# block 1

<file path="config.mk">
export PLATFORM = sky130hd
export DESIGN_NAME = stopwatch_ctrl
export DESIGN_NICKNAME = d
export VERILOG_FILES = /design/src/rtl/stopwatch_ctrl_pkg.sv /design/src/rtl/stopwatch_ctrl_bcd_digit.sv /design/src/rtl/stopwatch_ctrl.sv
export SDC_FILE = /design/constraint.sdc
export NUM_CORES = 1
export LEC_CHECK = 0
export ABC_AREA = 0
export ABC_CLOCK_PERIOD_IN_PS = 7050
export CAP_MARGIN = 30
export CORE_UTILIZATION = 60
export CTS_BUF_LIST = sky130_fd_sc_hd__clkbuf_2
export CTS_CLUSTER_DIAMETER = 100
export DETAILED_ROUTE_END_ITERATION = 8
export PLACE_DENSITY = 0.86
export SYNTH_ARGS = -nofsm -noshare
export SYNTH_HDL_FRONTEND = slang
export SYNTH_SLANG_ARGS = --single-unit
export TNS_END_PERCENT = 1
</file>
<file path="constraint.sdc">
create_clock -name clk -period 7.05 [get_ports clk]
set_input_delay 1.41 -clock clk [delete_from_list [all_inputs] [get_ports clk]]
set_output_delay 1.41 -clock clk [all_outputs]
set_load 0.02 [all_outputs]
</file>
<file path="src/rtl/stopwatch_ctrl_pkg.sv">
// ============================================================================
// Module : stopwatch_ctrl_pkg
// Brief  : Shared state encoding and BCD constants for the stopwatch controller.
// Rev    : 1.0  initial release
// ============================================================================
`default_nettype none

package stopwatch_ctrl_pkg;

    localparam int         c_bcd_w   = 4;
    localparam logic [3:0] c_bcd_max = 4'd9;

    typedef enum logic [1:0] {
        IDLE  = 2'd0,
        RUN   = 2'd1,
        PAUSE = 2'd2
    } state_t;

endpackage

`default_nettype wire

</file>
<file path="src/rtl/stopwatch_ctrl_bcd_digit.sv">
// ============================================================================
// Module : bcd_digit
// Brief  : Single mod-10 counter stage with carry out and synchronous clear.
// Rev    : 1.0  initial release
// ============================================================================
`default_nettype none

module bcd_digit
    import stopwatch_ctrl_pkg::*;
(
    input  logic               clk,
    input  logic               rst,
    input  logic               clr,
    input  logic               inc_in,
    output logic [c_bcd_w-1:0] value,
    output logic               carry_out
);

    logic [c_bcd_w-1:0] r_value;

    always_ff @(posedge clk) begin
        if (rst || clr) begin
            r_value <= '0;
        end else if (inc_in) begin
            r_value <= (r_value == c_bcd_max) ? '0 : r_value + 1'b1;
        end
    end

    assign value     = r_value;
    assign carry_out = inc_in && (r_value == c_bcd_max);

endmodule

`default_nettype wire

</file>
<file path="src/rtl/stopwatch_ctrl.sv">
// ============================================================================
// Module : stopwatch_ctrl
// Brief  : Start/stop/clear stopwatch: button edge detect, run/pause FSM,
//          tick prescaler and cascaded BCD digits. Optional lap hold display
//          is enabled by defining STOPWATCH_LAP_EN.
// Rev    : 1.0  initial release
// ============================================================================
`default_nettype none

module stopwatch_ctrl
    import stopwatch_ctrl_pkg::*;
#(
    parameter int TICK_DIV = 500000,
    parameter int NDIG     = 4
)
(
    input  logic                    clk,
    input  logic                    rst,
    input  logic                    start_stop,
    input  logic                    clear,
    input  logic                    lap,
    output logic [c_bcd_w*NDIG-1:0] digits,
    output logic                    running,
    output logic                    tick,
    output logic                    wrap,
    output logic                    frozen
);

    localparam int                c_pw         = $clog2(TICK_DIV);
    localparam logic [c_pw-1:0]   c_presc_last = c_pw'(TICK_DIV - 1);

    logic              r_ss, r_ss_d, r_clr, r_clr_d;
    logic              w_ss_edge, w_clr_edge;
    state_t            r_state, w_state_next;
    logic [c_pw-1:0]   r_presc;
    logic              w_tick;
    logic [NDIG:0]     w_inc;
    logic [c_bcd_w*NDIG-1:0] w_live;

    always_ff @(posedge clk) begin
        if (rst) begin
            r_ss    <= 1'b0;
            r_ss_d  <= 1'b0;
            r_clr   <= 1'b0;
            r_clr_d <= 1'b0;
        end else begin
            r_ss    <= start_stop;
            r_ss_d  <= r_ss;
            r_clr   <= clear;
            r_clr_d <= r_clr;
        end
    end

    assign w_ss_edge  = r_ss & ~r_ss_d;
    assign w_clr_edge = r_clr & ~r_clr_d;

    always_ff @(posedge clk) begin
        if (rst) begin
            r_state <= IDLE;
        end else begin
            r_state <= w_state_next;
        end
    end

    // Clear has priority; a simultaneous start_stop edge is dropped.
    always_comb begin
        w_state_next = r_state;
        if (w_clr_edge) begin
            w_state_next = IDLE;
        end else if (w_ss_edge) begin
            case (r_state)
                IDLE:    w_state_next = RUN;
                RUN:     w_state_next = PAUSE;
                PAUSE:   w_state_next = RUN;
                default: w_state_next = IDLE;
            endcase
        end
    end

    // Holds through PAUSE so a resume finishes the partial period.
    always_ff @(posedge clk) begin
        if (rst || w_clr_edge || (r_state == IDLE)) begin
            r_presc <= '0;
        end else if (r_state == RUN) begin
            r_presc <= (r_presc == c_presc_last) ? '0 : r_presc + 1'b1;
        end
    end

    assign w_tick   = (r_state == RUN) && (r_presc == c_presc_last);
    assign w_inc[0] = w_tick;

    generate
        for (genvar gi = 0; gi < NDIG; gi++) begin : g_digit
            bcd_digit u_digit (
                .clk       (clk),
                .rst       (rst),
                .clr       (w_clr_edge),
                .inc_in    (w_inc[gi]),
                .value     (w_live[gi*c_bcd_w +: c_bcd_w]),
                .carry_out (w_inc[gi+1])
            );
        end
    endgenerate

    assign tick    = w_tick;
    assign wrap    = w_inc[NDIG];
    assign running = (r_state == RUN);

`ifdef STOPWATCH_LAP_EN
    logic                    r_lap, r_lap_d, r_frozen;
    logic                    w_lap_edge;
    logic [c_bcd_w*NDIG-1:0] r_hold;

    assign w_lap_edge = r_lap & ~r_lap_d;

    always_ff @(posedge clk) begin
        if (rst) begin
            r_lap    <= 1'b0;
            r_lap_d  <= 1'b0;
            r_frozen <= 1'b0;
            r_hold   <= '0;
        end else begin
            r_lap   <= lap;
            r_lap_d <= r_lap;
            if (w_clr_edge) begin
                r_frozen <= 1'b0;
            end else if (w_lap_edge && (r_state != IDLE)) begin
                r_frozen <= ~r_frozen;
                if (!r_frozen) begin
                    r_hold <= w_live;
                end
            end
        end
    end

    assign frozen = r_frozen;
    assign digits = r_frozen ? r_hold : w_live;
`else
    logic w_unused_lap;
    assign w_unused_lap = lap;
    assign frozen       = 1'b0;
    assign digits       = w_live;
`endif

endmodule

`default_nettype wire
</file>
# block 2

<file path="src/rtl/alu_seq_pkg.sv">
// alu_seq_pkg: shared types and constants for the ALU issue/writeback sequencer.
// Optional feature macro: ALU_SEQ_IMM_EN (adds immediate fields to instr_t).
package alu_seq_pkg;

    localparam int DATA_W  = 16;
    localparam int IMM_W   = 8;
    // Register-index fields are sized for the largest supported file (16 entries).
    localparam int RAW_MAX = 4;

    typedef enum logic [1:0] {
        IDLE = 2'd0,
        EXEC = 2'd1,
        WB   = 2'd2
    } state_t;

    localparam logic [2:0] OP_NEG = 3'b000;
    localparam logic [2:0] OP_INC = 3'b001;
    localparam logic [2:0] OP_ADD = 3'b010;
    localparam logic [2:0] OP_ASH = 3'b011;
    localparam logic [2:0] OP_AND = 3'b100;
    localparam logic [2:0] OP_OR  = 3'b101;
    localparam logic [2:0] OP_CAT = 3'b110;
    localparam logic [2:0] OP_ILL = 3'b111;

    typedef struct packed {
        logic [2:0]         op;
        logic [RAW_MAX-1:0] dst;
        logic [RAW_MAX-1:0] srca;
        logic [RAW_MAX-1:0] srcb;
        logic               cin;
`ifdef ALU_SEQ_IMM_EN
        logic               use_imm;
        logic [IMM_W-1:0]   imm;
`endif
    } instr_t;

    // The only width extension this block performs: 8-bit immediate to data width.
    function automatic logic [DATA_W-1:0] sext_imm(input logic [IMM_W-1:0] imm);
        return {{(DATA_W-IMM_W){imm[IMM_W-1]}}, imm};
    endfunction

endpackage

</file>
<file path="src/rtl/alu_seq_regfile.sv">
// alu_seq_regfile: NUM_REGS x DATA_W register file, two combinational read
// ports, one synchronous write port, asynchronous active-low reset to zero.
module alu_seq_regfile
    import alu_seq_pkg::*;
#(
    parameter int NUM_REGS = 4,
    parameter int REG_AW   = $clog2(NUM_REGS)
) (
    input  logic              clk,
    input  logic              rst_n,
    input  logic [REG_AW-1:0] ra_addr,
    output logic [DATA_W-1:0] ra_data,
    input  logic [REG_AW-1:0] rb_addr,
    output logic [DATA_W-1:0] rb_data,
    input  logic              we,
    input  logic [REG_AW-1:0] waddr,
    input  logic [DATA_W-1:0] wdata
);

    logic [NUM_REGS-1:0][DATA_W-1:0] mem;

    // Storage: cleared on reset, single write per cycle.
    always_ff @(posedge clk or negedge rst_n) begin
        if (!rst_n) begin
            mem <= '0;
        end else if (we) begin
            mem[waddr] <= wdata;
        end
    end

    assign ra_data = mem[ra_addr];
    assign rb_data = mem[rb_addr];

endmodule

</file>
<file path="src/rtl/alu_seq_ctrl.sv">
// alu_seq_ctrl: non-overlapped IDLE/EXEC/WB sequencer in front of a
// combinational 16-bit ALU. One instruction per three cycles; host loads
// share the register-file write port and win over instruction accept.
// Optional feature macro: ALU_SEQ_IMM_EN (sign-extended 8-bit immediate as B).
module alu_seq_ctrl
    import alu_seq_pkg::*;
#(
    parameter int NUM_REGS = 4,
    parameter int REG_AW   = $clog2(NUM_REGS)
) (
    input  logic              clk,
    input  logic              rst_n,
    input  logic              in_valid,
    output logic              in_ready,
    input  logic [2:0]        in_op,
    input  logic [REG_AW-1:0] in_dst,
    input  logic [REG_AW-1:0] in_srca,
    input  logic [REG_AW-1:0] in_srcb,
    input  logic              in_cin,
    input  logic              in_use_imm,
    input  logic [IMM_W-1:0]  in_imm,
    input  logic              ld_en,
    input  logic [REG_AW-1:0] ld_addr,
    input  logic [DATA_W-1:0] ld_data,
    output logic [DATA_W-1:0] alu_a,
    output logic [DATA_W-1:0] alu_b,
    output logic              alu_c,
    output logic [2:0]        alu_op,
    input  logic [DATA_W-1:0] alu_w,
    input  logic              alu_zero,
    input  logic              alu_neg,
    output logic              out_valid,
    output logic [DATA_W-1:0] out_data,
    output logic              out_zero,
    output logic              out_neg,
    output logic              out_err
);

    state_t            state;
    instr_t            ir;
    logic              accept;
    logic              ld_wr;
    logic              wb_wr;
    logic              busy;
    logic              rf_we;
    logic [REG_AW-1:0] rf_waddr;
    logic [DATA_W-1:0] rf_wdata;
    logic [DATA_W-1:0] ra_data;
    logic [DATA_W-1:0] rb_data;
    logic [DATA_W-1:0] b_sel;

    assign in_ready = (state == IDLE) && !ld_en;
    assign accept   = in_valid && in_ready;
    assign ld_wr    = (state == IDLE) && ld_en;
    assign wb_wr    = (state == WB) && (ir.op != OP_ILL);
    assign busy     = (state != IDLE);

    // Sequencer: strictly IDLE -> EXEC -> WB -> IDLE; reset discards any in-flight op.
    always_ff @(posedge clk or negedge rst_n) begin
        if (!rst_n) begin
            state <= IDLE;
        end else begin
            case (state)
                IDLE:    if (accept) state <= EXEC;
                EXEC:    state <= WB;
                WB:      state <= IDLE;
                default: state <= IDLE;
            endcase
        end
    end

    // Instruction register: captured only on accept, stable through EXEC and WB.
    always_ff @(posedge clk or negedge rst_n) begin
        if (!rst_n) begin
            ir <= '0;
        end else if (accept) begin
            ir.op   <= in_op;
            ir.dst  <= RAW_MAX'(in_dst);
            ir.srca <= RAW_MAX'(in_srca);
            ir.srcb <= RAW_MAX'(in_srcb);
            ir.cin  <= in_cin;
`ifdef ALU_SEQ_IMM_EN
            ir.use_imm <= in_use_imm;
            ir.imm     <= in_imm;
`endif
        end
    end

    // Result and flag registers: updated at the end of WB for legal opcodes only.
    always_ff @(posedge clk or negedge rst_n) begin
        if (!rst_n) begin
            out_data <= '0;
            out_zero <= 1'b0;
            out_neg  <= 1'b0;
        end else if (wb_wr) begin
            out_data <= alu_w;
            out_zero <= alu_zero;
            out_neg  <= alu_neg;
        end
    end

    // Single write port: WB and host load are mutually exclusive by state.
    always_comb begin
        rf_we    = ld_wr || wb_wr;
        rf_waddr = ld_addr;
        rf_wdata = ld_data;
        if (wb_wr) begin
            rf_waddr = ir.dst[REG_AW-1:0];
            rf_wdata = alu_w;
        end
    end

    alu_seq_regfile #(
        .NUM_REGS (NUM_REGS),
        .REG_AW   (REG_AW)
    ) u_rf (
        .clk     (clk),
        .rst_n   (rst_n),
        .ra_addr (ir.srca[REG_AW-1:0]),
        .ra_data (ra_data),
        .rb_addr (ir.srcb[REG_AW-1:0]),
        .rb_data (rb_data),
        .we      (rf_we),
        .waddr   (rf_waddr),
        .wdata   (rf_wdata)
    );

`ifdef ALU_SEQ_IMM_EN
    assign b_sel = ir.use_imm ? sext_imm(ir.imm) : rb_data;
`else
    assign b_sel = rb_data;
    logic unused_imm;
    assign unused_imm = ^{in_use_imm, in_imm};
`endif

    // Register indices wider than this file's address never carry information.
    generate
        if (REG_AW < RAW_MAX) begin : g_idx_pad
            logic unused_idx_hi;
            assign unused_idx_hi = ^{ir.dst[RAW_MAX-1:REG_AW],
                                     ir.srca[RAW_MAX-1:REG_AW],
                                     ir.srcb[RAW_MAX-1:REG_AW]};
        end
    endgenerate

    // ALU drive: operands stay valid through WB (rf is written only at WB's end), zero in IDLE.
    always_comb begin
        alu_a  = '0;
        alu_b  = '0;
        alu_c  = 1'b0;
        alu_op = 3'b000;
        if (busy) begin
            alu_a  = ra_data;
            alu_b  = b_sel;
            alu_c  = ir.cin;
            alu_op = ir.op;
        end
    end

    // Completion strobe: one cycle in WB, err marks the illegal opcode.
    always_comb begin
        out_valid = (state == WB);
        out_err   = (state == WB) && (ir.op == OP_ILL);
    end

endmodule

</file>
<file path="config.mk">
export PLATFORM = sky130hd
export DESIGN_NAME = alu_seq_ctrl
export DESIGN_NICKNAME = d
export VERILOG_FILES = /design/src/rtl/alu_seq_pkg.sv /design/src/rtl/alu_seq_regfile.sv /design/src/rtl/alu_seq_ctrl.sv
export SDC_FILE = /design/constraint.sdc
export NUM_CORES = 1
export LEC_CHECK = 0
export CORE_MARGIN = 4
export CORE_UTILIZATION = 45
export DETAILED_ROUTE_END_ITERATION = 7
export DONT_BUFFER_PORTS = 1
export PLACE_DENSITY = 0.62
export RECOVER_POWER = 50
export SLEW_MARGIN = 10
export SYNTH_ARGS = -nofsm -noshare
export SYNTH_HDL_FRONTEND = slang
export SYNTH_HIERARCHICAL = 1
export SYNTH_SLANG_ARGS = --single-unit
</file>
<file path="constraint.sdc">
create_clock -name clk -period 2.7 [get_ports clk]
set_clock_uncertainty 0.1 [all_clocks]
set_input_delay 0.675 -clock clk [delete_from_list [all_inputs] [get_ports clk]]
set_output_delay 0.675 -clock clk [all_outputs]
set_load 0.03 [all_outputs]
</file>
# block 3

File: config.mk
export PLATFORM = sky130hd
export DESIGN_NAME = uart_rx
export DESIGN_NICKNAME = d
export VERILOG_FILES = /design/src/rtl/uart_pkg.sv /design/src/rtl/uart_rx_sync.sv /design/src/rtl/uart_rx.sv
export SDC_FILE = /design/constraint.sdc
export NUM_CORES = 1
export LEC_CHECK = 0
export CAP_MARGIN = 25
export CELL_PAD_IN_SITES_DETAIL_PLACEMENT = 0
export CELL_PAD_IN_SITES_GLOBAL_PLACEMENT = 1
export CORE_MARGIN = 5
export CORE_UTILIZATION = 25
export DETAILED_ROUTE_END_ITERATION = 10
export PLACE_DENSITY = 0.48
export REMOVE_ABC_BUFFERS = 1
export SETUP_SLACK_MARGIN = 0.5
export SYNTH_ARGS = -nofsm -noshare
export SYNTH_HDL_FRONTEND = slang
export SYNTH_SLANG_ARGS = --single-unit
File: constraint.sdc
create_clock -name clk -period 3.7 [get_ports clk]
set_input_delay 0.555 -clock clk [delete_from_list [all_inputs] [get_ports clk]]
set_output_delay 0.555 -clock clk [all_outputs]
set_load 0.05 [all_outputs]
File: src/rtl/uart_pkg.sv
// Shared UART definitions: receiver state encoding, default framing constants and parity helper.
// The parity bit is only present when the build defines UART_RX_PARITY_EN.
package uart_pkg;

    localparam int unsigned CLKS_PER_BIT_DEF = 16;
    localparam int unsigned DATA_BITS_DEF    = 8;

    typedef enum logic [2:0] {
        RxIdle,
        RxStart,
        RxData,
        RxParity,
        RxStop,
        RxWaitIdle
    } rx_state_e;

    // Even parity: the returned bit makes the total count of ones even.
    function automatic logic even_parity(input logic [7:0] data);
        return ^data;
    endfunction

endpackage

File: src/rtl/uart_rx_sync.sv
// Two-flop synchronizer for the asynchronous serial input.
// Both flops reset to 1, the idle level of the line.
module uart_rx_sync (
    input  logic clk,
    input  logic rst,
    input  logic rx_i,
    output logic rx_o
);

    logic meta_q;
    logic sync_q;

    always_ff @(posedge clk or posedge rst) begin
        if (rst) begin
            meta_q <= 1'b1;
            sync_q <= 1'b1;
        end else begin
            meta_q <= rx_i;
            sync_q <= meta_q;
        end
    end

    assign rx_o = sync_q;

endmodule

File: src/rtl/uart_rx.sv
// UART receiver: 2-flop synchronized input, mid-bit sampling, LSB-first shift register.
// Defining UART_RX_PARITY_EN adds an even-parity bit between the data bits and the stop bit.
module uart_rx
    import uart_pkg::*;
#(
    parameter int unsigned CLKS_PER_BIT = CLKS_PER_BIT_DEF,
    parameter int unsigned DATA_BITS    = DATA_BITS_DEF
) (
    input  logic                 clk,
    input  logic                 rst,
    input  logic                 Rx_dataIn,
    output logic [DATA_BITS-1:0] Rx_data,
    output logic                 Rx_valid,
    output logic                 Parity_err,
    output logic                 Frame_err,
    output logic                 Rx_busy
);

    localparam int unsigned CntW = $clog2(CLKS_PER_BIT);
    localparam int unsigned IdxW = $clog2(DATA_BITS);
    localparam logic [CntW-1:0] CntMax = CntW'(CLKS_PER_BIT - 1);
    localparam logic [CntW-1:0] CntMid = CntW'(CLKS_PER_BIT / 2 - 1);
    localparam logic [IdxW-1:0] BitMax = IdxW'(DATA_BITS - 1);

    logic rx_sync;

    uart_rx_sync u_sync (
        .clk  (clk),
        .rst  (rst),
        .rx_i (Rx_dataIn),
        .rx_o (rx_sync)
    );

    rx_state_e            state_q;
    logic [CntW-1:0]      cnt_q;
    logic [IdxW-1:0]      bit_q;
    logic [DATA_BITS-1:0] shift_q;
    logic [DATA_BITS-1:0] rx_data_q;
    logic                 rx_valid_q;
    logic                 frame_err_q;
`ifdef UART_RX_PARITY_EN
    logic                 parity_q;
    logic                 parity_err_q;
`endif

    always_ff @(posedge clk or posedge rst) begin
        if (rst) begin
            state_q      <= RxIdle;
            cnt_q        <= '0;
            bit_q        <= '0;
            shift_q      <= '0;
            rx_data_q    <= '0;
            rx_valid_q   <= 1'b0;
            frame_err_q  <= 1'b0;
`ifdef UART_RX_PARITY_EN
            parity_q     <= 1'b0;
            parity_err_q <= 1'b0;
`endif
        end else begin
            rx_valid_q <= 1'b0;
            unique case (state_q)
                RxIdle: begin
                    cnt_q <= '0;
                    bit_q <= '0;
                    if (!rx_sync) state_q <= RxStart;
                end
                RxStart: begin
                    // Mid-start sample: a high line here was only a glitch.
                    if (cnt_q == CntMid) begin
                        cnt_q   <= '0;
                        state_q <= rx_sync ? RxIdle : RxData;
                    end else begin
                        cnt_q <= cnt_q + CntW'(1);
                    end
                end
                RxData: begin
                    if (cnt_q == CntMax) begin
                        cnt_q   <= '0;
                        shift_q <= {rx_sync, shift_q[DATA_BITS-1:1]};
                        bit_q   <= bit_q + IdxW'(1);
                        if (bit_q == BitMax) begin
                            bit_q   <= '0;
`ifdef UART_RX_PARITY_EN
                            state_q <= RxParity;
`else
                            state_q <= RxStop;
`endif
                        end
                    end else begin
                        cnt_q <= cnt_q + CntW'(1);
                    end
                end
                RxParity: begin
                    if (cnt_q == CntMax) begin
                        cnt_q   <= '0;
`ifdef UART_RX_PARITY_EN
                        parity_q <= rx_sync;
`endif
                        state_q <= RxStop;
                    end else begin
                        cnt_q <= cnt_q + CntW'(1);
                    end
                end
                RxStop: begin
                    if (cnt_q == CntMax) begin
                        cnt_q        <= '0;
                        rx_valid_q   <= 1'b1;
                        rx_data_q    <= shift_q;
                        frame_err_q  <= ~rx_sync;
`ifdef UART_RX_PARITY_EN
                        parity_err_q <= even_parity(8'(shift_q)) ^ parity_q;
`endif
                        state_q      <= rx_sync ? RxIdle : RxWaitIdle;
                    end else begin
                        cnt_q <= cnt_q + CntW'(1);
                    end
                end
                RxWaitIdle: begin
                    // Break condition: stay here until the line returns high.
                    cnt_q <= '0;
                    if (rx_sync) state_q <= RxIdle;
                end
                default: state_q <= RxIdle;
            endcase
        end
    end

    assign Rx_data   = rx_data_q;
    assign Rx_valid  = rx_valid_q;
    assign Frame_err = frame_err_q;
    assign Rx_busy   = (state_q != RxIdle);
`ifdef UART_RX_PARITY_EN
    assign Parity_err = parity_err_q;
`else
    assign Parity_err = 1'b0;
`endif

endmodule


==> layout pictures side by side <==
Placed cells, one color a class.
picture 1
Scale: 4 px per µm. Fill, decap, tap and diode cells in gray.
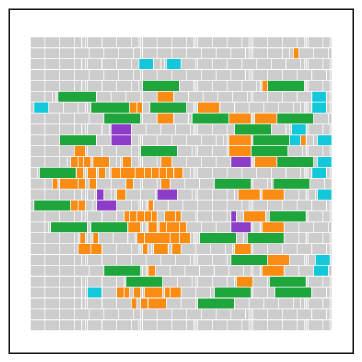
picture 2
Scale: 6 px per µm. Fill, decap, tap and diode cells in gray.
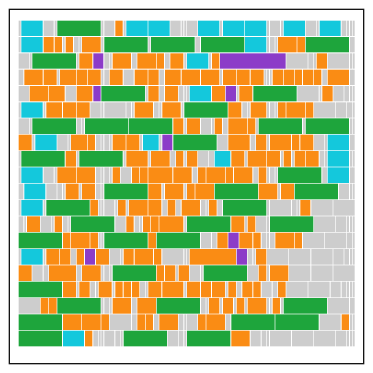
picture 3
Scale: 3 px per µm. Fill, decap, tap and diode cells in gray.
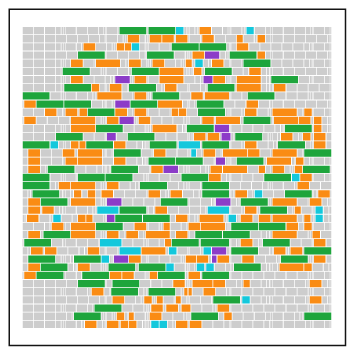
- block 1 = picture 2
- block 3 = picture 1
- block 2 = picture 3
- most cells: picture 3

Key to picture 3:
orange -> combinational and other logic  # cells 192, share of their area 46%
green -> sequential cells  # cells 94, share of their area 46%
cyan -> remaining buffers and delay cells  # cells 26, share of their area 5.0%
purple -> clock drivers and dummy loads  # cells 16, share of their area 3.6%

block_1/clocks.png
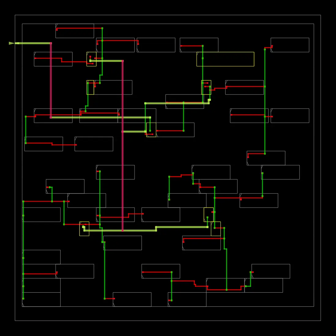
final worst clock skew: 0.0148 ns
flop count: 41
CTS sink count: 41
CTS buffer count: 5

block_1/clk_routes.png
Scale: 10 px per µm.
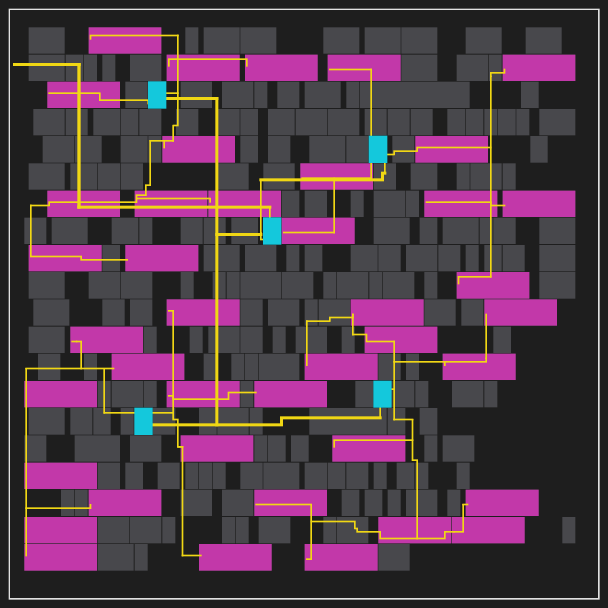
cyan -> clock drivers  # count 5
magenta -> flip-flops  # count 41
yellow -> clock wires  # length 485 µm
flops lie = all over the die
routed clock nets = 6
power in the clock group: 137 µW
clock power share: 35.6%
Insertion Delay late pin: 0.41 ns

==> GITHUB_STEP_SUMMARY, block 1 <==
## PnR job results

| Metric | Value |
|---|---|
| Status | `finished, final reports clean` |
| Area Overhead vs Synth | `16.0%` |
| Comb. pwr | `12.8 µW` |
| Int Pwr | `299 µW` |
| Combinational share of cell area | `46.7%` |
| Clock buf/inv share | `2.84%` |
| Inverters | `6` |
| Yosys cell count | `222` |
| Syn Nets | `228` |
| Worst r2r src | `r_presc[5]` |
| Comb area leader | `simple AND/OR/NAND/NOR gates` |
| Met2 wire len | `1.71 mm` |
| Switching Share | `22.2%` |
| WHS Endpoint | `r_ss_d` |
| Basic Gates by Area | `34.5%` |
| Yosys reg bits | `41` |
| Crit-path max FO | `15` |
| Post-CTS Hold Buffers | `0` |
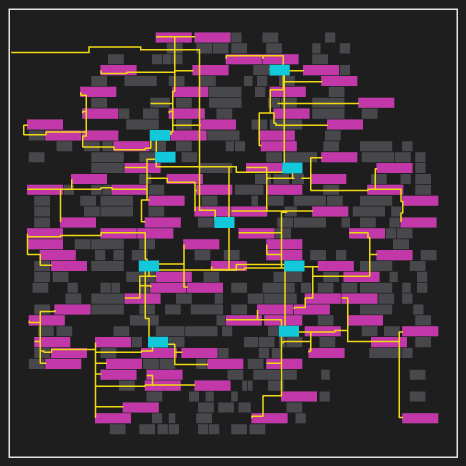
block_2/clk_routes.png
Scale: 4 px per µm.
magenta -> flip-flops  # count 94
cyan -> clock drivers  # count 9
yellow -> clock wires  # length 1160 µm
routed clock nets = 10

block_2/detail.png
Window x 43 to 68, y 43 to 68 µm. Cells in gray, sequential cells in the stronger gray; small squares are vias.
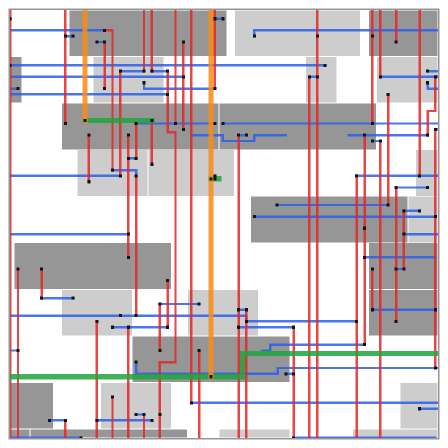
green -> metal 3
red -> metal 2
orange -> metal 4
blue -> metal 1
sequential cells in the window = 6
netlist names of flops here include = u_rf/mem (6)
cells with their middle in the window = 15
most frequent = mux2_2 (6), dfrtp_1 (6)

==> GITHUB_STEP_SUMMARY, block 2 <==
## PnR job results

| Metric | Value |
|---|---|
| Cell Type Count | `21` |
| Detail Route Antenna Nets | `0` |
| Tapcell Cnt | `136` |
| PwrDens | `955 nW/µm²` |
| # diodes | `0` |
| Top-area cell share | `48.7%` |
| Met3 usage | `4.78%` |
| Met1 Routed Length | `4.25 mm` |
| Placeable Area | `10400 µm²` |
| Failing checks | `negative hold slack` |
| Slowest cell on crit path | `mux4_2` |
| Wire per inst | `21.5 µm` |
| Status | `finished, violations left` |
| Pre-CTS setup slack | `0.335 ns` |
| Clock buf/inv share | `3.49%` |
| RePlAce Congestion | `0.708` |
| Critical Path, Cell by Cell | `buf_4 -> mux4_2 -> and2b_1` |
| Worst r2r src | `state[1]` |
| Post-synth seq share | `48.7%` |
| Critical Path Sink Type | `primary output` |
| Reg-to-Reg End | `u_rf/mem[3]` |
| Comb. pwr | `1750 µW` |
| Gate power share | `34.5%` |
| TNS Setup | `0 ns` |
| Register area | `2350 µm²` |
| CTS max path bufs | `2` |
| GR Util All Layers | `16.5%` |
| Most used logic cell in the final layout | `mux2_2` |
| Critical path depth | `3` |
| Final hold violations | `94` |
| Chip area | `12500 µm²` |
| Total Wirelength | `9.96 mm` |
| Flop count | `94` |
| Die Height | `112 µm` |
| Yosys warning total | `6` |
| Worst Hold Class | `input port to asynchronous set/reset pin` |
| Initial antenna violation count | `0` |
| Reg2Reg Depth | `6` |
| Worst hold slack | `-0.0989 ns` |
| Most common logic cells in the final layout | `mux2_2, dfrtp_1, mux4_2` |
| Int Pwr | `3310 µW` |
| Ys async rst share | `100%` |
block_3/detail.png
Window x 30 to 55, y 30 to 55 µm. Cells in gray, sequential cells in the stronger gray; small squares are vias.
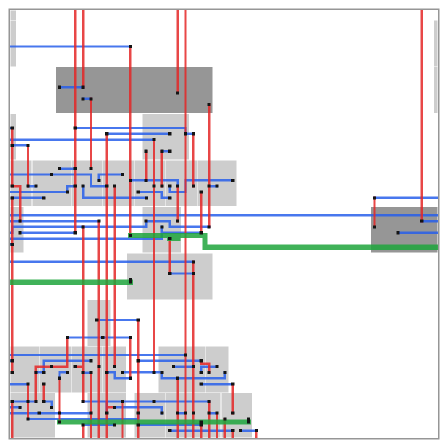
blue -> metal 1
green -> metal 3
red -> metal 2
sequential cells in the window = 1
netlist names of flops here include = state_q (1)
most frequent = o21ai_0 (4), a21oi_1 (3)
cells with their middle in the window = 22

==> GITHUB_STEP_SUMMARY, block 3 <==
## PnR job results

| Metric | Value |
|---|---|
| Status | `finished, final reports clean` |
| # IOs | `15` |
| Layer with the highest usage | `met2` |
| FP Rows | `27` |
| Register area | `753 µm²` |
| Vias per cell | `4.35` |
| Basic Gates by Area | `12.6%` |
| WHS Endpoint | `u_sync.rx_o` |
| Total Wirelength | `2.56 mm` |
| Comb. pwr | `205 µW` |
| Pwr Total | `903 µW` |
| Least-Margin Pin Slew | `0.509 ns` |
| Leak | `0.000784 µW` |
| Crit-path leading delay family | `buffers and inverters` |
| Crit path DAT | `2.16 ns` |
| EDFF count, synth | `0` |
| Mux cell area share | `15.8%` |
| Initial DRC count | `27` |
| Area Overhead vs Synth | `18.8%` |
| Worst-path clk slew | `0.06 ns` |
| Yosys cell count | `119` |
| Clock buffer cells | `7` |
| Synth Cell Area | `1430 µm²` |
| Inverters | `6` |
| Critical Path Sink Type | `primary output` |
| Wire per inst | `12.4 µm` |
| RePlAce Congestion | `0.818` |
| Ys async rst share | `100%` |
| Post-synth seq share | `52.7%` |
| Post-synth top area cell | `dfrtp_1` |
| Combinational share of cell area | `35.5%` |
| Reg2Reg Depth | `3` |
| Worst r2r src | `cnt_q[3]` |
| Max power group | `registers` |
| Crit-path max FO | `15` |
| Synth cell count leaders | `dfrtp_1, mux2_4, o21ai_0, inv_1, nand2_1` |
| Most common flop cell mapped by yosys | `dfrtp_1` |
| Die X | `85.6 µm` |
| TritonCTS clock tree | `built` |
| Clock buf/inv share | `5.38%` |
| CTS sink count | `30` |
| Fill count | `562` |
| Post-route cell area | `1700 µm²` |

# block 4

block_4/placement_by_type.png
Scale: 4 px per µm. Fill, decap, tap and diode cells in gray.
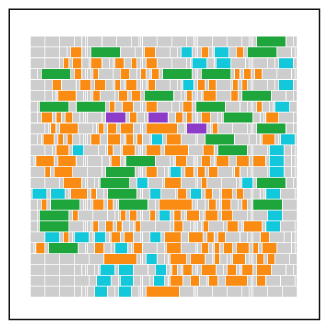

--- src/rtl/tristate_bus_arbiter.sv ---
// tristate_bus_arbiter
//   Round-robin arbiter for N requesters that share one tristate bus.
//   Each ownership period follows IDLE -> GNT -> DRV -> TURN -> IDLE.
//   In GNT the owner is told it has the bus, but its driver stays disabled.
//   In DRV the owner's tristate driver is enabled.
//   TURN is one dead cycle with every driver disabled, so two drivers are
//   never enabled at the same time.
//   All outputs are registered. Each output is computed from the next state
//   and loaded on the same edge as the state register, so the outputs always
//   match the state the FSM is in.
//
// Handshake: req is a level signal that is held until the requester has been
//   granted and has finished. done is a release strobe. Only the current
//   owner's req and done bits are looked at, and only while in DRV.
//   Outside IDLE, the req and done bits of all other requesters are ignored.
//   An owner leaves DRV when it raises done, drops req, or uses up HOLD_MAX
//   cycles. If the grant runs out while the owner still wants the bus,
//   timeout pulses during the TURN cycle.
//
// Ports:
//   clk        clock; all state changes on the rising edge
//   rst_n      synchronous active-low reset
//   req[N]     per-requester bus request (level)
//   done[N]    per-requester release (only the owner's bit is used)
//   grant[N]   one-hot ownership, high in GNT and DRV
//   drv_en[N]  one-hot tristate enable, high in DRV only
//   owner[3]   binary index of the owner, 0 when there is no owner
//   bus_idle   high only in IDLE
//   timeout    one-cycle pulse when HOLD_MAX revokes a grant
//   dbg_state  current FSM state encoding (0 IDLE, 1 GNT, 2 DRV, 3 TURN)
module tristate_bus_arbiter #(
  parameter int N        = 4,
  parameter int HOLD_MAX = 16
) (
  input  logic         clk,
  input  logic         rst_n,
  input  logic [N-1:0] req,
  input  logic [N-1:0] done,
  output logic [N-1:0] grant,
  output logic [N-1:0] drv_en,
  output logic [2:0]   owner,
  output logic         bus_idle,
  output logic         timeout,
  output logic [1:0]   dbg_state
);

  typedef enum logic [1:0] {
    S_IDLE = 2'd0,
    S_GNT  = 2'd1,
    S_DRV  = 2'd2,
    S_TURN = 2'd3
  } state_t;

  localparam logic [7:0] HOLD_MAX_C = 8'(HOLD_MAX);
  localparam logic [2:0] LAST_RST   = 3'(N-1);
  localparam logic [3:0] N_C        = 4'(N);

  state_t         state_q, state_d;
  logic [N-1:0]   grant_q, grant_d;
  logic [N-1:0]   drv_en_q, drv_en_d;
  logic [2:0]     owner_q, owner_d;
  logic           bus_idle_q, bus_idle_d;
  logic           timeout_q, timeout_d;
  logic [7:0]     hold_q, hold_d;
  logic [2:0]     last_owner_q, last_owner_d;

  // Widened copies let the FSM index with the full 3-bit owner for any N.
  logic [7:0]     req_ext, done_ext, owner_oh;
  logic [3:0]     idx;
  logic [2:0]     winner;
  logic           found;
  logic           own_done, own_req, hold_at_max;

  always_comb begin
    req_ext  = '0;
    done_ext = '0;
    req_ext[N-1:0]  = req;
    done_ext[N-1:0] = done;
  end

  // Round-robin search. It starts one past last_owner and wraps upward.
  // Because last_owner resets to N-1, index 0 wins the first arbitration.
  always_comb begin
    winner = '0;
    found  = 1'b0;
    idx    = '0;
    for (int i = 1; i <= N; i++) begin
      idx = {1'b0, last_owner_q} + 4'(i);
      if (idx >= N_C) idx = idx - N_C;
      if (!found && req_ext[idx[2:0]]) begin
        winner = idx[2:0];
        found  = 1'b1;
      end
    end
  end

  always_comb begin
    state_d      = state_q;
    grant_d      = grant_q;
    drv_en_d     = drv_en_q;
    owner_d      = owner_q;
    timeout_d    = 1'b0;
    hold_d       = hold_q;
    last_owner_d = last_owner_q;
    owner_oh     = 8'd1 << owner_q;
    own_done     = done_ext[owner_q];
    own_req      = req_ext[owner_q];
    hold_at_max  = (hold_q == HOLD_MAX_C);

    case (state_q)
      S_IDLE: begin
        if (found) begin
          state_d  = S_GNT;
          owner_d  = winner;
          owner_oh = 8'd1 << winner;
          grant_d  = owner_oh[N-1:0];
          drv_en_d = '0;
          hold_d   = 8'd0;
        end
      end
      S_GNT: begin
        // The owner always gets at least one DRV cycle, even if it dropped
        // req during GNT.
        state_d  = S_DRV;
        drv_en_d = owner_oh[N-1:0];
        hold_d   = 8'd1;
      end
      S_DRV: begin
        if (own_done || !own_req || hold_at_max) begin
          state_d      = S_TURN;
          grant_d      = '0;
          drv_en_d     = '0;
          owner_d      = '0;
          last_owner_d = owner_q;
          // If done arrives on the same cycle the limit is reached, it counts
          // as a normal release, so no timeout pulse.
          timeout_d    = hold_at_max && !own_done && own_req;
        end else if (hold_q != 8'hFF) begin
          hold_d = hold_q + 8'd1;
        end
      end
      S_TURN: begin
        state_d = S_IDLE;
      end
      default: begin
        state_d  = S_IDLE;
        grant_d  = '0;
        drv_en_d = '0;
        owner_d  = '0;
      end
    endcase

    bus_idle_d = (state_d == S_IDLE);
  end

  always_ff @(posedge clk) begin
    if (!rst_n) begin
      state_q      <= S_IDLE;
      grant_q      <= '0;
      drv_en_q     <= '0;
      owner_q      <= '0;
      bus_idle_q   <= 1'b1;
      timeout_q    <= 1'b0;
      hold_q       <= 8'd0;
      last_owner_q <= LAST_RST;
    end else begin
      state_q      <= state_d;
      grant_q      <= grant_d;
      drv_en_q     <= drv_en_d;
      owner_q      <= owner_d;
      bus_idle_q   <= bus_idle_d;
      timeout_q    <= timeout_d;
      hold_q       <= hold_d;
      last_owner_q <= last_owner_d;
    end
  end

  assign grant     = grant_q;
  assign drv_en    = drv_en_q;
  assign owner     = owner_q;
  assign bus_idle  = bus_idle_q;
  assign timeout   = timeout_q;
  assign dbg_state = state_q;

endmodule
--- config.mk ---
export PLATFORM = sky130hd
export DESIGN_NAME = tristate_bus_arbiter
export DESIGN_NICKNAME = d
export VERILOG_FILES = /design/src/rtl/tristate_bus_arbiter.sv
export SDC_FILE = /design/constraint.sdc
export NUM_CORES = 1
export LEC_CHECK = 0
export ABC_AREA = 0
export CELL_PAD_IN_SITES_DETAIL_PLACEMENT = 1
export CELL_PAD_IN_SITES_GLOBAL_PLACEMENT = 1
export CORE_MARGIN = 5
export CORE_UTILIZATION = 36
export CTS_CLUSTER_DIAMETER = 50
export DETAILED_ROUTE_END_ITERATION = 16
export PLACE_DENSITY_LB_ADDON = 0.1
export SLEW_MARGIN = 10
export SYNTH_ARGS = -nofsm -noshare
export SYNTH_HDL_FRONTEND = slang
export SYNTH_SLANG_ARGS = --single-unit
--- constraint.sdc ---
create_clock -name clk -period 2.7 [get_ports clk]
set_input_delay 0.675 -clock clk [delete_from_list [all_inputs] [get_ports clk]]
set_output_delay 0.675 -clock clk [all_outputs]
set_load 0.02 [all_outputs]
# block 5

==> src/rtl/keypad_matrix_responder.sv <==
// keypad_matrix_responder: 4x4 keypad emulator answering a row scan; KEYPAD_BOUNCE_EN adds a contact-bounce phase before each hold
module keypad_matrix_responder #(
  parameter int DW            = 22,
  parameter int HOLD_CYCLES   = 2_500_000,
  parameter int GAP_CYCLES    = 2_500_000,
  parameter int BOUNCE_CYCLES = 50_000,
  parameter int BOUNCE_TOGGLE = 1024
) (
  input  logic       clk_50MHz_i,
  input  logic       rst_async_la_i,
  input  logic [3:0] rows_i,
  input  logic [3:0] key_i,
  input  logic       press_i,
  output logic [3:0] columns_o,
  output logic       busy_o,
  output logic       done_o
);
  localparam logic [1:0] IDLE = 2'd0;
  localparam logic [1:0] HOLD = 2'd2;
  localparam logic [1:0] GAP  = 2'd3;
  localparam logic [DW-1:0] HOLD_LAST = DW'(HOLD_CYCLES - 1);
  localparam logic [DW-1:0] GAP_LAST  = DW'(GAP_CYCLES - 1);
`ifdef KEYPAD_BOUNCE_EN
  localparam logic [1:0] BOUNCE = 2'd1;
  localparam logic [DW-1:0] BOUNCE_LAST = DW'(BOUNCE_CYCLES - 1);
  localparam int TOG_BIT = $clog2(BOUNCE_TOGGLE);
`endif
  logic [1:0] state, state_n, start;
  logic [DW-1:0] cnt;
  logic [3:0] rows_m, rows_s, key_q;
  logic contact, last;
`ifdef KEYPAD_BOUNCE_EN
  assign start   = BOUNCE;
  assign last    = (state == HOLD && cnt == HOLD_LAST) || (state == GAP && cnt == GAP_LAST) ||
                   (state == BOUNCE && cnt == BOUNCE_LAST);
  // counter bit low means closed, so the bounce starts with the contact made
  assign contact = state == HOLD || (state == BOUNCE && !cnt[TOG_BIT]);
`else
  assign start   = HOLD;
  assign last    = (state == HOLD && cnt == HOLD_LAST) || (state == GAP && cnt == GAP_LAST);
  assign contact = state == HOLD;
`endif
  always_comb begin
    state_n = state == IDLE ? (press_i ? start : IDLE) :
              !last ? state :
              state == HOLD ? GAP :
              state == GAP ? IDLE : HOLD;
  end
  assign busy_o = state != IDLE;
  assign done_o = state == GAP && cnt == GAP_LAST;
  always_ff @(posedge clk_50MHz_i or negedge rst_async_la_i) begin
    if (!rst_async_la_i) begin
      rows_m    <= 4'hF;
      rows_s    <= 4'hF;
      state     <= IDLE;
      cnt       <= '0;
      key_q     <= 4'h0;
      columns_o <= 4'hF;
    end else begin
      rows_m    <= rows_i;
      rows_s    <= rows_m;
      state     <= state_n;
      cnt       <= (state_n != state || state == IDLE) ? '0 : cnt + 1'b1;
      if (state == IDLE && press_i) key_q <= key_i;
      columns_o <= (contact && !rows_s[key_q[3:2]]) ? ~(4'b0001 << key_q[1:0]) : 4'hF;
    end
  end
endmodule

==> config.mk <==
export PLATFORM = sky130hd
export DESIGN_NAME = keypad_matrix_responder
export DESIGN_NICKNAME = d
export VERILOG_FILES = /design/src/rtl/keypad_matrix_responder.sv
export SDC_FILE = /design/constraint.sdc
export NUM_CORES = 1
export LEC_CHECK = 0
export CAP_MARGIN = 15
export CELL_PAD_IN_SITES_DETAIL_PLACEMENT = 1
export CELL_PAD_IN_SITES_GLOBAL_PLACEMENT = 1
export CORE_MARGIN = 2
export CORE_UTILIZATION = 48
export DETAILED_ROUTE_END_ITERATION = 12
export GPL_TIMING_DRIVEN = 0
export PLACE_DENSITY_LB_ADDON = 0.15
export SKIP_LAST_GASP = 1
export SLEW_MARGIN = 20
export SYNTH_ARGS = -nofsm -noshare
export SYNTH_HDL_FRONTEND = slang
export SYNTH_SLANG_ARGS = --single-unit
==> constraint.sdc <==
create_clock -name clk_50MHz_i -period 3.4 [get_ports clk_50MHz_i]
set_clock_uncertainty 0.15 [all_clocks]
set_input_delay 0.51 -clock clk_50MHz_i [delete_from_list [all_inputs] [get_ports clk_50MHz_i]]
set_output_delay 0.51 -clock clk_50MHz_i [all_outputs]
set_load 0.1 [all_outputs]
# block 6

File: config.mk
export PLATFORM = sky130hd
export DESIGN_NAME = lsu_flat
export DESIGN_NICKNAME = d
export VERILOG_FILES = /design/src/rtl/cpu_pkg.sv /design/src/rtl/lsu_if.sv /design/src/rtl/lsu_align.sv /design/src/rtl/lsu.sv /design/src/flat_wrapper.sv
export SDC_FILE = /design/constraint.sdc
export NUM_CORES = 1
export LEC_CHECK = 0
export ABC_CLOCK_PERIOD_IN_PS = 3300
export CAP_MARGIN = 5
export CELL_PAD_IN_SITES_DETAIL_PLACEMENT = 0
export CELL_PAD_IN_SITES_GLOBAL_PLACEMENT = 1
export CORE_ASPECT_RATIO = 1.25
export CORE_MARGIN = 5
export CORE_UTILIZATION = 32
export CTS_CLUSTER_DIAMETER = 40
export DETAILED_ROUTE_END_ITERATION = 6
export PLACE_DENSITY = 0.91
export SLEW_MARGIN = 20
export SYNTH_ARGS = -nofsm -noshare
export SYNTH_HDL_FRONTEND = slang
export SYNTH_SLANG_ARGS = --single-unit
File: constraint.sdc
create_clock -name clk -period 3.3 [get_ports clk]
set_input_delay 0.66 -clock clk [delete_from_list [all_inputs] [get_ports clk]]
set_output_delay 0.66 -clock clk [all_outputs]
set_load 0.02 [all_outputs]
File: src/rtl/cpu_pkg.sv
// rtl/cpu_pkg.sv - shared size encodings, LSU state type and lane-offset helper
package cpu_pkg;

    localparam logic [1:0] SZ_B = 2'b00;
    localparam logic [1:0] SZ_H = 2'b01;
    localparam logic [1:0] SZ_W = 2'b10;
    localparam logic [1:0] SZ_R = 2'b11;

    typedef enum logic [1:0] {
        IDLE   = 2'b00,
        ACCESS = 2'b01,
        WAIT   = 2'b10,
        RESP   = 2'b11
    } lsu_state_t;

    // Byte lane actually used: halves and words drop the low bits that would be misaligned.
    function automatic logic [1:0] lane_off(input logic [1:0] addr_lo, input logic [1:0] size);
        logic [1:0] off;
        case (size)
            SZ_H:    off = {addr_lo[1], 1'b0};
            SZ_W:    off = 2'b00;
            default: off = addr_lo;
        endcase
        return off;
    endfunction

endpackage

File: src/rtl/lsu_if.sv
// rtl/lsu_if.sv - request, response and memory port bundle of the load/store unit
interface lsu_if #(
    parameter int ADDR_W = 32,
    parameter int MEM_AW = 10
);
    logic              req_valid;
    logic              req_ready;
    logic              req_we;
    logic [1:0]        req_size;
    logic              req_unsigned;
    logic [ADDR_W-1:0] req_addr;
    logic [31:0]       req_wdata;
    logic              resp_valid;
    logic              resp_ready;
    logic [31:0]       resp_rdata;
    logic              resp_err;
    logic [MEM_AW-1:0] mem_addr;
    logic              mem_we;
    logic [3:0]        mem_be;
    logic [31:0]       mem_wdata;
    logic [31:0]       mem_rdata;

    modport slave (
        input  req_valid, req_we, req_size, req_unsigned, req_addr, req_wdata,
        input  resp_ready, mem_rdata,
        output req_ready, resp_valid, resp_rdata, resp_err,
        output mem_addr, mem_we, mem_be, mem_wdata
    );

    modport master (
        output req_valid, req_we, req_size, req_unsigned, req_addr, req_wdata,
        output resp_ready, mem_rdata,
        input  req_ready, resp_valid, resp_rdata, resp_err,
        input  mem_addr, mem_we, mem_be, mem_wdata
    );
endinterface

File: src/rtl/lsu_align.sv
// rtl/lsu_align.sv - picks the addressed lane out of a read word and sign/zero-extends it
module lsu_align
    import cpu_pkg::*;
(
    input  logic [31:0] rdata,
    input  logic [1:0]  off,
    input  logic [1:0]  size,
    input  logic        is_unsigned,
    output logic [31:0] data
);
    logic [7:0]  b_lane;
    logic [15:0] h_lane;

    always_comb begin
        data   = '0;
        b_lane = rdata[{off, 3'b000} +: 8];
        h_lane = off[1] ? rdata[31:16] : rdata[15:0];
        case (size)
            SZ_B:    data = is_unsigned ? {24'h0, b_lane} : {{24{b_lane[7]}}, b_lane};
            SZ_H:    data = is_unsigned ? {16'h0, h_lane} : {{16{h_lane[15]}}, h_lane};
            SZ_W:    data = rdata;
            default: data = '0;
        endcase
    end

endmodule

File: src/rtl/lsu.sv
// rtl/lsu.sv - single-outstanding load/store unit; LSU_MISALIGN_TRAP_EN enables alignment traps
module lsu
    import cpu_pkg::*;
#(
    parameter int ADDR_W = 32,
    parameter int MEM_AW = 10
) (
    input  logic  clk,
    input  logic  rst_n,
    lsu_if.slave  bus
);
    lsu_state_t        state, state_nxt;
    logic              r_we;
    logic              r_uns;
    logic [1:0]        r_size;
    logic [MEM_AW+1:0] r_addr;
    logic [31:0]       r_wdata;
    logic [31:0]       rdata_q;
    logic              err_q;
    logic [1:0]        off;
    logic              misalign;
    logic              err;
    logic              accept;
    logic              store_access;
    logic [3:0]        be_pat;
    logic [31:0]       ld_data;
    logic              unused_addr_hi;

    assign unused_addr_hi = ^bus.req_addr[ADDR_W-1:MEM_AW+2];

    assign accept = bus.req_valid && (state == IDLE);
    assign off    = lane_off(r_addr[1:0], r_size);

`ifdef LSU_MISALIGN_TRAP_EN
    assign misalign = ((r_size == SZ_H) && r_addr[0]) ||
                      ((r_size == SZ_W) && (r_addr[1:0] != 2'b00));
`else
    assign misalign = 1'b0;
`endif

    assign err = (r_size == SZ_R) || misalign;

    // Gating with rst_n keeps a store that is being reset in ACCESS from reaching memory.
    assign store_access = (state == ACCESS) && r_we && !err && rst_n;

    always_comb begin
        be_pat = 4'b0000;
        case (r_size)
            SZ_B:    be_pat = 4'b0001 << off;
            SZ_H:    be_pat = 4'b0011 << off;
            SZ_W:    be_pat = 4'b1111;
            default: be_pat = 4'b0000;
        endcase
    end

    assign bus.req_ready  = (state == IDLE);
    assign bus.resp_valid = (state == RESP);
    assign bus.resp_rdata = rdata_q;
    assign bus.resp_err   = err_q;
    assign bus.mem_addr   = r_addr[MEM_AW+1:2];
    assign bus.mem_we     = store_access;
    assign bus.mem_be     = store_access ? be_pat : 4'b0000;
    assign bus.mem_wdata  = (r_size == SZ_B) ? {4{r_wdata[7:0]}} :
                            (r_size == SZ_H) ? {2{r_wdata[15:0]}} : r_wdata;

    lsu_align u_align (
        .rdata       (bus.mem_rdata),
        .off         (off),
        .size        (r_size),
        .is_unsigned (r_uns),
        .data        (ld_data)
    );

    always_ff @(posedge clk) begin
        if (!rst_n) begin
            state <= IDLE;
        end else begin
            state <= state_nxt;
        end
    end

    always_comb begin
        state_nxt = state;
        case (state)
            IDLE:    if (bus.req_valid) state_nxt = ACCESS;
            ACCESS:  state_nxt = (r_we || err) ? RESP : WAIT;
            WAIT:    state_nxt = RESP;
            RESP:    if (bus.resp_ready) state_nxt = IDLE;
            default: state_nxt = IDLE;
        endcase
    end

    always_ff @(posedge clk) begin
        if (!rst_n) begin
            r_we    <= 1'b0;
            r_uns   <= 1'b0;
            r_size  <= SZ_B;
            r_addr  <= '0;
            r_wdata <= '0;
            rdata_q <= '0;
            err_q   <= 1'b0;
        end else begin
            if (accept) begin
                r_we    <= bus.req_we;
                r_uns   <= bus.req_unsigned;
                r_size  <= bus.req_size;
                r_addr  <= bus.req_addr[MEM_AW+1:0];
                r_wdata <= bus.req_wdata;
            end
            if ((state == ACCESS) && (r_we || err)) begin
                rdata_q <= '0;
                err_q   <= err;
            end
            if (state == WAIT) begin
                rdata_q <= ld_data;
                err_q   <= 1'b0;
            end
        end
    end

endmodule
File: src/flat_wrapper.sv
// flat-port wrapper written by rule: the top's interface ports become plain ports
module lsu_flat import cpu_pkg::*;
#(
    parameter int ADDR_W = 32,
    parameter int MEM_AW = 10
)
  (clk, rst_n, bus_req_valid, bus_req_we, bus_req_size, bus_req_unsigned, bus_req_addr, bus_req_wdata, bus_resp_ready, bus_mem_rdata, bus_req_ready, bus_resp_valid, bus_resp_rdata, bus_resp_err, bus_mem_addr, bus_mem_we, bus_mem_be, bus_mem_wdata);
  lsu_if #(.ADDR_W(ADDR_W), .MEM_AW(MEM_AW)) bus_i ();
  input  logic clk;
  input  logic rst_n;
  input wire logic [$bits(bus_i.req_valid)-1:0] bus_req_valid;
  input wire logic [$bits(bus_i.req_we)-1:0] bus_req_we;
  input wire logic [$bits(bus_i.req_size)-1:0] bus_req_size;
  input wire logic [$bits(bus_i.req_unsigned)-1:0] bus_req_unsigned;
  input wire logic [$bits(bus_i.req_addr)-1:0] bus_req_addr;
  input wire logic [$bits(bus_i.req_wdata)-1:0] bus_req_wdata;
  input wire logic [$bits(bus_i.resp_ready)-1:0] bus_resp_ready;
  input wire logic [$bits(bus_i.mem_rdata)-1:0] bus_mem_rdata;
  output wire logic [$bits(bus_i.req_ready)-1:0] bus_req_ready;
  output wire logic [$bits(bus_i.resp_valid)-1:0] bus_resp_valid;
  output wire logic [$bits(bus_i.resp_rdata)-1:0] bus_resp_rdata;
  output wire logic [$bits(bus_i.resp_err)-1:0] bus_resp_err;
  output wire logic [$bits(bus_i.mem_addr)-1:0] bus_mem_addr;
  output wire logic [$bits(bus_i.mem_we)-1:0] bus_mem_we;
  output wire logic [$bits(bus_i.mem_be)-1:0] bus_mem_be;
  output wire logic [$bits(bus_i.mem_wdata)-1:0] bus_mem_wdata;
  assign bus_i.req_valid = bus_req_valid;
  assign bus_i.req_we = bus_req_we;
  assign bus_i.req_size = bus_req_size;
  assign bus_i.req_unsigned = bus_req_unsigned;
  assign bus_i.req_addr = bus_req_addr;
  assign bus_i.req_wdata = bus_req_wdata;
  assign bus_i.resp_ready = bus_resp_ready;
  assign bus_i.mem_rdata = bus_mem_rdata;
  assign bus_req_ready = bus_i.req_ready;
  assign bus_resp_valid = bus_i.resp_valid;
  assign bus_resp_rdata = bus_i.resp_rdata;
  assign bus_resp_err = bus_i.resp_err;
  assign bus_mem_addr = bus_i.mem_addr;
  assign bus_mem_we = bus_i.mem_we;
  assign bus_mem_be = bus_i.mem_be;
  assign bus_mem_wdata = bus_i.mem_wdata;
  lsu #(.ADDR_W(ADDR_W), .MEM_AW(MEM_AW)) u_core (.clk(clk), .rst_n(rst_n), .bus(bus_i));
endmodule
# block 7

File: src/rtl/cmp_search_pkg.sv
// Shared types and constants for the cmp_search successive-approximation controller.
// Optional strict flag checking is selected with the CMP_SEARCH_ERRCHK_EN macro.
package cmp_search_pkg;

    typedef enum logic [1:0] {
        StIdle,
        StProbe,
        StDone
    } state_e;

    // Comparator flag vector encodings, ordered {gt, eq, lt}
    localparam logic [2:0] FlagGt = 3'b100;
    localparam logic [2:0] FlagEq = 3'b010;
    localparam logic [2:0] FlagLt = 3'b001;

    function automatic bit width_legal(int unsigned w);
        return (w >= 2) && (w <= 16);
    endfunction

endpackage

File: src/rtl/cmp_search_bounds.sv
// Search-window registers for cmp_search: holds lo/hi, produces the midpoint guess
// and flags when the window about to be loaded is empty.
module cmp_search_bounds #(
    parameter int unsigned W = 4
) (
    input  logic         clk,
    input  logic         rst_n,
    input  logic         init,
    input  logic         step_up,
    input  logic         step_dn,
    output logic [W-1:0] mid,
    output logic         exhausted
);

    logic [W-1:0] lo_q, lo_d;
    logic [W-1:0] hi_q, hi_d;
    logic [W:0]   sum;

    always_comb begin
        // Sum kept at W+1 bits so lo+hi never wraps
        sum  = {1'b0, lo_q} + {1'b0, hi_q};
        mid  = W'(sum >> 1);
        lo_d = lo_q;
        hi_d = hi_q;
        if (init) begin
            lo_d = '0;
            hi_d = '1;
        end else begin
            if (step_up) lo_d = mid + 1'b1;
            if (step_dn) hi_d = mid - 1'b1;
        end
        exhausted = lo_d > hi_d;
    end

    always_ff @(posedge clk or negedge rst_n) begin
        if (!rst_n) begin
            lo_q <= '0;
            hi_q <= '1;
        end else begin
            lo_q <= lo_d;
            hi_q <= hi_d;
        end
    end

endmodule

File: src/rtl/cmp_search.sv
// Binary-search initiator toward an external combinational magnitude comparator.
// Define CMP_SEARCH_ERRCHK_EN to require one-hot flags and report violations on err.
module cmp_search
    import cmp_search_pkg::*;
#(
    parameter int unsigned W = 4
) (
    input  logic         clk,
    input  logic         rst_n,
    input  logic         start,
    input  logic         gt,
    input  logic         eq,
    input  logic         lt,
    output logic [W-1:0] guess,
    output logic         probe,
    output logic         busy,
    output logic         done,
    output logic         found,
    output logic [W-1:0] result,
    output logic         err
);

    localparam logic [W-1:0] MaxVal = '1;

    if (!width_legal(W)) begin : g_bad_width
        $error("cmp_search: W must be within 2..16");
    end

    state_e       state_q, state_d;
    logic [W-1:0] mid;
    logic [W-1:0] guess_q;
    logic [W-1:0] result_q;
    logic         found_q;
    logic         err_q;
    logic         exhausted;
    logic         in_probe, init;
    logic         take_eq, take_gt, take_lt, bad;
    logic         at_max, at_zero;
    logic         step_up, step_dn;

    always_comb begin
        take_eq = 1'b0;
        take_gt = 1'b0;
        take_lt = 1'b0;
        bad     = 1'b0;
`ifdef CMP_SEARCH_ERRCHK_EN
        case ({gt, eq, lt})
            FlagEq:  take_eq = 1'b1;
            FlagGt:  take_gt = 1'b1;
            FlagLt:  take_lt = 1'b1;
            default: bad     = 1'b1;
        endcase
`else
        // eq wins, then gt; anything else (including no flag) counts as lt
        take_eq = eq;
        take_gt = !eq && gt;
        take_lt = !eq && !gt;
`endif
        in_probe = (state_q == StProbe);
        init     = (state_q == StIdle) && start;
        at_max   = (mid == MaxVal);
        at_zero  = (mid == '0);
        step_up  = in_probe && take_lt && !at_max;
        step_dn  = in_probe && take_gt && !at_zero;
    end

    cmp_search_bounds #(
        .W (W)
    ) u_bounds (
        .clk       (clk),
        .rst_n     (rst_n),
        .init      (init),
        .step_up   (step_up),
        .step_dn   (step_dn),
        .mid       (mid),
        .exhausted (exhausted)
    );

    always_ff @(posedge clk or negedge rst_n) begin
        if (!rst_n) begin
            state_q <= StIdle;
        end else begin
            state_q <= state_d;
        end
    end

    always_comb begin
        state_d = state_q;
        unique case (state_q)
            StIdle: begin
                if (start) state_d = StProbe;
            end
            StProbe: begin
                if (take_eq || bad || (take_lt && at_max) || (take_gt && at_zero) || exhausted) begin
                    state_d = StDone;
                end
            end
            StDone:  state_d = StIdle;
            default: state_d = StIdle;
        endcase
    end

    always_comb begin
        probe  = in_probe;
        busy   = (state_q != StIdle);
        done   = (state_q == StDone);
        guess  = in_probe ? mid : guess_q;
        found  = found_q;
        result = result_q;
`ifdef CMP_SEARCH_ERRCHK_EN
        err    = err_q;
`else
        err    = 1'b0;
`endif
    end

    always_ff @(posedge clk or negedge rst_n) begin
        if (!rst_n) begin
            guess_q  <= '0;
            found_q  <= 1'b0;
            result_q <= '0;
            err_q    <= 1'b0;
        end else if (init) begin
            found_q  <= 1'b0;
            result_q <= '0;
            err_q    <= 1'b0;
        end else if (in_probe) begin
            guess_q <= mid;
            if (take_eq) begin
                found_q  <= 1'b1;
                result_q <= mid;
            end
            if (bad) err_q <= 1'b1;
        end
    end

endmodule

File: config.mk
export PLATFORM = sky130hd
export DESIGN_NAME = cmp_search
export DESIGN_NICKNAME = d
export VERILOG_FILES = /design/src/rtl/cmp_search_pkg.sv /design/src/rtl/cmp_search_bounds.sv /design/src/rtl/cmp_search.sv
export SDC_FILE = /design/constraint.sdc
export NUM_CORES = 1
export LEC_CHECK = 0
export CORE_MARGIN = 1.5
export CORE_UTILIZATION = 30
export CTS_BUF_LIST = sky130_fd_sc_hd__clkbuf_4 sky130_fd_sc_hd__clkbuf_8 sky130_fd_sc_hd__clkbuf_16
export DETAILED_ROUTE_END_ITERATION = 10
export MAX_ROUTING_LAYER = met4
export PLACE_DENSITY_LB_ADDON = 0.1
export RECOVER_POWER = 25
export SKIP_CTS_REPAIR_TIMING = 1
export SYNTH_ARGS = -nofsm -noshare
export SYNTH_HDL_FRONTEND = slang
export SYNTH_HIERARCHICAL = 1
export SYNTH_SLANG_ARGS = --single-unit
File: constraint.sdc
create_clock -name clk -period 6.9 [get_ports clk]
set_input_delay 1.035 -clock clk [delete_from_list [all_inputs] [get_ports clk]]
set_output_delay 1.035 -clock clk [all_outputs]
set_load 0.01 [all_outputs]

==> notes/layouts.md <==
Pictures saved along the way, in no particular order.

Close-up of the layout.
Plate I
Window x 22 to 47, y 22 to 47 µm. Cells in gray, sequential cells in the stronger gray; small squares are vias.
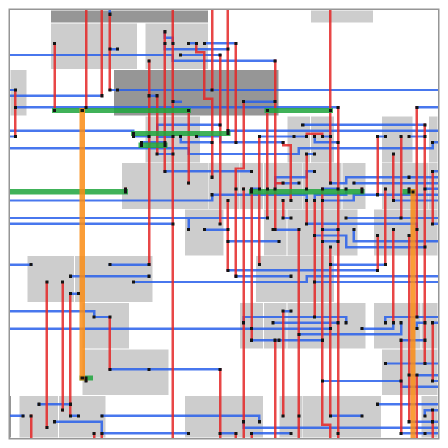
Plate II
Window x 26 to 51, y 26 to 51 µm. Cells in gray, sequential cells in the stronger gray; small squares are vias.
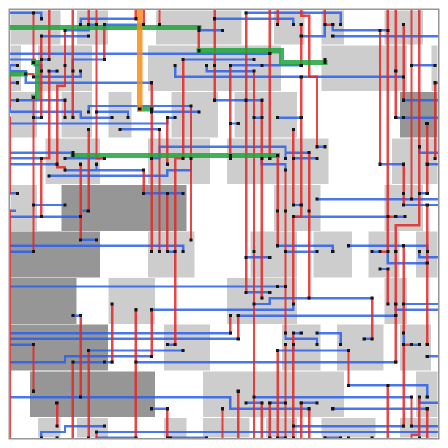
Plate III
Window x 21 to 46, y 21 to 46 µm. Cells in gray, sequential cells in the stronger gray; small squares are vias.
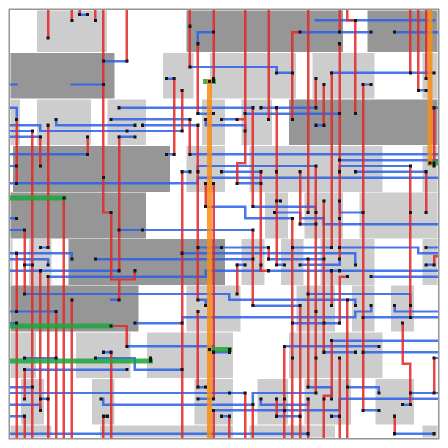
Plate IV
Window x 44 to 69, y 57 to 82 µm. Cells in gray, sequential cells in the stronger gray; small squares are vias.
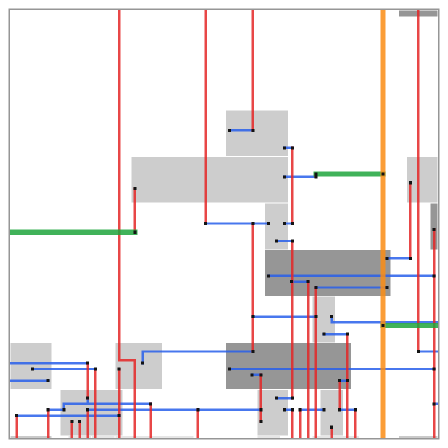
Plate III -> block 5
Plate I -> block 7
Plate II -> block 4
Plate IV -> block 6

block_5/cell_density.png
Scale: 4 px per µm. The die is cut into 7 by 7 equal tiles; black is low, pale yellow is high, 0 to 100% covered.
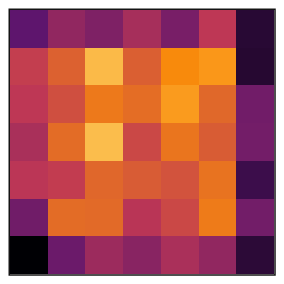
tiles over 75% full = 8.2%
nearly empty tiles = 2.0%
densest ninth of the die = middle
fullest tile = 86%
mean over tiles = 50%
post-layout util: 60.2%
Placeable Area: 3690 µm²

==> GITHUB_STEP_SUMMARY, block 5 <==
## PnR job results

| Metric | Value |
|---|---|
| Yosys synthesis chip area | `1850 µm²` |
| EDFF count, synth | `0` |
| Post-route cell area | `2220 µm²` |
| Max-cap violation count | `0` |
| Post-CTS Hold Buffers | `1` |
| Crit-path leading delay family | `simple AND/OR/NAND/NOR gates` |
| Met2 wire len | `2.20 mm` |
| Non-clk bufs | `23` |
| Comb area | `786 µm²` |
| Critical path depth | `5` |
| Initial antenna violation count | `0` |
| Clock power share | `32.2%` |
| Comb. pwr | `239 µW` |
| Detail Route Antenna Nets | `0` |
| Multi-input gates | `116` |
| Critical path required time | `2.74 ns` |
| Slowest cell on crit path | `clkbuf_2` |
| Max power group | `registers` |
| Status | `finished, final reports clean` |
| Reg2Reg Depth | `6` |
| Comb area leader | `simple AND/OR/NAND/NOR gates` |
| AO/OA Area Share | `4.74%` |
| Seq. pwr | `595 µW` |
| Setup-failing EPs final | `0` |
| Tapcell Cnt | `48` |
| Power in the clock group | `396 µW` |
| Post-synth top area cell | `dfrtp_1` |
| Gate power share | `19.5%` |
| Post-synth seq share | `54.9%` |
| Final hold violations | `0` |
block_4/cell_density.png
Scale: 4 px per µm. The die is cut into 8 by 8 equal tiles; black is low, pale yellow is high, 0 to 100% covered.
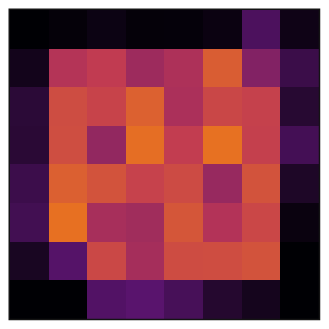
mean over tiles = 33%
densest ninth of the die = middle
nearly empty tiles = 13%
fullest tile = 67%

Notes on block_4/placement_by_type.png above:
cyan -> remaining buffers and delay cells  # cells 39, share of their area 18%
green -> sequential cells  # cells 26, share of their area 26%
orange -> combinational and other logic  # cells 154, share of their area 54%
purple -> clock drivers  # cells 3, share of their area 2.1%
post-layout util: 47.0%
FP Rows: 24
post-route cell area: 2040 µm²
Placeable Area: 4350 µm²

==> GITHUB_STEP_SUMMARY, block 4 <==
## PnR job results

| Metric | Value |
|---|---|
| Placed Area | `1990 µm²` |
| Initial antenna violation count | `0` |
| Ys async rst share | `0%` |
| Grt met1 use | `20.4%` |
| Crit-path leading delay family | `simple AND/OR/NAND/NOR gates` |
| Comb area | `1040 µm²` |
| Area Overhead vs Synth | `25.7%` |
| Met3 usage | `3.51%` |
| Wire per inst | `16.9 µm` |
| CP startpoint | `done[3]` |
| Yosys reg bits | `26` |
| Max reg flops | `8` |
| CTS Root Cell | `clkbuf_8` |
| Power in the clock group | `211 µW` |
| Reg2Reg Depth | `9` |
| Max frequency | `0.380 GHz` |
| Initial DRC count | `126` |
| Status | `finished, final reports clean` |
| Clock power share | `10.7%` |
| Synth Cell Area | `1630 µm²` |
| Total Wirelength | `4.63 mm` |
| Layer with the highest usage | `met2` |
| Post-CTS Hold Buffers | `0` |
| Die X | `77.2 µm` |
| Crit path DAT | `2.84 ns` |
| Register area | `520 µm²` |
| Pre-CTS setup slack | `-0.386 ns` |
| Slew margin rel. | `62.0%` |
| Fill count | `543` |
| Share of cells above drive strength 1 | `13.5%` |
| H-tree Lvls | `1` |
| Combinational share of cell area | `50.9%` |
| HPWL after DPL | `3.69 mm` |
| Crit-path max cell delay | `0.54 ns` |
| Crit-path max FO | `4` |
| XOR/XNOR Area Share | `0%` |
| Post-Syn Instances | `188` |
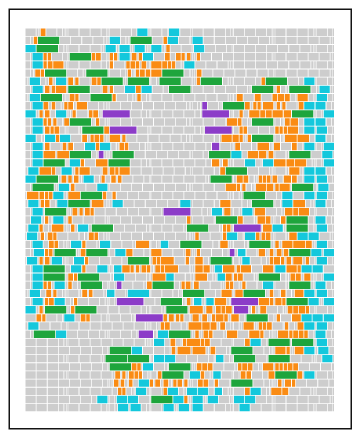
block_6/placement_by_type.png
Scale: 3 px per µm. Fill, decap, tap and diode cells in gray.
green -> sequential cells  # cells 83, share of their area 28%
orange -> combinational and other logic  # cells 416, share of their area 38%
purple -> clock drivers and dummy loads  # cells 16, share of their area 4.7%
cyan -> remaining buffers and delay cells  # cells 179, share of their area 29%

block_6/clocks.png
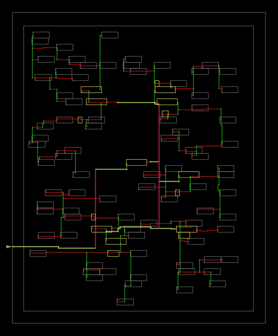
CTS buffer count: 9
Insertion Delay late pin: 0.33 ns
power in the clock group: 947 µW
flop count: 83
Clock buffer cells: 11

==> GITHUB_STEP_SUMMARY, block 6 <==
## PnR job results

| Metric | Value |
|---|---|
| PwrDens | `715 nW/µm²` |
| Top-area cell share | `38.8%` |
| Comb area leader | `AND-OR/OR-AND gates` |
| Status | `finished, final reports clean` |
| First-pass GRT wire length | `22.9 mm` |
| Max power group | `combinational logic` |
| Reg-to-Reg End | `u_core.bus.resp_rdata[10]` |
| Largest net degree at the start of global routing | `60` |
| Comb. pwr | `2150 µW` |
| RSZ-0062 raised after global routing | `no` |
| Crit start category | `register` |
| Int Pwr | `2640 µW` |
| Pwr Total | `4460 µW` |
| Clock buf/inv share | `4.49%` |
| CTS Root Cell | `clkbuf_16` |
| Met2 wire len | `7.13 mm` |
| Period minus WS final | `3.12 ns` |
| R2r setup slk | `0.50 ns` |
block_7/clocks.png
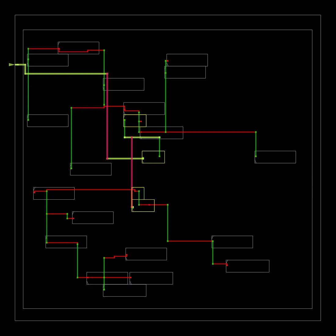
Clock buffer cells: 4
Insertion Delay late pin: 0.26 ns

==> GITHUB_STEP_SUMMARY, block 7 <==
## PnR job results

| Metric | Value |
|---|---|
| Post-synth seq share | `37.2%` |
| Inverters | `10` |
| Status | `finished, final reports clean` |
| Period minus WS final | `4.67 ns` |
| Pre-CTS setup slack | `2.25 ns` |
| Tcrit/Tclk final | `67.6%` |
| Number of global-route vias before repair | `1016` |
| XOR/XNOR Area Share | `1.26%` |
| Top Layer Used | `met4` |
| Synth cell count leaders | `dfrtp_1, ha_1, inv_1, nor2_1, mux2_1` |
| Comb area | `741 µm²` |
| Log Warnings | `29` |
| GR Util All Layers | `15.1%` |
| Comb. pwr | `598 µW` |
| Register area | `480 µm²` |
| FP Rows | `23` |
| Gate power share | `67.9%` |
| Int Pwr | `466 µW` |
| Final worst slack | `2.23 ns` |
| Most common logic cells in the final layout | `dfrtp_1, clkdlybuf4s50_1, ha_1` |

# block 8

[config.mk]
export PLATFORM = sky130hd
export DESIGN_NAME = lap_timer_flat
export DESIGN_NICKNAME = d
export VERILOG_FILES = /design/src/rtl/lap_timer_if.sv /design/src/rtl/lap_timer.sv /design/src/flat_wrapper.sv
export SDC_FILE = /design/constraint.sdc
export NUM_CORES = 1
export LEC_CHECK = 0
export CAP_MARGIN = 20
export CORE_UTILIZATION = 50
export DETAILED_ROUTE_END_ITERATION = 12
export GPL_ROUTABILITY_DRIVEN = 0
export GPL_TIMING_DRIVEN = 0
export PLACE_DENSITY = 0.69
export SYNTH_ARGS = -nofsm -noshare
export SYNTH_HDL_FRONTEND = slang
export SYNTH_SLANG_ARGS = --single-unit
[constraint.sdc]
create_clock -name clk -period 4 [get_ports clk]
set_input_delay 0.6 -clock clk [delete_from_list [all_inputs] [get_ports clk]]
set_output_delay 0.6 -clock clk [all_outputs]
set_load 0.005 [all_outputs]
[src/rtl/lap_timer_if.sv]
// Lap FIFO read port of the lap timer: the reader pops with lap_rd and sees the
// head entry, the non-empty flag and the sticky overflow flag.
interface lap_timer_if;
    logic        lap_rd;
    logic [15:0] lap_data;
    logic        lap_valid;
    logic        lap_ovf;

    modport master (output lap_rd, input lap_data, lap_valid, lap_ovf);
    modport slave  (input lap_rd, output lap_data, lap_valid, lap_ovf);
endinterface

[src/rtl/lap_timer.sv]
// BCD stopwatch / countdown timer (M:SS.t) with a lap-capture FIFO, a frozen
// lap display and a flashing blank indication once a run completes.
module lap_timer #(
    parameter int TICK_DIV    = 10_000_000,
    parameter int MAX_MIN     = 9,
    parameter int LAP_DEPTH   = 4,
    parameter int FLASH_TICKS = 5
) (
    input  logic       clk,
    input  logic       reset,
    input  logic       Start,
    input  logic       Stop,
    input  logic       Clear,
    input  logic       Countdown,
    input  logic       Lap,
    output logic [3:0] disp_Minutes,
    output logic [3:0] disp_Tens_Seconds,
    output logic [3:0] disp_Ones_Seconds,
    output logic [3:0] disp_Tenths_Seconds,
    output logic       running,
    output logic       done,
    output logic       blank,
    lap_timer_if.slave lap
);

    localparam int PW  = (TICK_DIV > 1) ? $clog2(TICK_DIV) : 1;
    localparam int FW  = (FLASH_TICKS > 1) ? $clog2(FLASH_TICKS) : 1;
    localparam int AW  = $clog2(LAP_DEPTH);
    localparam int AW1 = AW + 1;

    localparam logic [PW-1:0]  PRESC_LAST = PW'(TICK_DIV - 1);
    localparam logic [FW-1:0]  FLASH_LAST = FW'(FLASH_TICKS - 1);
    localparam logic [AW:0]    FIFO_FULL  = AW1'(LAP_DEPTH);
    localparam logic [15:0]    T_FULL     = {4'(MAX_MIN), 4'd5, 4'd9, 4'd9};

    localparam logic [1:0] S_IDLE  = 2'd0;
    localparam logic [1:0] S_RUN   = 2'd1;
    localparam logic [1:0] S_PAUSE = 2'd2;
    localparam logic [1:0] S_DONE  = 2'd3;

    logic [1:0]    state_q, state_d;
    logic [15:0]   time_q, time_d;
    logic [15:0]   disp_q, disp_d;
    logic [PW-1:0] presc_q, presc_d;
    logic [FW-1:0] flash_q, flash_d;
    logic          dir_q, dir_d;
    logic          frozen_q, frozen_d;
    logic          blank_q, blank_d;
    logic          ovf_q, ovf_d;
    logic [3:0]    prev_q, prev_d;
    logic [AW:0]   cnt_q, cnt_d;
    logic [AW-1:0] wr_q, wr_d;
    logic [AW-1:0] rd_q, rd_d;
    logic [15:0]   mem_q [LAP_DEPTH];

    logic start_e, stop_e, clear_e, lap_e;
    logic tick, push, pop, flush, full, wr_en;

    function automatic logic [15:0] bcd_inc(input logic [15:0] t);
        logic [3:0] m, te, on, tn;
        {m, te, on, tn} = t;
        if (tn != 4'd9) begin
            tn = tn + 4'd1;
        end else begin
            tn = 4'd0;
            if (on != 4'd9) begin
                on = on + 4'd1;
            end else begin
                on = 4'd0;
                if (te != 4'd5) begin
                    te = te + 4'd1;
                end else begin
                    te = 4'd0;
                    m  = m + 4'd1;
                end
            end
        end
        return {m, te, on, tn};
    endfunction

    function automatic logic [15:0] bcd_dec(input logic [15:0] t);
        logic [3:0] m, te, on, tn;
        {m, te, on, tn} = t;
        if (tn != 4'd0) begin
            tn = tn - 4'd1;
        end else begin
            tn = 4'd9;
            if (on != 4'd0) begin
                on = on - 4'd1;
            end else begin
                on = 4'd9;
                if (te != 4'd0) begin
                    te = te - 4'd1;
                end else begin
                    te = 4'd5;
                    m  = m - 4'd1;
                end
            end
        end
        return {m, te, on, tn};
    endfunction

    always_comb begin
        start_e  = Start & ~prev_q[3];
        stop_e   = Stop  & ~prev_q[2];
        clear_e  = Clear & ~prev_q[1];
        lap_e    = Lap   & ~prev_q[0];
        tick     = ((state_q == S_RUN) || (state_q == S_DONE)) && (presc_q == PRESC_LAST);

        state_d  = state_q;
        time_d   = time_q;
        disp_d   = disp_q;
        presc_d  = presc_q;
        flash_d  = flash_q;
        dir_d    = dir_q;
        frozen_d = frozen_q;
        blank_d  = blank_q;
        ovf_d    = ovf_q;
        prev_d   = {Start, Stop, Clear, Lap};
        cnt_d    = cnt_q;
        wr_d     = wr_q;
        rd_d     = rd_q;
        push     = 1'b0;
        flush    = 1'b0;

        if ((state_q == S_RUN) || (state_q == S_DONE)) begin
            presc_d = tick ? '0 : presc_q + 1'b1;
        end

        // Only the highest-priority command edge present acts this cycle.
        if (clear_e) begin
            state_d  = S_IDLE;
            time_d   = 16'd0;
            presc_d  = '0;
            flush    = 1'b1;
            ovf_d    = 1'b0;
            frozen_d = 1'b0;
        end else if (stop_e) begin
            if (state_q == S_RUN) state_d = S_PAUSE;
        end else if (start_e) begin
            if (state_q != S_RUN) begin
                state_d  = S_RUN;
                presc_d  = '0;
                dir_d    = Countdown;
                frozen_d = 1'b0;
                if (Countdown && (state_q != S_PAUSE)) time_d = T_FULL;
            end
        end else if (lap_e && !dir_q && ((state_q == S_RUN) || (state_q == S_PAUSE))) begin
            push     = 1'b1;
            frozen_d = 1'b1;
        end

        // A tick is lost if a command takes the timer out of RUN on the same edge.
        if (tick && (state_q == S_RUN) && (state_d == S_RUN)) begin
            if (!dir_q) begin
                if (time_q == T_FULL) begin
                    time_d  = 16'd0;
                    state_d = S_DONE;
                end else begin
                    time_d = bcd_inc(time_q);
                end
            end else if ((time_q[15:4] == 12'd0) && (time_q[3:0] <= 4'd1)) begin
                time_d  = 16'd0;
                state_d = S_DONE;
            end else begin
                time_d = bcd_dec(time_q);
            end
        end

        if ((state_d != S_DONE) || (state_q != S_DONE)) begin
            blank_d = 1'b0;
            flash_d = '0;
        end else if (tick) begin
            if (flash_q == FLASH_LAST) begin
                flash_d = '0;
                blank_d = ~blank_q;
            end else begin
                flash_d = flash_q + 1'b1;
            end
        end

        if (push || !frozen_d) disp_d = time_q;

        pop   = lap.lap_rd && (cnt_q != '0) && !flush;
        full  = (cnt_q == FIFO_FULL);
        wr_en = push && (!full || pop);
        if (flush) begin
            cnt_d = '0;
            wr_d  = '0;
            rd_d  = '0;
        end else begin
            if (wr_en) wr_d = wr_q + 1'b1;
            if (pop)   rd_d = rd_q + 1'b1;
            if (wr_en && !pop)      cnt_d = cnt_q + 1'b1;
            else if (pop && !wr_en) cnt_d = cnt_q - 1'b1;
            if (push && !wr_en)     ovf_d = 1'b1;
        end
    end

    always_ff @(posedge clk) begin
        if (reset) begin
            state_q  <= S_IDLE;
            time_q   <= 16'd0;
            disp_q   <= 16'd0;
            presc_q  <= '0;
            flash_q  <= '0;
            dir_q    <= 1'b0;
            frozen_q <= 1'b0;
            blank_q  <= 1'b0;
            ovf_q    <= 1'b0;
            prev_q   <= 4'd0;
            cnt_q    <= '0;
            wr_q     <= '0;
            rd_q     <= '0;
        end else begin
            state_q  <= state_d;
            time_q   <= time_d;
            disp_q   <= disp_d;
            presc_q  <= presc_d;
            flash_q  <= flash_d;
            dir_q    <= dir_d;
            frozen_q <= frozen_d;
            blank_q  <= blank_d;
            ovf_q    <= ovf_d;
            prev_q   <= prev_d;
            cnt_q    <= cnt_d;
            wr_q     <= wr_d;
            rd_q     <= rd_d;
        end
    end

    always_ff @(posedge clk) begin
        if (wr_en && !reset) mem_q[wr_q] <= time_q;
    end

    assign {disp_Minutes, disp_Tens_Seconds, disp_Ones_Seconds, disp_Tenths_Seconds} = disp_q;
    assign running       = (state_q == S_RUN);
    assign done          = (state_q == S_DONE);
    assign blank         = blank_q;
    assign lap.lap_valid = (cnt_q != '0);
    assign lap.lap_ovf   = ovf_q;
    assign lap.lap_data  = (cnt_q != '0) ? mem_q[rd_q] : 16'd0;

endmodule

[src/flat_wrapper.sv]
// flat-port wrapper written by rule: the top's interface ports become plain ports
module lap_timer_flat 
#(
    parameter int TICK_DIV    = 10_000_000,
    parameter int MAX_MIN     = 9,
    parameter int LAP_DEPTH   = 4,
    parameter int FLASH_TICKS = 5
)
  (clk, reset, Start, Stop, Clear, Countdown, Lap, disp_Minutes, disp_Tens_Seconds, disp_Ones_Seconds, disp_Tenths_Seconds, running, done, blank, lap_lap_rd, lap_lap_data, lap_lap_valid, lap_lap_ovf);
  lap_timer_if lap_i ();
  input  logic clk;
  input  logic reset;
  input  logic Start;
  input  logic Stop;
  input  logic Clear;
  input  logic Countdown;
  input  logic Lap;
  output logic [3:0] disp_Minutes;
  output logic [3:0] disp_Tens_Seconds;
  output logic [3:0] disp_Ones_Seconds;
  output logic [3:0] disp_Tenths_Seconds;
  output logic running;
  output logic done;
  output logic blank;
  input wire logic [$bits(lap_i.lap_rd)-1:0] lap_lap_rd;
  output wire logic [$bits(lap_i.lap_data)-1:0] lap_lap_data;
  output wire logic [$bits(lap_i.lap_valid)-1:0] lap_lap_valid;
  output wire logic [$bits(lap_i.lap_ovf)-1:0] lap_lap_ovf;
  assign lap_i.lap_rd = lap_lap_rd;
  assign lap_lap_data = lap_i.lap_data;
  assign lap_lap_valid = lap_i.lap_valid;
  assign lap_lap_ovf = lap_i.lap_ovf;
  lap_timer #(.TICK_DIV(TICK_DIV), .MAX_MIN(MAX_MIN), .LAP_DEPTH(LAP_DEPTH), .FLASH_TICKS(FLASH_TICKS)) u_core (.clk(clk), .reset(reset), .Start(Start), .Stop(Stop), .Clear(Clear), .Countdown(Countdown), .Lap(Lap), .disp_Minutes(disp_Minutes), .disp_Tens_Seconds(disp_Tens_Seconds), .disp_Ones_Seconds(disp_Ones_Seconds), .disp_Tenths_Seconds(disp_Tenths_Seconds), .running(running), .done(done), .blank(blank), .lap(lap_i));
endmodule
# block 9

`src/rtl/stage4_message_drain.sv`:
```
// Stage-4 message drain: packs valid bundle slots into a circular FIFO
// and streams them one message per cycle; whole bundles drop on overflow.
module stage4_message_drain #(
    parameter int MSG_W   = 64,
    parameter int NTYPE_W = 4,
    parameter int MUX_W   = 3,
    parameter int DEPTH   = 8,
    parameter int CNT_W   = 16
) (
    input  logic               clk,
    input  logic               rst,
    input  logic               message_en_in,
    input  logic [MSG_W-1:0]   message_1_in,
    input  logic [MSG_W-1:0]   message_2_in,
    input  logic [MSG_W-1:0]   message_3_in,
    input  logic [NTYPE_W-1:0] N_type_control_m1_in,
    input  logic [NTYPE_W-1:0] N_type_control_m2_in,
    input  logic [NTYPE_W-1:0] N_type_control_m3_in,
    input  logic [MUX_W-1:0]   message_mux_control_m1_in,
    input  logic [MUX_W-1:0]   message_mux_control_m2_in,
    input  logic [MUX_W-1:0]   message_mux_control_m3_in,
    output logic               out_valid,
    input  logic               out_ready,
    output logic [MSG_W-1:0]   out_message,
    output logic [NTYPE_W-1:0] out_N_type,
    output logic [MUX_W-1:0]   out_mux,
    output logic               in_stall,
    output logic               overflow,
    output logic [CNT_W-1:0]   drop_cnt,
    input  logic               stats_clr
);

    localparam int PW = $clog2(DEPTH);
    localparam int CW = PW + 1;

    logic [MSG_W-1:0]   mem_msg [DEPTH];
    logic [NTYPE_W-1:0] mem_nt  [DEPTH];
    logic [MUX_W-1:0]   mem_mux [DEPTH];

    logic [PW-1:0]    wr_q, wr_d, rd_q, rd_d;
    logic [CW-1:0]    cnt_q, cnt_d;
    logic             ovf_q, ovf_d;
    logic [CNT_W-1:0] drop_q, drop_d;

    logic          v1, v2, v3, pop, push_ok, drop;
    logic [1:0]    nv;
    logic [CW-1:0] free;
    logic [PW-1:0] a1, a2, a3;

    assign v1 = message_en_in && (message_mux_control_m1_in != '0);
    assign v2 = message_en_in && (message_mux_control_m2_in != '0);
    assign v3 = message_en_in && (message_mux_control_m3_in != '0);
    assign nv = {1'b0, v1} + {1'b0, v2} + {1'b0, v3};

    assign pop  = out_valid && out_ready;
    // A same-cycle pop frees one slot for the incoming bundle.
    assign free = CW'(DEPTH) - cnt_q + {{(CW-1){1'b0}}, pop};

    assign push_ok = (nv != 2'd0) && ({{(CW-2){1'b0}}, nv} <= free);
    assign drop    = (nv != 2'd0) && !push_ok;

    // Valid slots are compacted: each lands after the valid ones before it.
    assign a1 = wr_q;
    assign a2 = wr_q + PW'(v1);
    assign a3 = wr_q + PW'(v1) + PW'(v2);

    always_comb begin
        wr_d   = wr_q;
        rd_d   = rd_q;
        cnt_d  = cnt_q;
        ovf_d  = ovf_q;
        drop_d = drop_q;
        if (push_ok) begin
            wr_d  = wr_q + PW'(nv);
            cnt_d = cnt_q + CW'(nv);
        end
        if (pop) begin
            rd_d  = rd_q + PW'(1);
            cnt_d = cnt_d - CW'(1);
        end
        if (stats_clr) begin
            ovf_d  = 1'b0;
            drop_d = '0;
        end else if (drop) begin
            ovf_d = 1'b1;
            if (drop_q != '1) drop_d = drop_q + CNT_W'(1);
        end
    end

    always_ff @(posedge clk or posedge rst) begin
        if (rst) begin
            wr_q   <= '0;
            rd_q   <= '0;
            cnt_q  <= '0;
            ovf_q  <= 1'b0;
            drop_q <= '0;
        end else begin
            wr_q   <= wr_d;
            rd_q   <= rd_d;
            cnt_q  <= cnt_d;
            ovf_q  <= ovf_d;
            drop_q <= drop_d;
        end
    end

    always_ff @(posedge clk) begin
        if (push_ok) begin
            if (v1) begin
                mem_msg[a1] <= message_1_in;
                mem_nt[a1]  <= N_type_control_m1_in;
                mem_mux[a1] <= message_mux_control_m1_in;
            end
            if (v2) begin
                mem_msg[a2] <= message_2_in;
                mem_nt[a2]  <= N_type_control_m2_in;
                mem_mux[a2] <= message_mux_control_m2_in;
            end
            if (v3) begin
                mem_msg[a3] <= message_3_in;
                mem_nt[a3]  <= N_type_control_m3_in;
                mem_mux[a3] <= message_mux_control_m3_in;
            end
        end
    end

    // Outputs read as zero while empty so post-reset values are defined.
    assign out_valid   = (cnt_q != '0);
    assign out_message = out_valid ? mem_msg[rd_q] : '0;
    assign out_N_type  = out_valid ? mem_nt[rd_q]  : '0;
    assign out_mux     = out_valid ? mem_mux[rd_q] : '0;
    assign in_stall    = (cnt_q > CW'(DEPTH - 3));
    assign overflow    = ovf_q;
    assign drop_cnt    = drop_q;

endmodule

```
`config.mk`:
```
export PLATFORM = sky130hd
export DESIGN_NAME = stage4_message_drain
export DESIGN_NICKNAME = d
export VERILOG_FILES = /design/src/rtl/stage4_message_drain.sv
export SDC_FILE = /design/constraint.sdc
export NUM_CORES = 1
export LEC_CHECK = 0
export CORE_MARGIN = 10
export CORE_UTILIZATION = 50
export DETAILED_ROUTE_END_ITERATION = 16
export GPL_TIMING_DRIVEN = 1
export PLACE_DENSITY_LB_ADDON = 0.3
export SETUP_SLACK_MARGIN = 0.5
export SKIP_LAST_GASP = 1
export SLEW_MARGIN = 20
export SYNTH_ARGS = -nofsm -noshare
export SYNTH_HDL_FRONTEND = slang
export SYNTH_SLANG_ARGS = --single-unit
```
`constraint.sdc`:
```
create_clock -name clk -period 8.9 [get_ports clk]
set_clock_uncertainty 0.1 [all_clocks]
set_input_delay 1.78 -clock clk [delete_from_list [all_inputs] [get_ports clk]]
set_output_delay 1.78 -clock clk [all_outputs]
set_load 0.1 [all_outputs]
```
block_8/clk_routes.png
Scale: 4 px per µm.
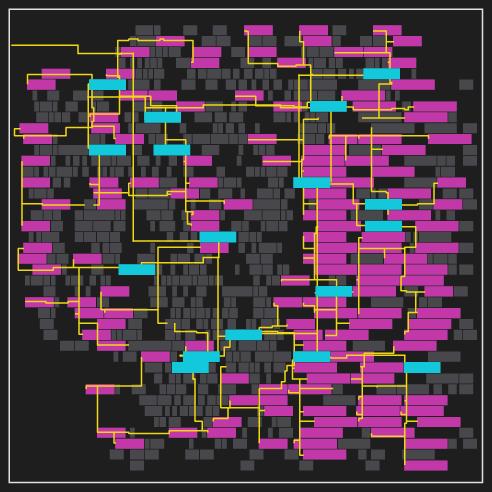
magenta -> flip-flops  # count 142
cyan -> clock drivers  # count 17
yellow -> clock wires  # length 1700 µm
routed clock nets = 18

block_8/clocks.png
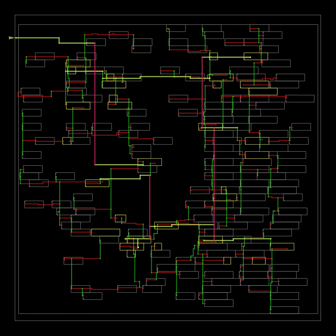
final worst clock skew: 0.00877 ns
power in the clock group: 1650 µW
flop count: 142
Insertion Delay late pin: 0.43 ns

==> GITHUB_STEP_SUMMARY, block 8 <==
## PnR job results

| Metric | Value |
|---|---|
| P_sw | `767 µW` |
| DRT Pass-1 Iters | `5` |
| Yosys warning total | `0` |
| Nets | `696` |
| Met1 Routed Length | `5.97 mm` |
| R2r setup slk | `0.93 ns` |
| Max frequency | `0.273 GHz` |
| Post-route cell area | `8000 µm²` |
| Crit path kind | `register to primary output` |
| Grt met2 use | `36.5%` |
| Post-CTS Setup Bufs | `0` |
| Total Wirelength | `14.1 mm` |
| Port Buf Inserts | `44` |
| Worst-path clk slew | `0.06 ns` |
| Pre-CTS setup slack | `0.589 ns` |
| Max reg flops | `64` |
| Worst Hold Class | `register to register` |
| Most common flop cell mapped by yosys | `dfxtp_1` |
| WHS Endpoint | `u_core.frozen_q` |
| Basic Gates by Area | `19.3%` |
| Log Warnings | `43` |
| Reg-to-Reg End | `u_core.cnt_q[2]` |
| Max power group | `clock` |
| Cell Type Count | `76` |
| Post-layout util | `62.1%` |
| Largest net degree at the start of global routing | `17` |
| Clock buffer cells | `18` |
| Fp_density | `52.2%` |
| Post-synth top area cell | `edfxtp_1` |
| Status | `finished, final reports clean` |
| Clock power share | `48.7%` |
| Crit path to | `lap_lap_data[14]` |
| Top Layer Used | `met4` |
| Synth cell count leaders | `dfxtp_1, nor2_1, edfxtp_1, nand2_1` |
| Comb area | `3030 µm²` |
block_9/clk_routes.png
Scale: 2 px per µm.
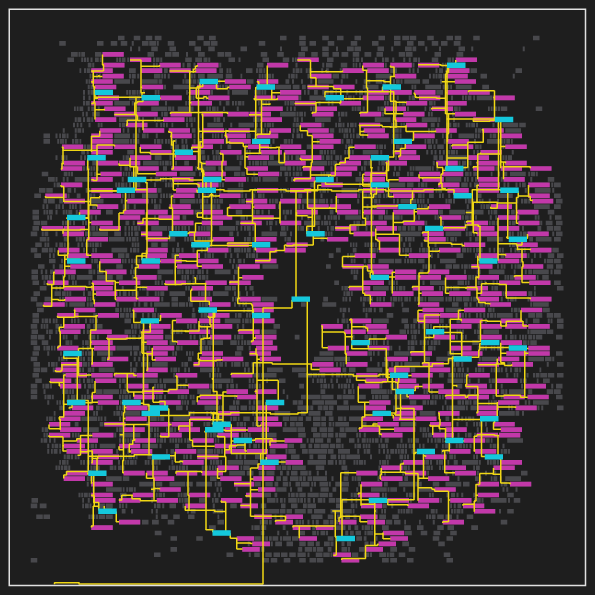
magenta -> flip-flops  # count 595
cyan -> clock drivers  # count 66
yellow -> clock wires  # length 7740 µm
routed clock nets = 67
flops lie = all over the die

==> GITHUB_STEP_SUMMARY, block 9 <==
## PnR job results

| Metric | Value |
|---|---|
| Top cells by area | `edfxtp_1, nand2_1, a31oi_1` |
| Status | `finished, final reports clean` |
| Reg-to-Reg End | `mem_msg[2][55]` |
| Post-layout util | `57.6%` |
| CTS max path bufs | `3` |
| Nets | `4038` |
| Crit path to | `mem_msg[2][55]` |
| Most used logic cell in the final layout | `nand2_1` |
| Syn avg cell area | `9.20 µm²` |
| GR Util All Layers | `29.1%` |
| Chip area | `82600 µm²` |
| Critical path depth | `11` |
| Gate power share | `53.9%` |
| Non-clock buffering overhead | `9.02%` |
| Post-Syn Instances | `3883` |
| Setup-failing EPs final | `0` |
| Basic Gates by Area | `20.6%` |
| Power share of the sequential group | `30.0%` |
| Switching Share | `47.9%` |
| Least-Margin Pin Slew | `1.17 ns` |
| Worst hold slack | `0.424 ns` |
| PwrDens | `408 nW/µm²` |
| Grt met2 use | `48.6%` |
| Layer with the highest usage | `met2` |

# block 10

block_10/clocks.png
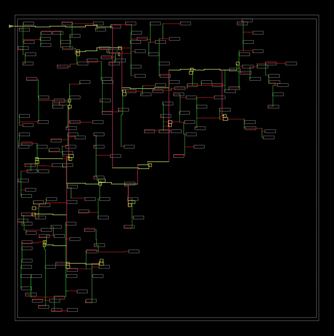

**src/rtl/sram_bist_pkg.sv**
```systemverilog
// Shared state encoding and March C- element table for the SRAM march BIST engine.
// Purely declarative; no timing or flow-control behaviour of its own.
package sram_bist_pkg;

    localparam int ERR_W     = 16;
    localparam int NUM_ELEMS = 6;

    typedef enum logic [2:0] {
        S_IDLE,
        S_WRITE,
        S_READ,
        S_WAIT,
        S_CMP,
        S_DONE
    } state_t;

    typedef struct packed {
        logic up;      // address direction: 1 = ascending
        logic rd_inv;  // expected read data is ~pattern
        logic has_wr;  // element writes after its read
        logic wr_inv;  // written data is ~pattern
    } elem_t;

    localparam elem_t MARCH_C [NUM_ELEMS] = '{
        '{up: 1'b1, rd_inv: 1'b0, has_wr: 1'b1, wr_inv: 1'b0},  // M0 up   w0
        '{up: 1'b1, rd_inv: 1'b0, has_wr: 1'b1, wr_inv: 1'b1},  // M1 up   r0 w1
        '{up: 1'b1, rd_inv: 1'b1, has_wr: 1'b1, wr_inv: 1'b0},  // M2 up   r1 w0
        '{up: 1'b0, rd_inv: 1'b0, has_wr: 1'b1, wr_inv: 1'b1},  // M3 down r0 w1
        '{up: 1'b0, rd_inv: 1'b1, has_wr: 1'b1, wr_inv: 1'b0},  // M4 down r1 w0
        '{up: 1'b1, rd_inv: 1'b0, has_wr: 1'b0, wr_inv: 1'b0}   // M5 up   r0
    };

    function automatic elem_t march_elem(input logic [2:0] idx);
        march_elem = MARCH_C[0];
        if (int'(idx) < NUM_ELEMS) march_elem = MARCH_C[idx];
    endfunction

endpackage

```
**src/rtl/sram_bist_addr_gen.sv**
```systemverilog
// Up/down march address counter with load to 0 or depth_m1; last flags the final address.
// Counter updates one cycle after load/step; no backpressure, caller sequences it.
module sram_bist_addr_gen #(
    parameter int ADDR_WIDTH = 10
) (
    input  logic                  clk,
    input  logic                  resetn,
    input  logic                  load,
    input  logic                  load_up,
    input  logic                  step,
    input  logic [ADDR_WIDTH-1:0] depth_m1,
    output logic [ADDR_WIDTH-1:0] addr,
    output logic                  last
);

    logic up_q;

    always_ff @(posedge clk or negedge resetn) begin
        if (!resetn) begin
            addr <= '0;
            up_q <= 1'b1;
        end else if (load) begin
            addr <= load_up ? '0 : depth_m1;
            up_q <= load_up;
        end else if (step) begin
            addr <= up_q ? addr + ADDR_WIDTH'(1) : addr - ADDR_WIDTH'(1);
        end
    end

    // Elements end on equality with the far bound, never by wrapping.
    assign last = up_q ? (addr == depth_m1) : (addr == '0);

endmodule

```
**src/rtl/sram_march_bist.sv**
```systemverilog
// March C- BIST engine driving a shared SRAM port-0 bus, one macro at a time, with result capture.
// All outputs registered; read data checked READ_LATENCY cycles after issue; no backpressure.
module sram_march_bist
    import sram_bist_pkg::*;
#(
    parameter int ADDR_WIDTH   = 10,
    parameter int DATA_WIDTH   = 32,
    parameter int WMASK_WIDTH  = 4,
    parameter int NUM_SRAMS    = 16,
    parameter int READ_LATENCY = 1,
    parameter int SEL_WIDTH    = $clog2(NUM_SRAMS)
) (
    input  logic                            clk,
    input  logic                            resetn,
    input  logic                            start,
    input  logic [SEL_WIDTH-1:0]            sram_sel,
    input  logic [ADDR_WIDTH-1:0]           depth_m1,
    input  logic [DATA_WIDTH-1:0]           pattern,
    input  logic                            stop_on_fail,
    input  logic [NUM_SRAMS*DATA_WIDTH-1:0] dout_in,
    output logic [ADDR_WIDTH-1:0]           addr0,
    output logic [DATA_WIDTH-1:0]           din0,
    output logic                            web0,
    output logic [WMASK_WIDTH-1:0]          wmask0,
    output logic [NUM_SRAMS-1:0]            csb0,
    output logic                            busy,
    output logic                            done,
    output logic                            pass,
    output logic [ERR_W-1:0]                err_count,
    output logic [ADDR_WIDTH-1:0]           fail_addr,
    output logic [DATA_WIDTH-1:0]           fail_data,
    output logic [2:0]                      fail_element
);

    localparam int WCW = (READ_LATENCY > 1) ? $clog2(READ_LATENCY) : 1;

    state_t                  state, state_nxt;
    logic [2:0]              elem, elem_nxt;
    logic [WCW-1:0]          wcnt, wcnt_nxt;
    logic                    abort, abort_nxt;
    logic [SEL_WIDTH-1:0]    sel_r;
    logic [ADDR_WIDTH-1:0]   depth_r;
    logic [DATA_WIDTH-1:0]   pat_r;
    logic                    sof_r;
    logic                    latch;

    logic [NUM_SRAMS-1:0]    csb_nxt;
    logic                    web_nxt, busy_nxt, done_nxt, pass_nxt;
    logic [WMASK_WIDTH-1:0]  wmask_nxt;
    logic [DATA_WIDTH-1:0]   din_nxt, fdata_nxt;
    logic [ERR_W-1:0]        err_nxt;
    logic [ADDR_WIDTH-1:0]   faddr_nxt;
    logic [2:0]              felem_nxt;

    logic                    ag_load, ag_load_up, ag_step, ag_last;
    logic [DATA_WIDTH-1:0]   rd_word, exp_word, wr_word;
    logic                    mismatch;

    function automatic logic [NUM_SRAMS-1:0] cs_for(input logic [SEL_WIDTH-1:0] s);
        cs_for = '1;
        for (int k = 0; k < NUM_SRAMS; k++)
            if (s == SEL_WIDTH'(k)) cs_for[k] = 1'b0;
    endfunction

    sram_bist_addr_gen #(.ADDR_WIDTH(ADDR_WIDTH)) u_addr_gen (
        .clk      (clk),
        .resetn   (resetn),
        .load     (ag_load),
        .load_up  (ag_load_up),
        .step     (ag_step),
        .depth_m1 (depth_r),
        .addr     (addr0),
        .last     (ag_last)
    );

    always_comb begin
        rd_word = '0;
        for (int k = 0; k < NUM_SRAMS; k++)
            if (sel_r == SEL_WIDTH'(k)) rd_word = dout_in[k*DATA_WIDTH +: DATA_WIDTH];
    end

    assign exp_word = march_elem(elem).rd_inv ? ~pat_r : pat_r;
    assign wr_word  = march_elem(elem).wr_inv ? ~pat_r : pat_r;
    assign mismatch = (rd_word != exp_word);

    always_comb begin
        state_nxt  = state;
        elem_nxt   = elem;
        wcnt_nxt   = wcnt;
        abort_nxt  = abort;
        csb_nxt    = '1;
        web_nxt    = 1'b1;
        wmask_nxt  = wmask0;
        din_nxt    = din0;
        busy_nxt   = busy;
        done_nxt   = done;
        pass_nxt   = pass;
        err_nxt    = err_count;
        faddr_nxt  = fail_addr;
        fdata_nxt  = fail_data;
        felem_nxt  = fail_element;
        latch      = 1'b0;
        ag_load    = 1'b0;
        ag_load_up = 1'b1;
        ag_step    = 1'b0;

        unique case (state)
            S_IDLE: begin
                if (start) begin
                    latch     = 1'b1;
                    done_nxt  = 1'b0;
                    pass_nxt  = 1'b0;
                    err_nxt   = '0;
                    faddr_nxt = '0;
                    fdata_nxt = '0;
                    felem_nxt = '0;
                    elem_nxt  = '0;
                    abort_nxt = 1'b0;
                    if (int'(sram_sel) >= NUM_SRAMS) begin
                        state_nxt = S_DONE;
                        done_nxt  = 1'b1;
                    end else begin
                        state_nxt = S_WRITE;
                        busy_nxt  = 1'b1;
                        ag_load   = 1'b1;
                        csb_nxt   = cs_for(sram_sel);
                        web_nxt   = 1'b0;
                        wmask_nxt = '1;
                        din_nxt   = pattern;
                    end
                end
            end
            S_WRITE: begin
                csb_nxt = cs_for(sel_r);
                if (ag_last) begin
                    state_nxt  = S_READ;
                    elem_nxt   = 3'd1;
                    ag_load    = 1'b1;
                    ag_load_up = march_elem(3'd1).up;
                end else begin
                    ag_step = 1'b1;
                    web_nxt = 1'b0;
                    din_nxt = pat_r;
                end
            end
            S_READ: begin
                state_nxt = S_WAIT;
                wcnt_nxt  = WCW'(READ_LATENCY - 1);
            end
            S_WAIT: begin
                if (wcnt != '0) begin
                    wcnt_nxt = wcnt - 1'b1;
                end else begin
                    state_nxt = S_CMP;
                    if (mismatch) begin
                        if (err_count != '1) err_nxt = err_count + 1'b1;
                        if (err_count == '0) begin
                            faddr_nxt = addr0;
                            fdata_nxt = rd_word;
                            felem_nxt = elem;
                        end
                    end
                    // An abort suppresses the element's write in the compare cycle.
                    if (mismatch && sof_r) begin
                        abort_nxt = 1'b1;
                    end else if (march_elem(elem).has_wr) begin
                        csb_nxt = cs_for(sel_r);
                        web_nxt = 1'b0;
                        din_nxt = wr_word;
                    end
                end
            end
            S_CMP: begin
                if (abort || (ag_last && elem == 3'(NUM_ELEMS - 1))) begin
                    state_nxt = S_DONE;
                    busy_nxt  = 1'b0;
                    done_nxt  = 1'b1;
                    pass_nxt  = (err_count == '0);
                end else begin
                    state_nxt = S_READ;
                    csb_nxt   = cs_for(sel_r);
                    if (ag_last) begin
                        elem_nxt   = elem + 3'd1;
                        ag_load    = 1'b1;
                        ag_load_up = march_elem(elem + 3'd1).up;
                    end else begin
                        ag_step = 1'b1;
                    end
                end
            end
            S_DONE:  state_nxt = S_IDLE;
            default: state_nxt = S_IDLE;
        endcase
    end

    always_ff @(posedge clk or negedge resetn) begin
        if (!resetn) begin
            state        <= S_IDLE;
            elem         <= '0;
            wcnt         <= '0;
            abort        <= 1'b0;
            sel_r        <= '0;
            depth_r      <= '0;
            pat_r        <= '0;
            sof_r        <= 1'b0;
            csb0         <= '1;
            web0         <= 1'b1;
            wmask0       <= '0;
            din0         <= '0;
            busy         <= 1'b0;
            done         <= 1'b0;
            pass         <= 1'b0;
            err_count    <= '0;
            fail_addr    <= '0;
            fail_data    <= '0;
            fail_element <= '0;
        end else begin
            state        <= state_nxt;
            elem         <= elem_nxt;
            wcnt         <= wcnt_nxt;
            abort        <= abort_nxt;
            csb0         <= csb_nxt;
            web0         <= web_nxt;
            wmask0       <= wmask_nxt;
            din0         <= din_nxt;
            busy         <= busy_nxt;
            done         <= done_nxt;
            pass         <= pass_nxt;
            err_count    <= err_nxt;
            fail_addr    <= faddr_nxt;
            fail_data    <= fdata_nxt;
            fail_element <= felem_nxt;
            if (latch) begin
                sel_r   <= sram_sel;
                depth_r <= depth_m1;
                pat_r   <= pattern;
                sof_r   <= stop_on_fail;
            end
        end
    end

endmodule

```
**config.mk**
```make
export PLATFORM = sky130hd
export DESIGN_NAME = sram_march_bist
export DESIGN_NICKNAME = d
export VERILOG_FILES = /design/src/rtl/sram_bist_pkg.sv /design/src/rtl/sram_bist_addr_gen.sv /design/src/rtl/sram_march_bist.sv
export SDC_FILE = /design/constraint.sdc
export NUM_CORES = 1
export LEC_CHECK = 0
export ABC_AREA = 1
export CAP_MARGIN = 30
export CORE_AREA = 2 2 266 268
export CTS_BUF_LIST = sky130_fd_sc_hd__clkbuf_4
export DETAILED_ROUTE_END_ITERATION = 16
export DIE_AREA = 0 0 268 270
export DONT_BUFFER_PORTS = 1
export PLACE_DENSITY = 0.31
export SETUP_SLACK_MARGIN = 0.15
export SKIP_LAST_GASP = 1
export SYNTH_ARGS = -nofsm -noshare
export SYNTH_HDL_FRONTEND = slang
export SYNTH_SLANG_ARGS = --single-unit
```
**constraint.sdc**
```tcl
create_clock -name clk -period 4.1 [get_ports clk]
set_input_delay 0.41 -clock clk [delete_from_list [all_inputs] [get_ports clk]]
set_output_delay 0.41 -clock clk [all_outputs]
set_load 0.02 [all_outputs]
```
# block 11

### config.mk
export PLATFORM = sky130hd
export DESIGN_NAME = pipe_stage_reg_flat
export DESIGN_NICKNAME = d
export VERILOG_FILES = /design/src/rtl/pipe_pkg.sv /design/src/rtl/pipe_stage_reg_if.sv /design/src/rtl/pipe_skid_entry.sv /design/src/rtl/pipe_stage_reg.sv /design/src/flat_wrapper.sv
export SDC_FILE = /design/constraint.sdc
export NUM_CORES = 1
export LEC_CHECK = 0
export CAP_MARGIN = 10
export CORE_ASPECT_RATIO = 0.75
export CORE_MARGIN = 5
export CORE_UTILIZATION = 40
export DETAILED_ROUTE_END_ITERATION = 7
export GPL_TIMING_DRIVEN = 0
export HOLD_SLACK_MARGIN = 0.1
export PLACE_DENSITY = 0.73
export SLEW_MARGIN = 5
export SYNTH_ARGS = -nofsm -noshare
export SYNTH_HDL_FRONTEND = slang
export SYNTH_HIERARCHICAL = 1
export SYNTH_SLANG_ARGS = --single-unit
### constraint.sdc
create_clock -name clk -period 3.04 [get_ports clk]
set_input_delay 0.456 -clock clk [delete_from_list [all_inputs] [get_ports clk]]
set_output_delay 0.456 -clock clk [all_outputs]
set_load 0.005 [all_outputs]
### src/rtl/pipe_pkg.sv
// Shared definitions for the pipeline stage register.
// - Default bundle widths.
// - Occupancy encoding.
// - Control-field bit positions.
// - A helper that maps entry valids to an occupancy code.
package pipe_pkg;

    localparam int DATA_W_DEF = 32;
    localparam int CTRL_W_DEF = 8;

    typedef enum logic [1:0] {
        OCC_EMPTY = 2'd0,
        OCC_MAIN  = 2'd1,
        OCC_FULL  = 2'd2
    } occ_e;

    // Control bundle layout.
    // - ALUOp sits in the low nibble.
    // - The single-bit flags sit above ALUOp.
    // - The 8-bit default bundle carries ALUOp, RegWrite, MemToReg, MemRead and MemWrite.
    // - RWsel and ALUSrc need a bundle of at least CTRL_W_FULL bits.
    localparam int CTRL_ALUOP_LSB = 0;
    localparam int CTRL_ALUOP_W   = 4;
    localparam int CTRL_REGWRITE  = 4;
    localparam int CTRL_MEMTOREG  = 5;
    localparam int CTRL_MEMREAD   = 6;
    localparam int CTRL_MEMWRITE  = 7;
    localparam int CTRL_RWSEL     = 8;
    localparam int CTRL_ALUSRC    = 9;
    localparam int CTRL_W_FULL    = 10;

    // The skid entry is only ever filled while the main entry is full,
    // so the two valids map directly onto an occupancy code.
    function automatic occ_e occ_of(input logic main_valid, input logic skid_valid);
        if (skid_valid)
            return OCC_FULL;
        else if (main_valid)
            return OCC_MAIN;
        else
            return OCC_EMPTY;
    endfunction

endpackage

### src/rtl/pipe_stage_reg_if.sv
// Valid/ready channel that carries one pipeline instruction.
// - valid : producer holds a valid instruction
// - ready : consumer can accept this cycle
// - ctrl  : control bundle (CTRL_W bits)
// - data  : data bundle (DATA_W bits)
// Modports:
// - master : producer side
// - slave  : consumer side
interface pipe_stage_reg_if
    import pipe_pkg::*;
#(
    parameter int DATA_W = DATA_W_DEF,
    parameter int CTRL_W = CTRL_W_DEF
) ();

    logic              valid;
    logic              ready;
    logic [CTRL_W-1:0] ctrl;
    logic [DATA_W-1:0] data;

    modport master (output valid, output ctrl, output data, input ready);
    modport slave  (input valid, input ctrl, input data, output ready);

endinterface

### src/rtl/pipe_skid_entry.sv
// One pipeline entry: a valid bit, a control bundle and a data bundle.
// Ports:
// - clk, rst         : clock, async active-high reset
// - clr              : sync clear; drops the entry and zeroes ctrl
// - load             : capture in_ctrl/in_data and mark the entry valid
// - in_ctrl, in_data : bundle to capture
// - valid, ctrl, data: held entry
// Behaviour:
// - clr has priority over load.
// - data is left untouched on clear, so it stays stable while the entry is empty.
module pipe_skid_entry
    import pipe_pkg::*;
#(
    parameter int DATA_W = DATA_W_DEF,
    parameter int CTRL_W = CTRL_W_DEF
) (
    input  logic              clk,
    input  logic              rst,
    input  logic              clr,
    input  logic              load,
    input  logic [CTRL_W-1:0] in_ctrl,
    input  logic [DATA_W-1:0] in_data,
    output logic              valid,
    output logic [CTRL_W-1:0] ctrl,
    output logic [DATA_W-1:0] data
);

    // NOTE: every flop here, data included, is cleared by the async reset.
    // This makes a mid-operation reset wipe the skid entry at once.
    // State updates use non-blocking assignments.
    always_ff @(posedge clk or posedge rst) begin
        if (rst) begin
            valid <= 1'b0;
            ctrl  <= '0;
            data  <= '0;
        end else if (clr) begin
            valid <= 1'b0;
            ctrl  <= '0;
        end else if (load) begin
            valid <= 1'b1;
            ctrl  <= in_ctrl;
            data  <= in_data;
        end
    end

endmodule

### src/rtl/pipe_stage_reg.sv
// Pipeline stage register with a valid/ready handshake on both sides.
// Ports:
// - clk, rst  : clock, async active-high reset
// - up        : upstream channel (valid/ctrl/data in, ready out)
// - dn        : downstream channel (valid/ctrl/data out, ready in)
// - stall     : hold everything; no transfer in or out
// - flush     : drop all held entries and the one being offered
// - occupancy : number of entries held (0..2)
// Build options:
// - SKID_EN=1 : a main + skid entry pair; up.ready comes straight from a flop.
// - SKID_EN=0 : a single entry; up.ready is combinational from dn.ready.
module pipe_stage_reg
    import pipe_pkg::*;
#(
    parameter int DATA_W  = DATA_W_DEF,
    parameter int CTRL_W  = CTRL_W_DEF,
    parameter bit SKID_EN = 1'b1
) (
    input  logic                    clk,
    input  logic                    rst,
    pipe_stage_reg_if.slave         up,
    pipe_stage_reg_if.master        dn,
    input  logic                    stall,
    input  logic                    flush,
    output logic [1:0]              occupancy
);

    logic              in_xfer;
    logic              out_xfer;
    logic              main_valid;
    logic              main_load;
    logic              main_clr;
    logic [CTRL_W-1:0] main_ctrl;
    logic [DATA_W-1:0] main_data;
    logic [CTRL_W-1:0] main_in_ctrl;
    logic [DATA_W-1:0] main_in_data;
    logic              skid_valid;
    logic [CTRL_W-1:0] skid_ctrl;
    logic [DATA_W-1:0] skid_data;

    assign in_xfer  = up.valid & up.ready & ~stall & ~flush;
    assign out_xfer = main_valid & dn.ready & ~stall;

    // The main entry loads when it is free, or when it is being drained
    // and something is waiting. A waiting skid entry goes first, so order is kept.
    assign main_load    = (~main_valid | out_xfer) & (skid_valid | in_xfer);
    assign main_clr     = flush | (out_xfer & ~skid_valid & ~in_xfer);
    assign main_in_ctrl = skid_valid ? skid_ctrl : up.ctrl;
    assign main_in_data = skid_valid ? skid_data : up.data;

    pipe_skid_entry #(.DATA_W(DATA_W), .CTRL_W(CTRL_W)) u_main (
        .clk     (clk),
        .rst     (rst),
        .clr     (main_clr),
        .load    (main_load),
        .in_ctrl (main_in_ctrl),
        .in_data (main_in_data),
        .valid   (main_valid),
        .ctrl    (main_ctrl),
        .data    (main_data)
    );

    generate
        if (SKID_EN) begin : g_skid
            logic skid_load;
            logic skid_clr;
            logic skid_next;
            logic ready_q;

            // A new entry parks in the skid only while main is held.
            // The skid empties whenever main drains, because it then moves into main.
            assign skid_load = in_xfer & main_valid & ~out_xfer;
            assign skid_clr  = flush | out_xfer;
            assign skid_next = ~flush & ~out_xfer & (skid_valid | (in_xfer & main_valid));

            pipe_skid_entry #(.DATA_W(DATA_W), .CTRL_W(CTRL_W)) u_skid (
                .clk     (clk),
                .rst     (rst),
                .clr     (skid_clr),
                .load    (skid_load),
                .in_ctrl (up.ctrl),
                .in_data (up.data),
                .valid   (skid_valid),
                .ctrl    (skid_ctrl),
                .data    (skid_data)
            );

            // Registered ready: it tracks whether the skid will be free after this edge.
            // This keeps dn.ready off the upstream ready path.
            always_ff @(posedge clk or posedge rst) begin
                if (rst)
                    ready_q <= 1'b0;
                else
                    ready_q <= ~skid_next;
            end

            assign up.ready = ready_q;
        end else begin : g_noskid
            assign skid_valid = 1'b0;
            assign skid_ctrl  = '0;
            assign skid_data  = '0;
            assign up.ready   = ~rst & (~main_valid | (dn.ready & ~stall));
        end
    endgenerate

    assign dn.valid  = main_valid;
    assign dn.ctrl   = main_ctrl;
    assign dn.data   = main_data;
    assign occupancy = occ_of(main_valid, skid_valid);

endmodule

### src/flat_wrapper.sv
// flat-port wrapper written by rule: the top's interface ports become plain ports
module pipe_stage_reg_flat import pipe_pkg::*;
#(
    parameter int DATA_W  = DATA_W_DEF,
    parameter int CTRL_W  = CTRL_W_DEF,
    parameter bit SKID_EN = 1'b1
)
  (clk, rst, stall, flush, occupancy, up_valid, up_ctrl, up_data, up_ready, dn_valid, dn_ctrl, dn_data, dn_ready);
  pipe_stage_reg_if #(.DATA_W(DATA_W), .CTRL_W(CTRL_W)) up_i ();
  pipe_stage_reg_if #(.DATA_W(DATA_W), .CTRL_W(CTRL_W)) dn_i ();
  input  logic clk;
  input  logic rst;
  input  logic stall;
  input  logic flush;
  output logic [1:0] occupancy;
  input wire logic [$bits(up_i.valid)-1:0] up_valid;
  input wire logic [$bits(up_i.ctrl)-1:0] up_ctrl;
  input wire logic [$bits(up_i.data)-1:0] up_data;
  output wire logic [$bits(up_i.ready)-1:0] up_ready;
  output wire logic [$bits(dn_i.valid)-1:0] dn_valid;
  output wire logic [$bits(dn_i.ctrl)-1:0] dn_ctrl;
  output wire logic [$bits(dn_i.data)-1:0] dn_data;
  input wire logic [$bits(dn_i.ready)-1:0] dn_ready;
  assign up_i.valid = up_valid;
  assign up_i.ctrl = up_ctrl;
  assign up_i.data = up_data;
  assign up_ready = up_i.ready;
  assign dn_valid = dn_i.valid;
  assign dn_ctrl = dn_i.ctrl;
  assign dn_data = dn_i.data;
  assign dn_i.ready = dn_ready;
  pipe_stage_reg #(.DATA_W(DATA_W), .CTRL_W(CTRL_W), .SKID_EN(SKID_EN)) u_core (.clk(clk), .rst(rst), .up(up_i), .dn(dn_i), .stall(stall), .flush(flush), .occupancy(occupancy));
endmodule
block_11/placement_by_type.png
Scale: 3 px per µm. Fill, decap, tap and diode cells in gray.
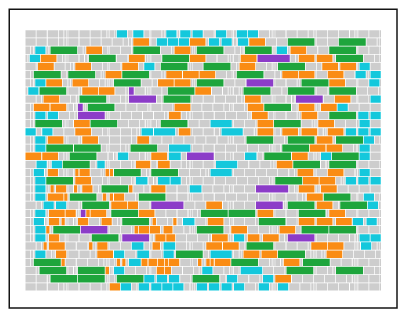
orange -> combinational and other logic  # cells 157, share of their area 35%
cyan -> remaining buffers and delay cells  # cells 109, share of their area 22%
purple -> clock drivers and dummy loads  # cells 15, share of their area 6.0%
green -> sequential cells  # cells 83, share of their area 38%

==> GITHUB_STEP_SUMMARY, block 11 <==
## PnR job results

| Metric | Value |
|---|---|
| Post-synth seq share | `49.1%` |
| Crit-path leading delay family | `buffers and inverters` |
| Gate power share | `20.6%` |
| TritonCTS clock tree | `built` |
| Buf/Inv on CP | `4` |
| Multi-input gates | `152` |
| CP most frequent cell | `buf_6` |
| Seq. pwr | `1350 µW` |
| Share of cells above drive strength 1 | `39.6%` |
| Layer with the highest usage | `met2` |
| Non-clock buffering overhead | `20.9%` |
| Status | `finished, final reports clean` |
| Seq area share | `36.7%` |
| Slowest cell on crit path | `clkdlybuf4s50_1` |
| Critical Path Sink Type | `register` |
| Largest registers | `u_core/g_skid.u_skid/data (32), u_core/u_main/data (32)` |
| PwrDens | `569 nW/µm²` |
| Crit-path max FO | `10` |
| Comb area leader | `multiplexers` |
| Critical path required time | `3.25 ns` |
| Combinational share of cell area | `33.3%` |
block_10/cell_density.png
Scale: 1 px per µm. The die is cut into 27 by 27 equal tiles; black is low, pale yellow is high, 0 to 100% covered.
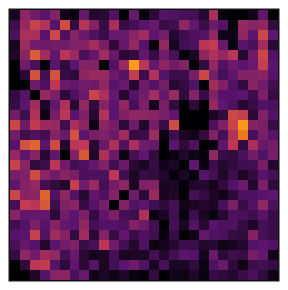
nearly empty tiles = 5.9%
mean over tiles = 24%
fullest tile = 78%
tiles over 75% full = 0.30%
densest ninth of the die = left middle

## Picture notes: block_10/clocks.png
power in the clock group: 1120 µW
CTS sink count: 179
CTS buffer count: 17
flop count: 179

==> GITHUB_STEP_SUMMARY, block 10 <==
## PnR job results

| Metric | Value |
|---|---|
| Mux cell area share | `0%` |
| Area Overhead vs Synth | `21.3%` |
| Post-synthesis adder-cell area fraction | `1.21%` |
| Placeable Area | `69500 µm²` |
| TNS Setup | `0 ns` |
| Failing checks | `negative hold slack` |
| Met3 usage | `6.37%` |
| AO/OA Area Share | `8.01%` |
| Worst hold slack | `-0.698 ns` |
| Status | `finished, violations left` |
| Non-Filler Instances | `3527` |
| Final hold violations | `179` |
| Crit-path max cell delay | `0.52 ns` |
| Leak | `0.00877 µW` |
| Worst r2r src | `sel_r[1]` |
| Basic Gates by Area | `47.0%` |
| Nets | `3112` |
| Post-synth seq share | `29.7%` |
| HPWL after DPL | `88.9 mm` |
| Comb area | `9250 µm²` |
| DRT Pass-1 Iters | `5` |
| Syn avg cell area | `6.15 µm²` |
| Fp_density | `21.8%` |
| Int Pwr | `2170 µW` |
| Largest registers | `din0 (32), fail_data (32), pat_r (32)` |
| Met2 wire len | `55.2 mm` |


==> layout pictures side by side <==
Placed cells, one color a class.
image #1
Scale: 1 px per µm. Fill, decap, tap and diode cells in gray.
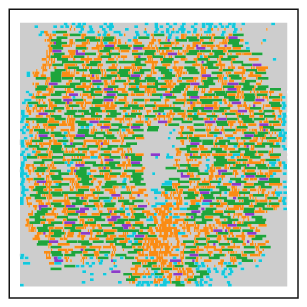
image #2
Scale: 3 px per µm. Fill, decap, tap and diode cells in gray.
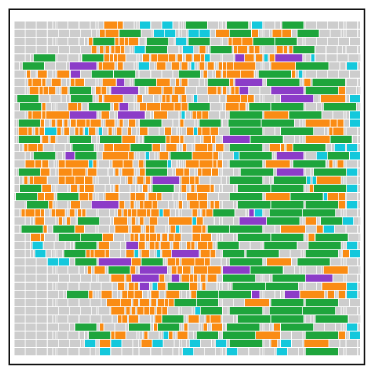
image #3
Scale: 6 px per µm. Fill, decap, tap and diode cells in gray.
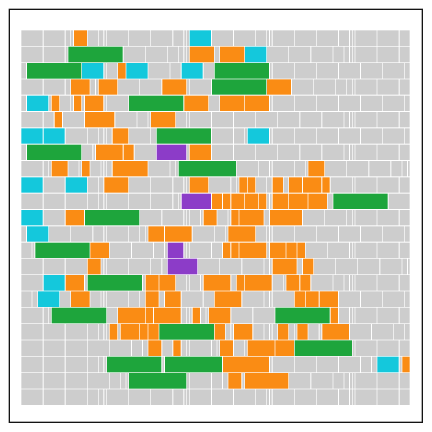
image #4
Scale: 6 px per µm. Fill, decap, tap and diode cells in gray.
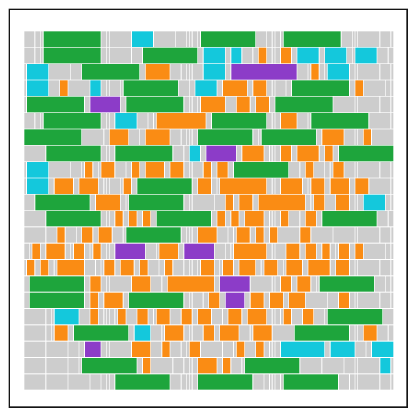
image #5
Scale: 1.5 px per µm. Fill, decap, tap and diode cells in gray.
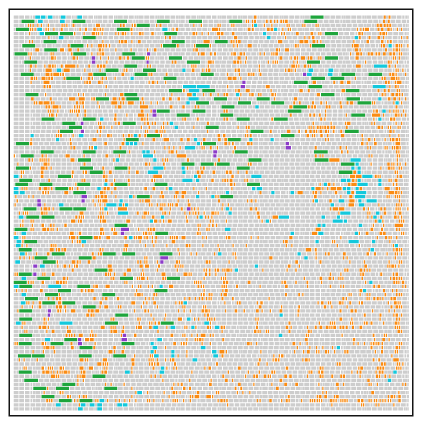
image #4 -> block 5
image #2 -> block 8
image #1 -> block 9
image #3 -> block 7
image #5 -> block 10

Key to image #5:
cyan -> remaining buffers and delay cells  # cells 204, share of their area 12%
orange -> combinational and other logic  # cells 2134, share of their area 60%
green -> sequential cells  # cells 179, share of their area 26%
purple -> clock drivers and dummy loads  # cells 32, share of their area 1.6%


## Gallery

The clock network.
shot_01.png
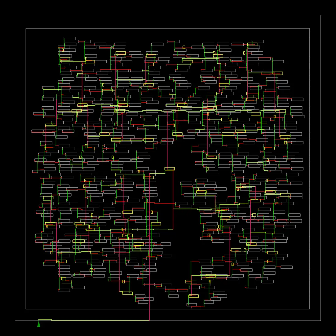
shot_02.png
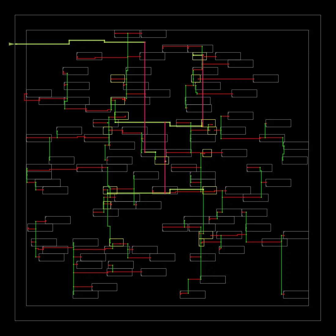
shot_03.png
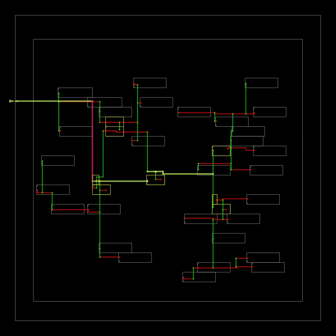
shot_04.png
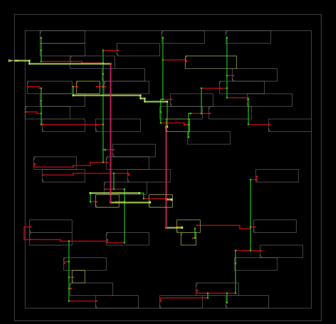
shot_05.png
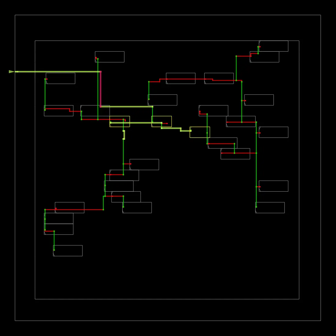
shot_06.png
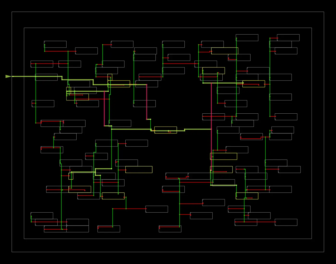
shot_06.png: block 11
shot_02.png: block 2
shot_05.png: block 4
shot_04.png: block 5
shot_03.png: block 3
shot_01.png: block 9
Of these, most sequential cells: shot_01.png

Power figures rest on the tool's default switching activity, not on a simulated workload.
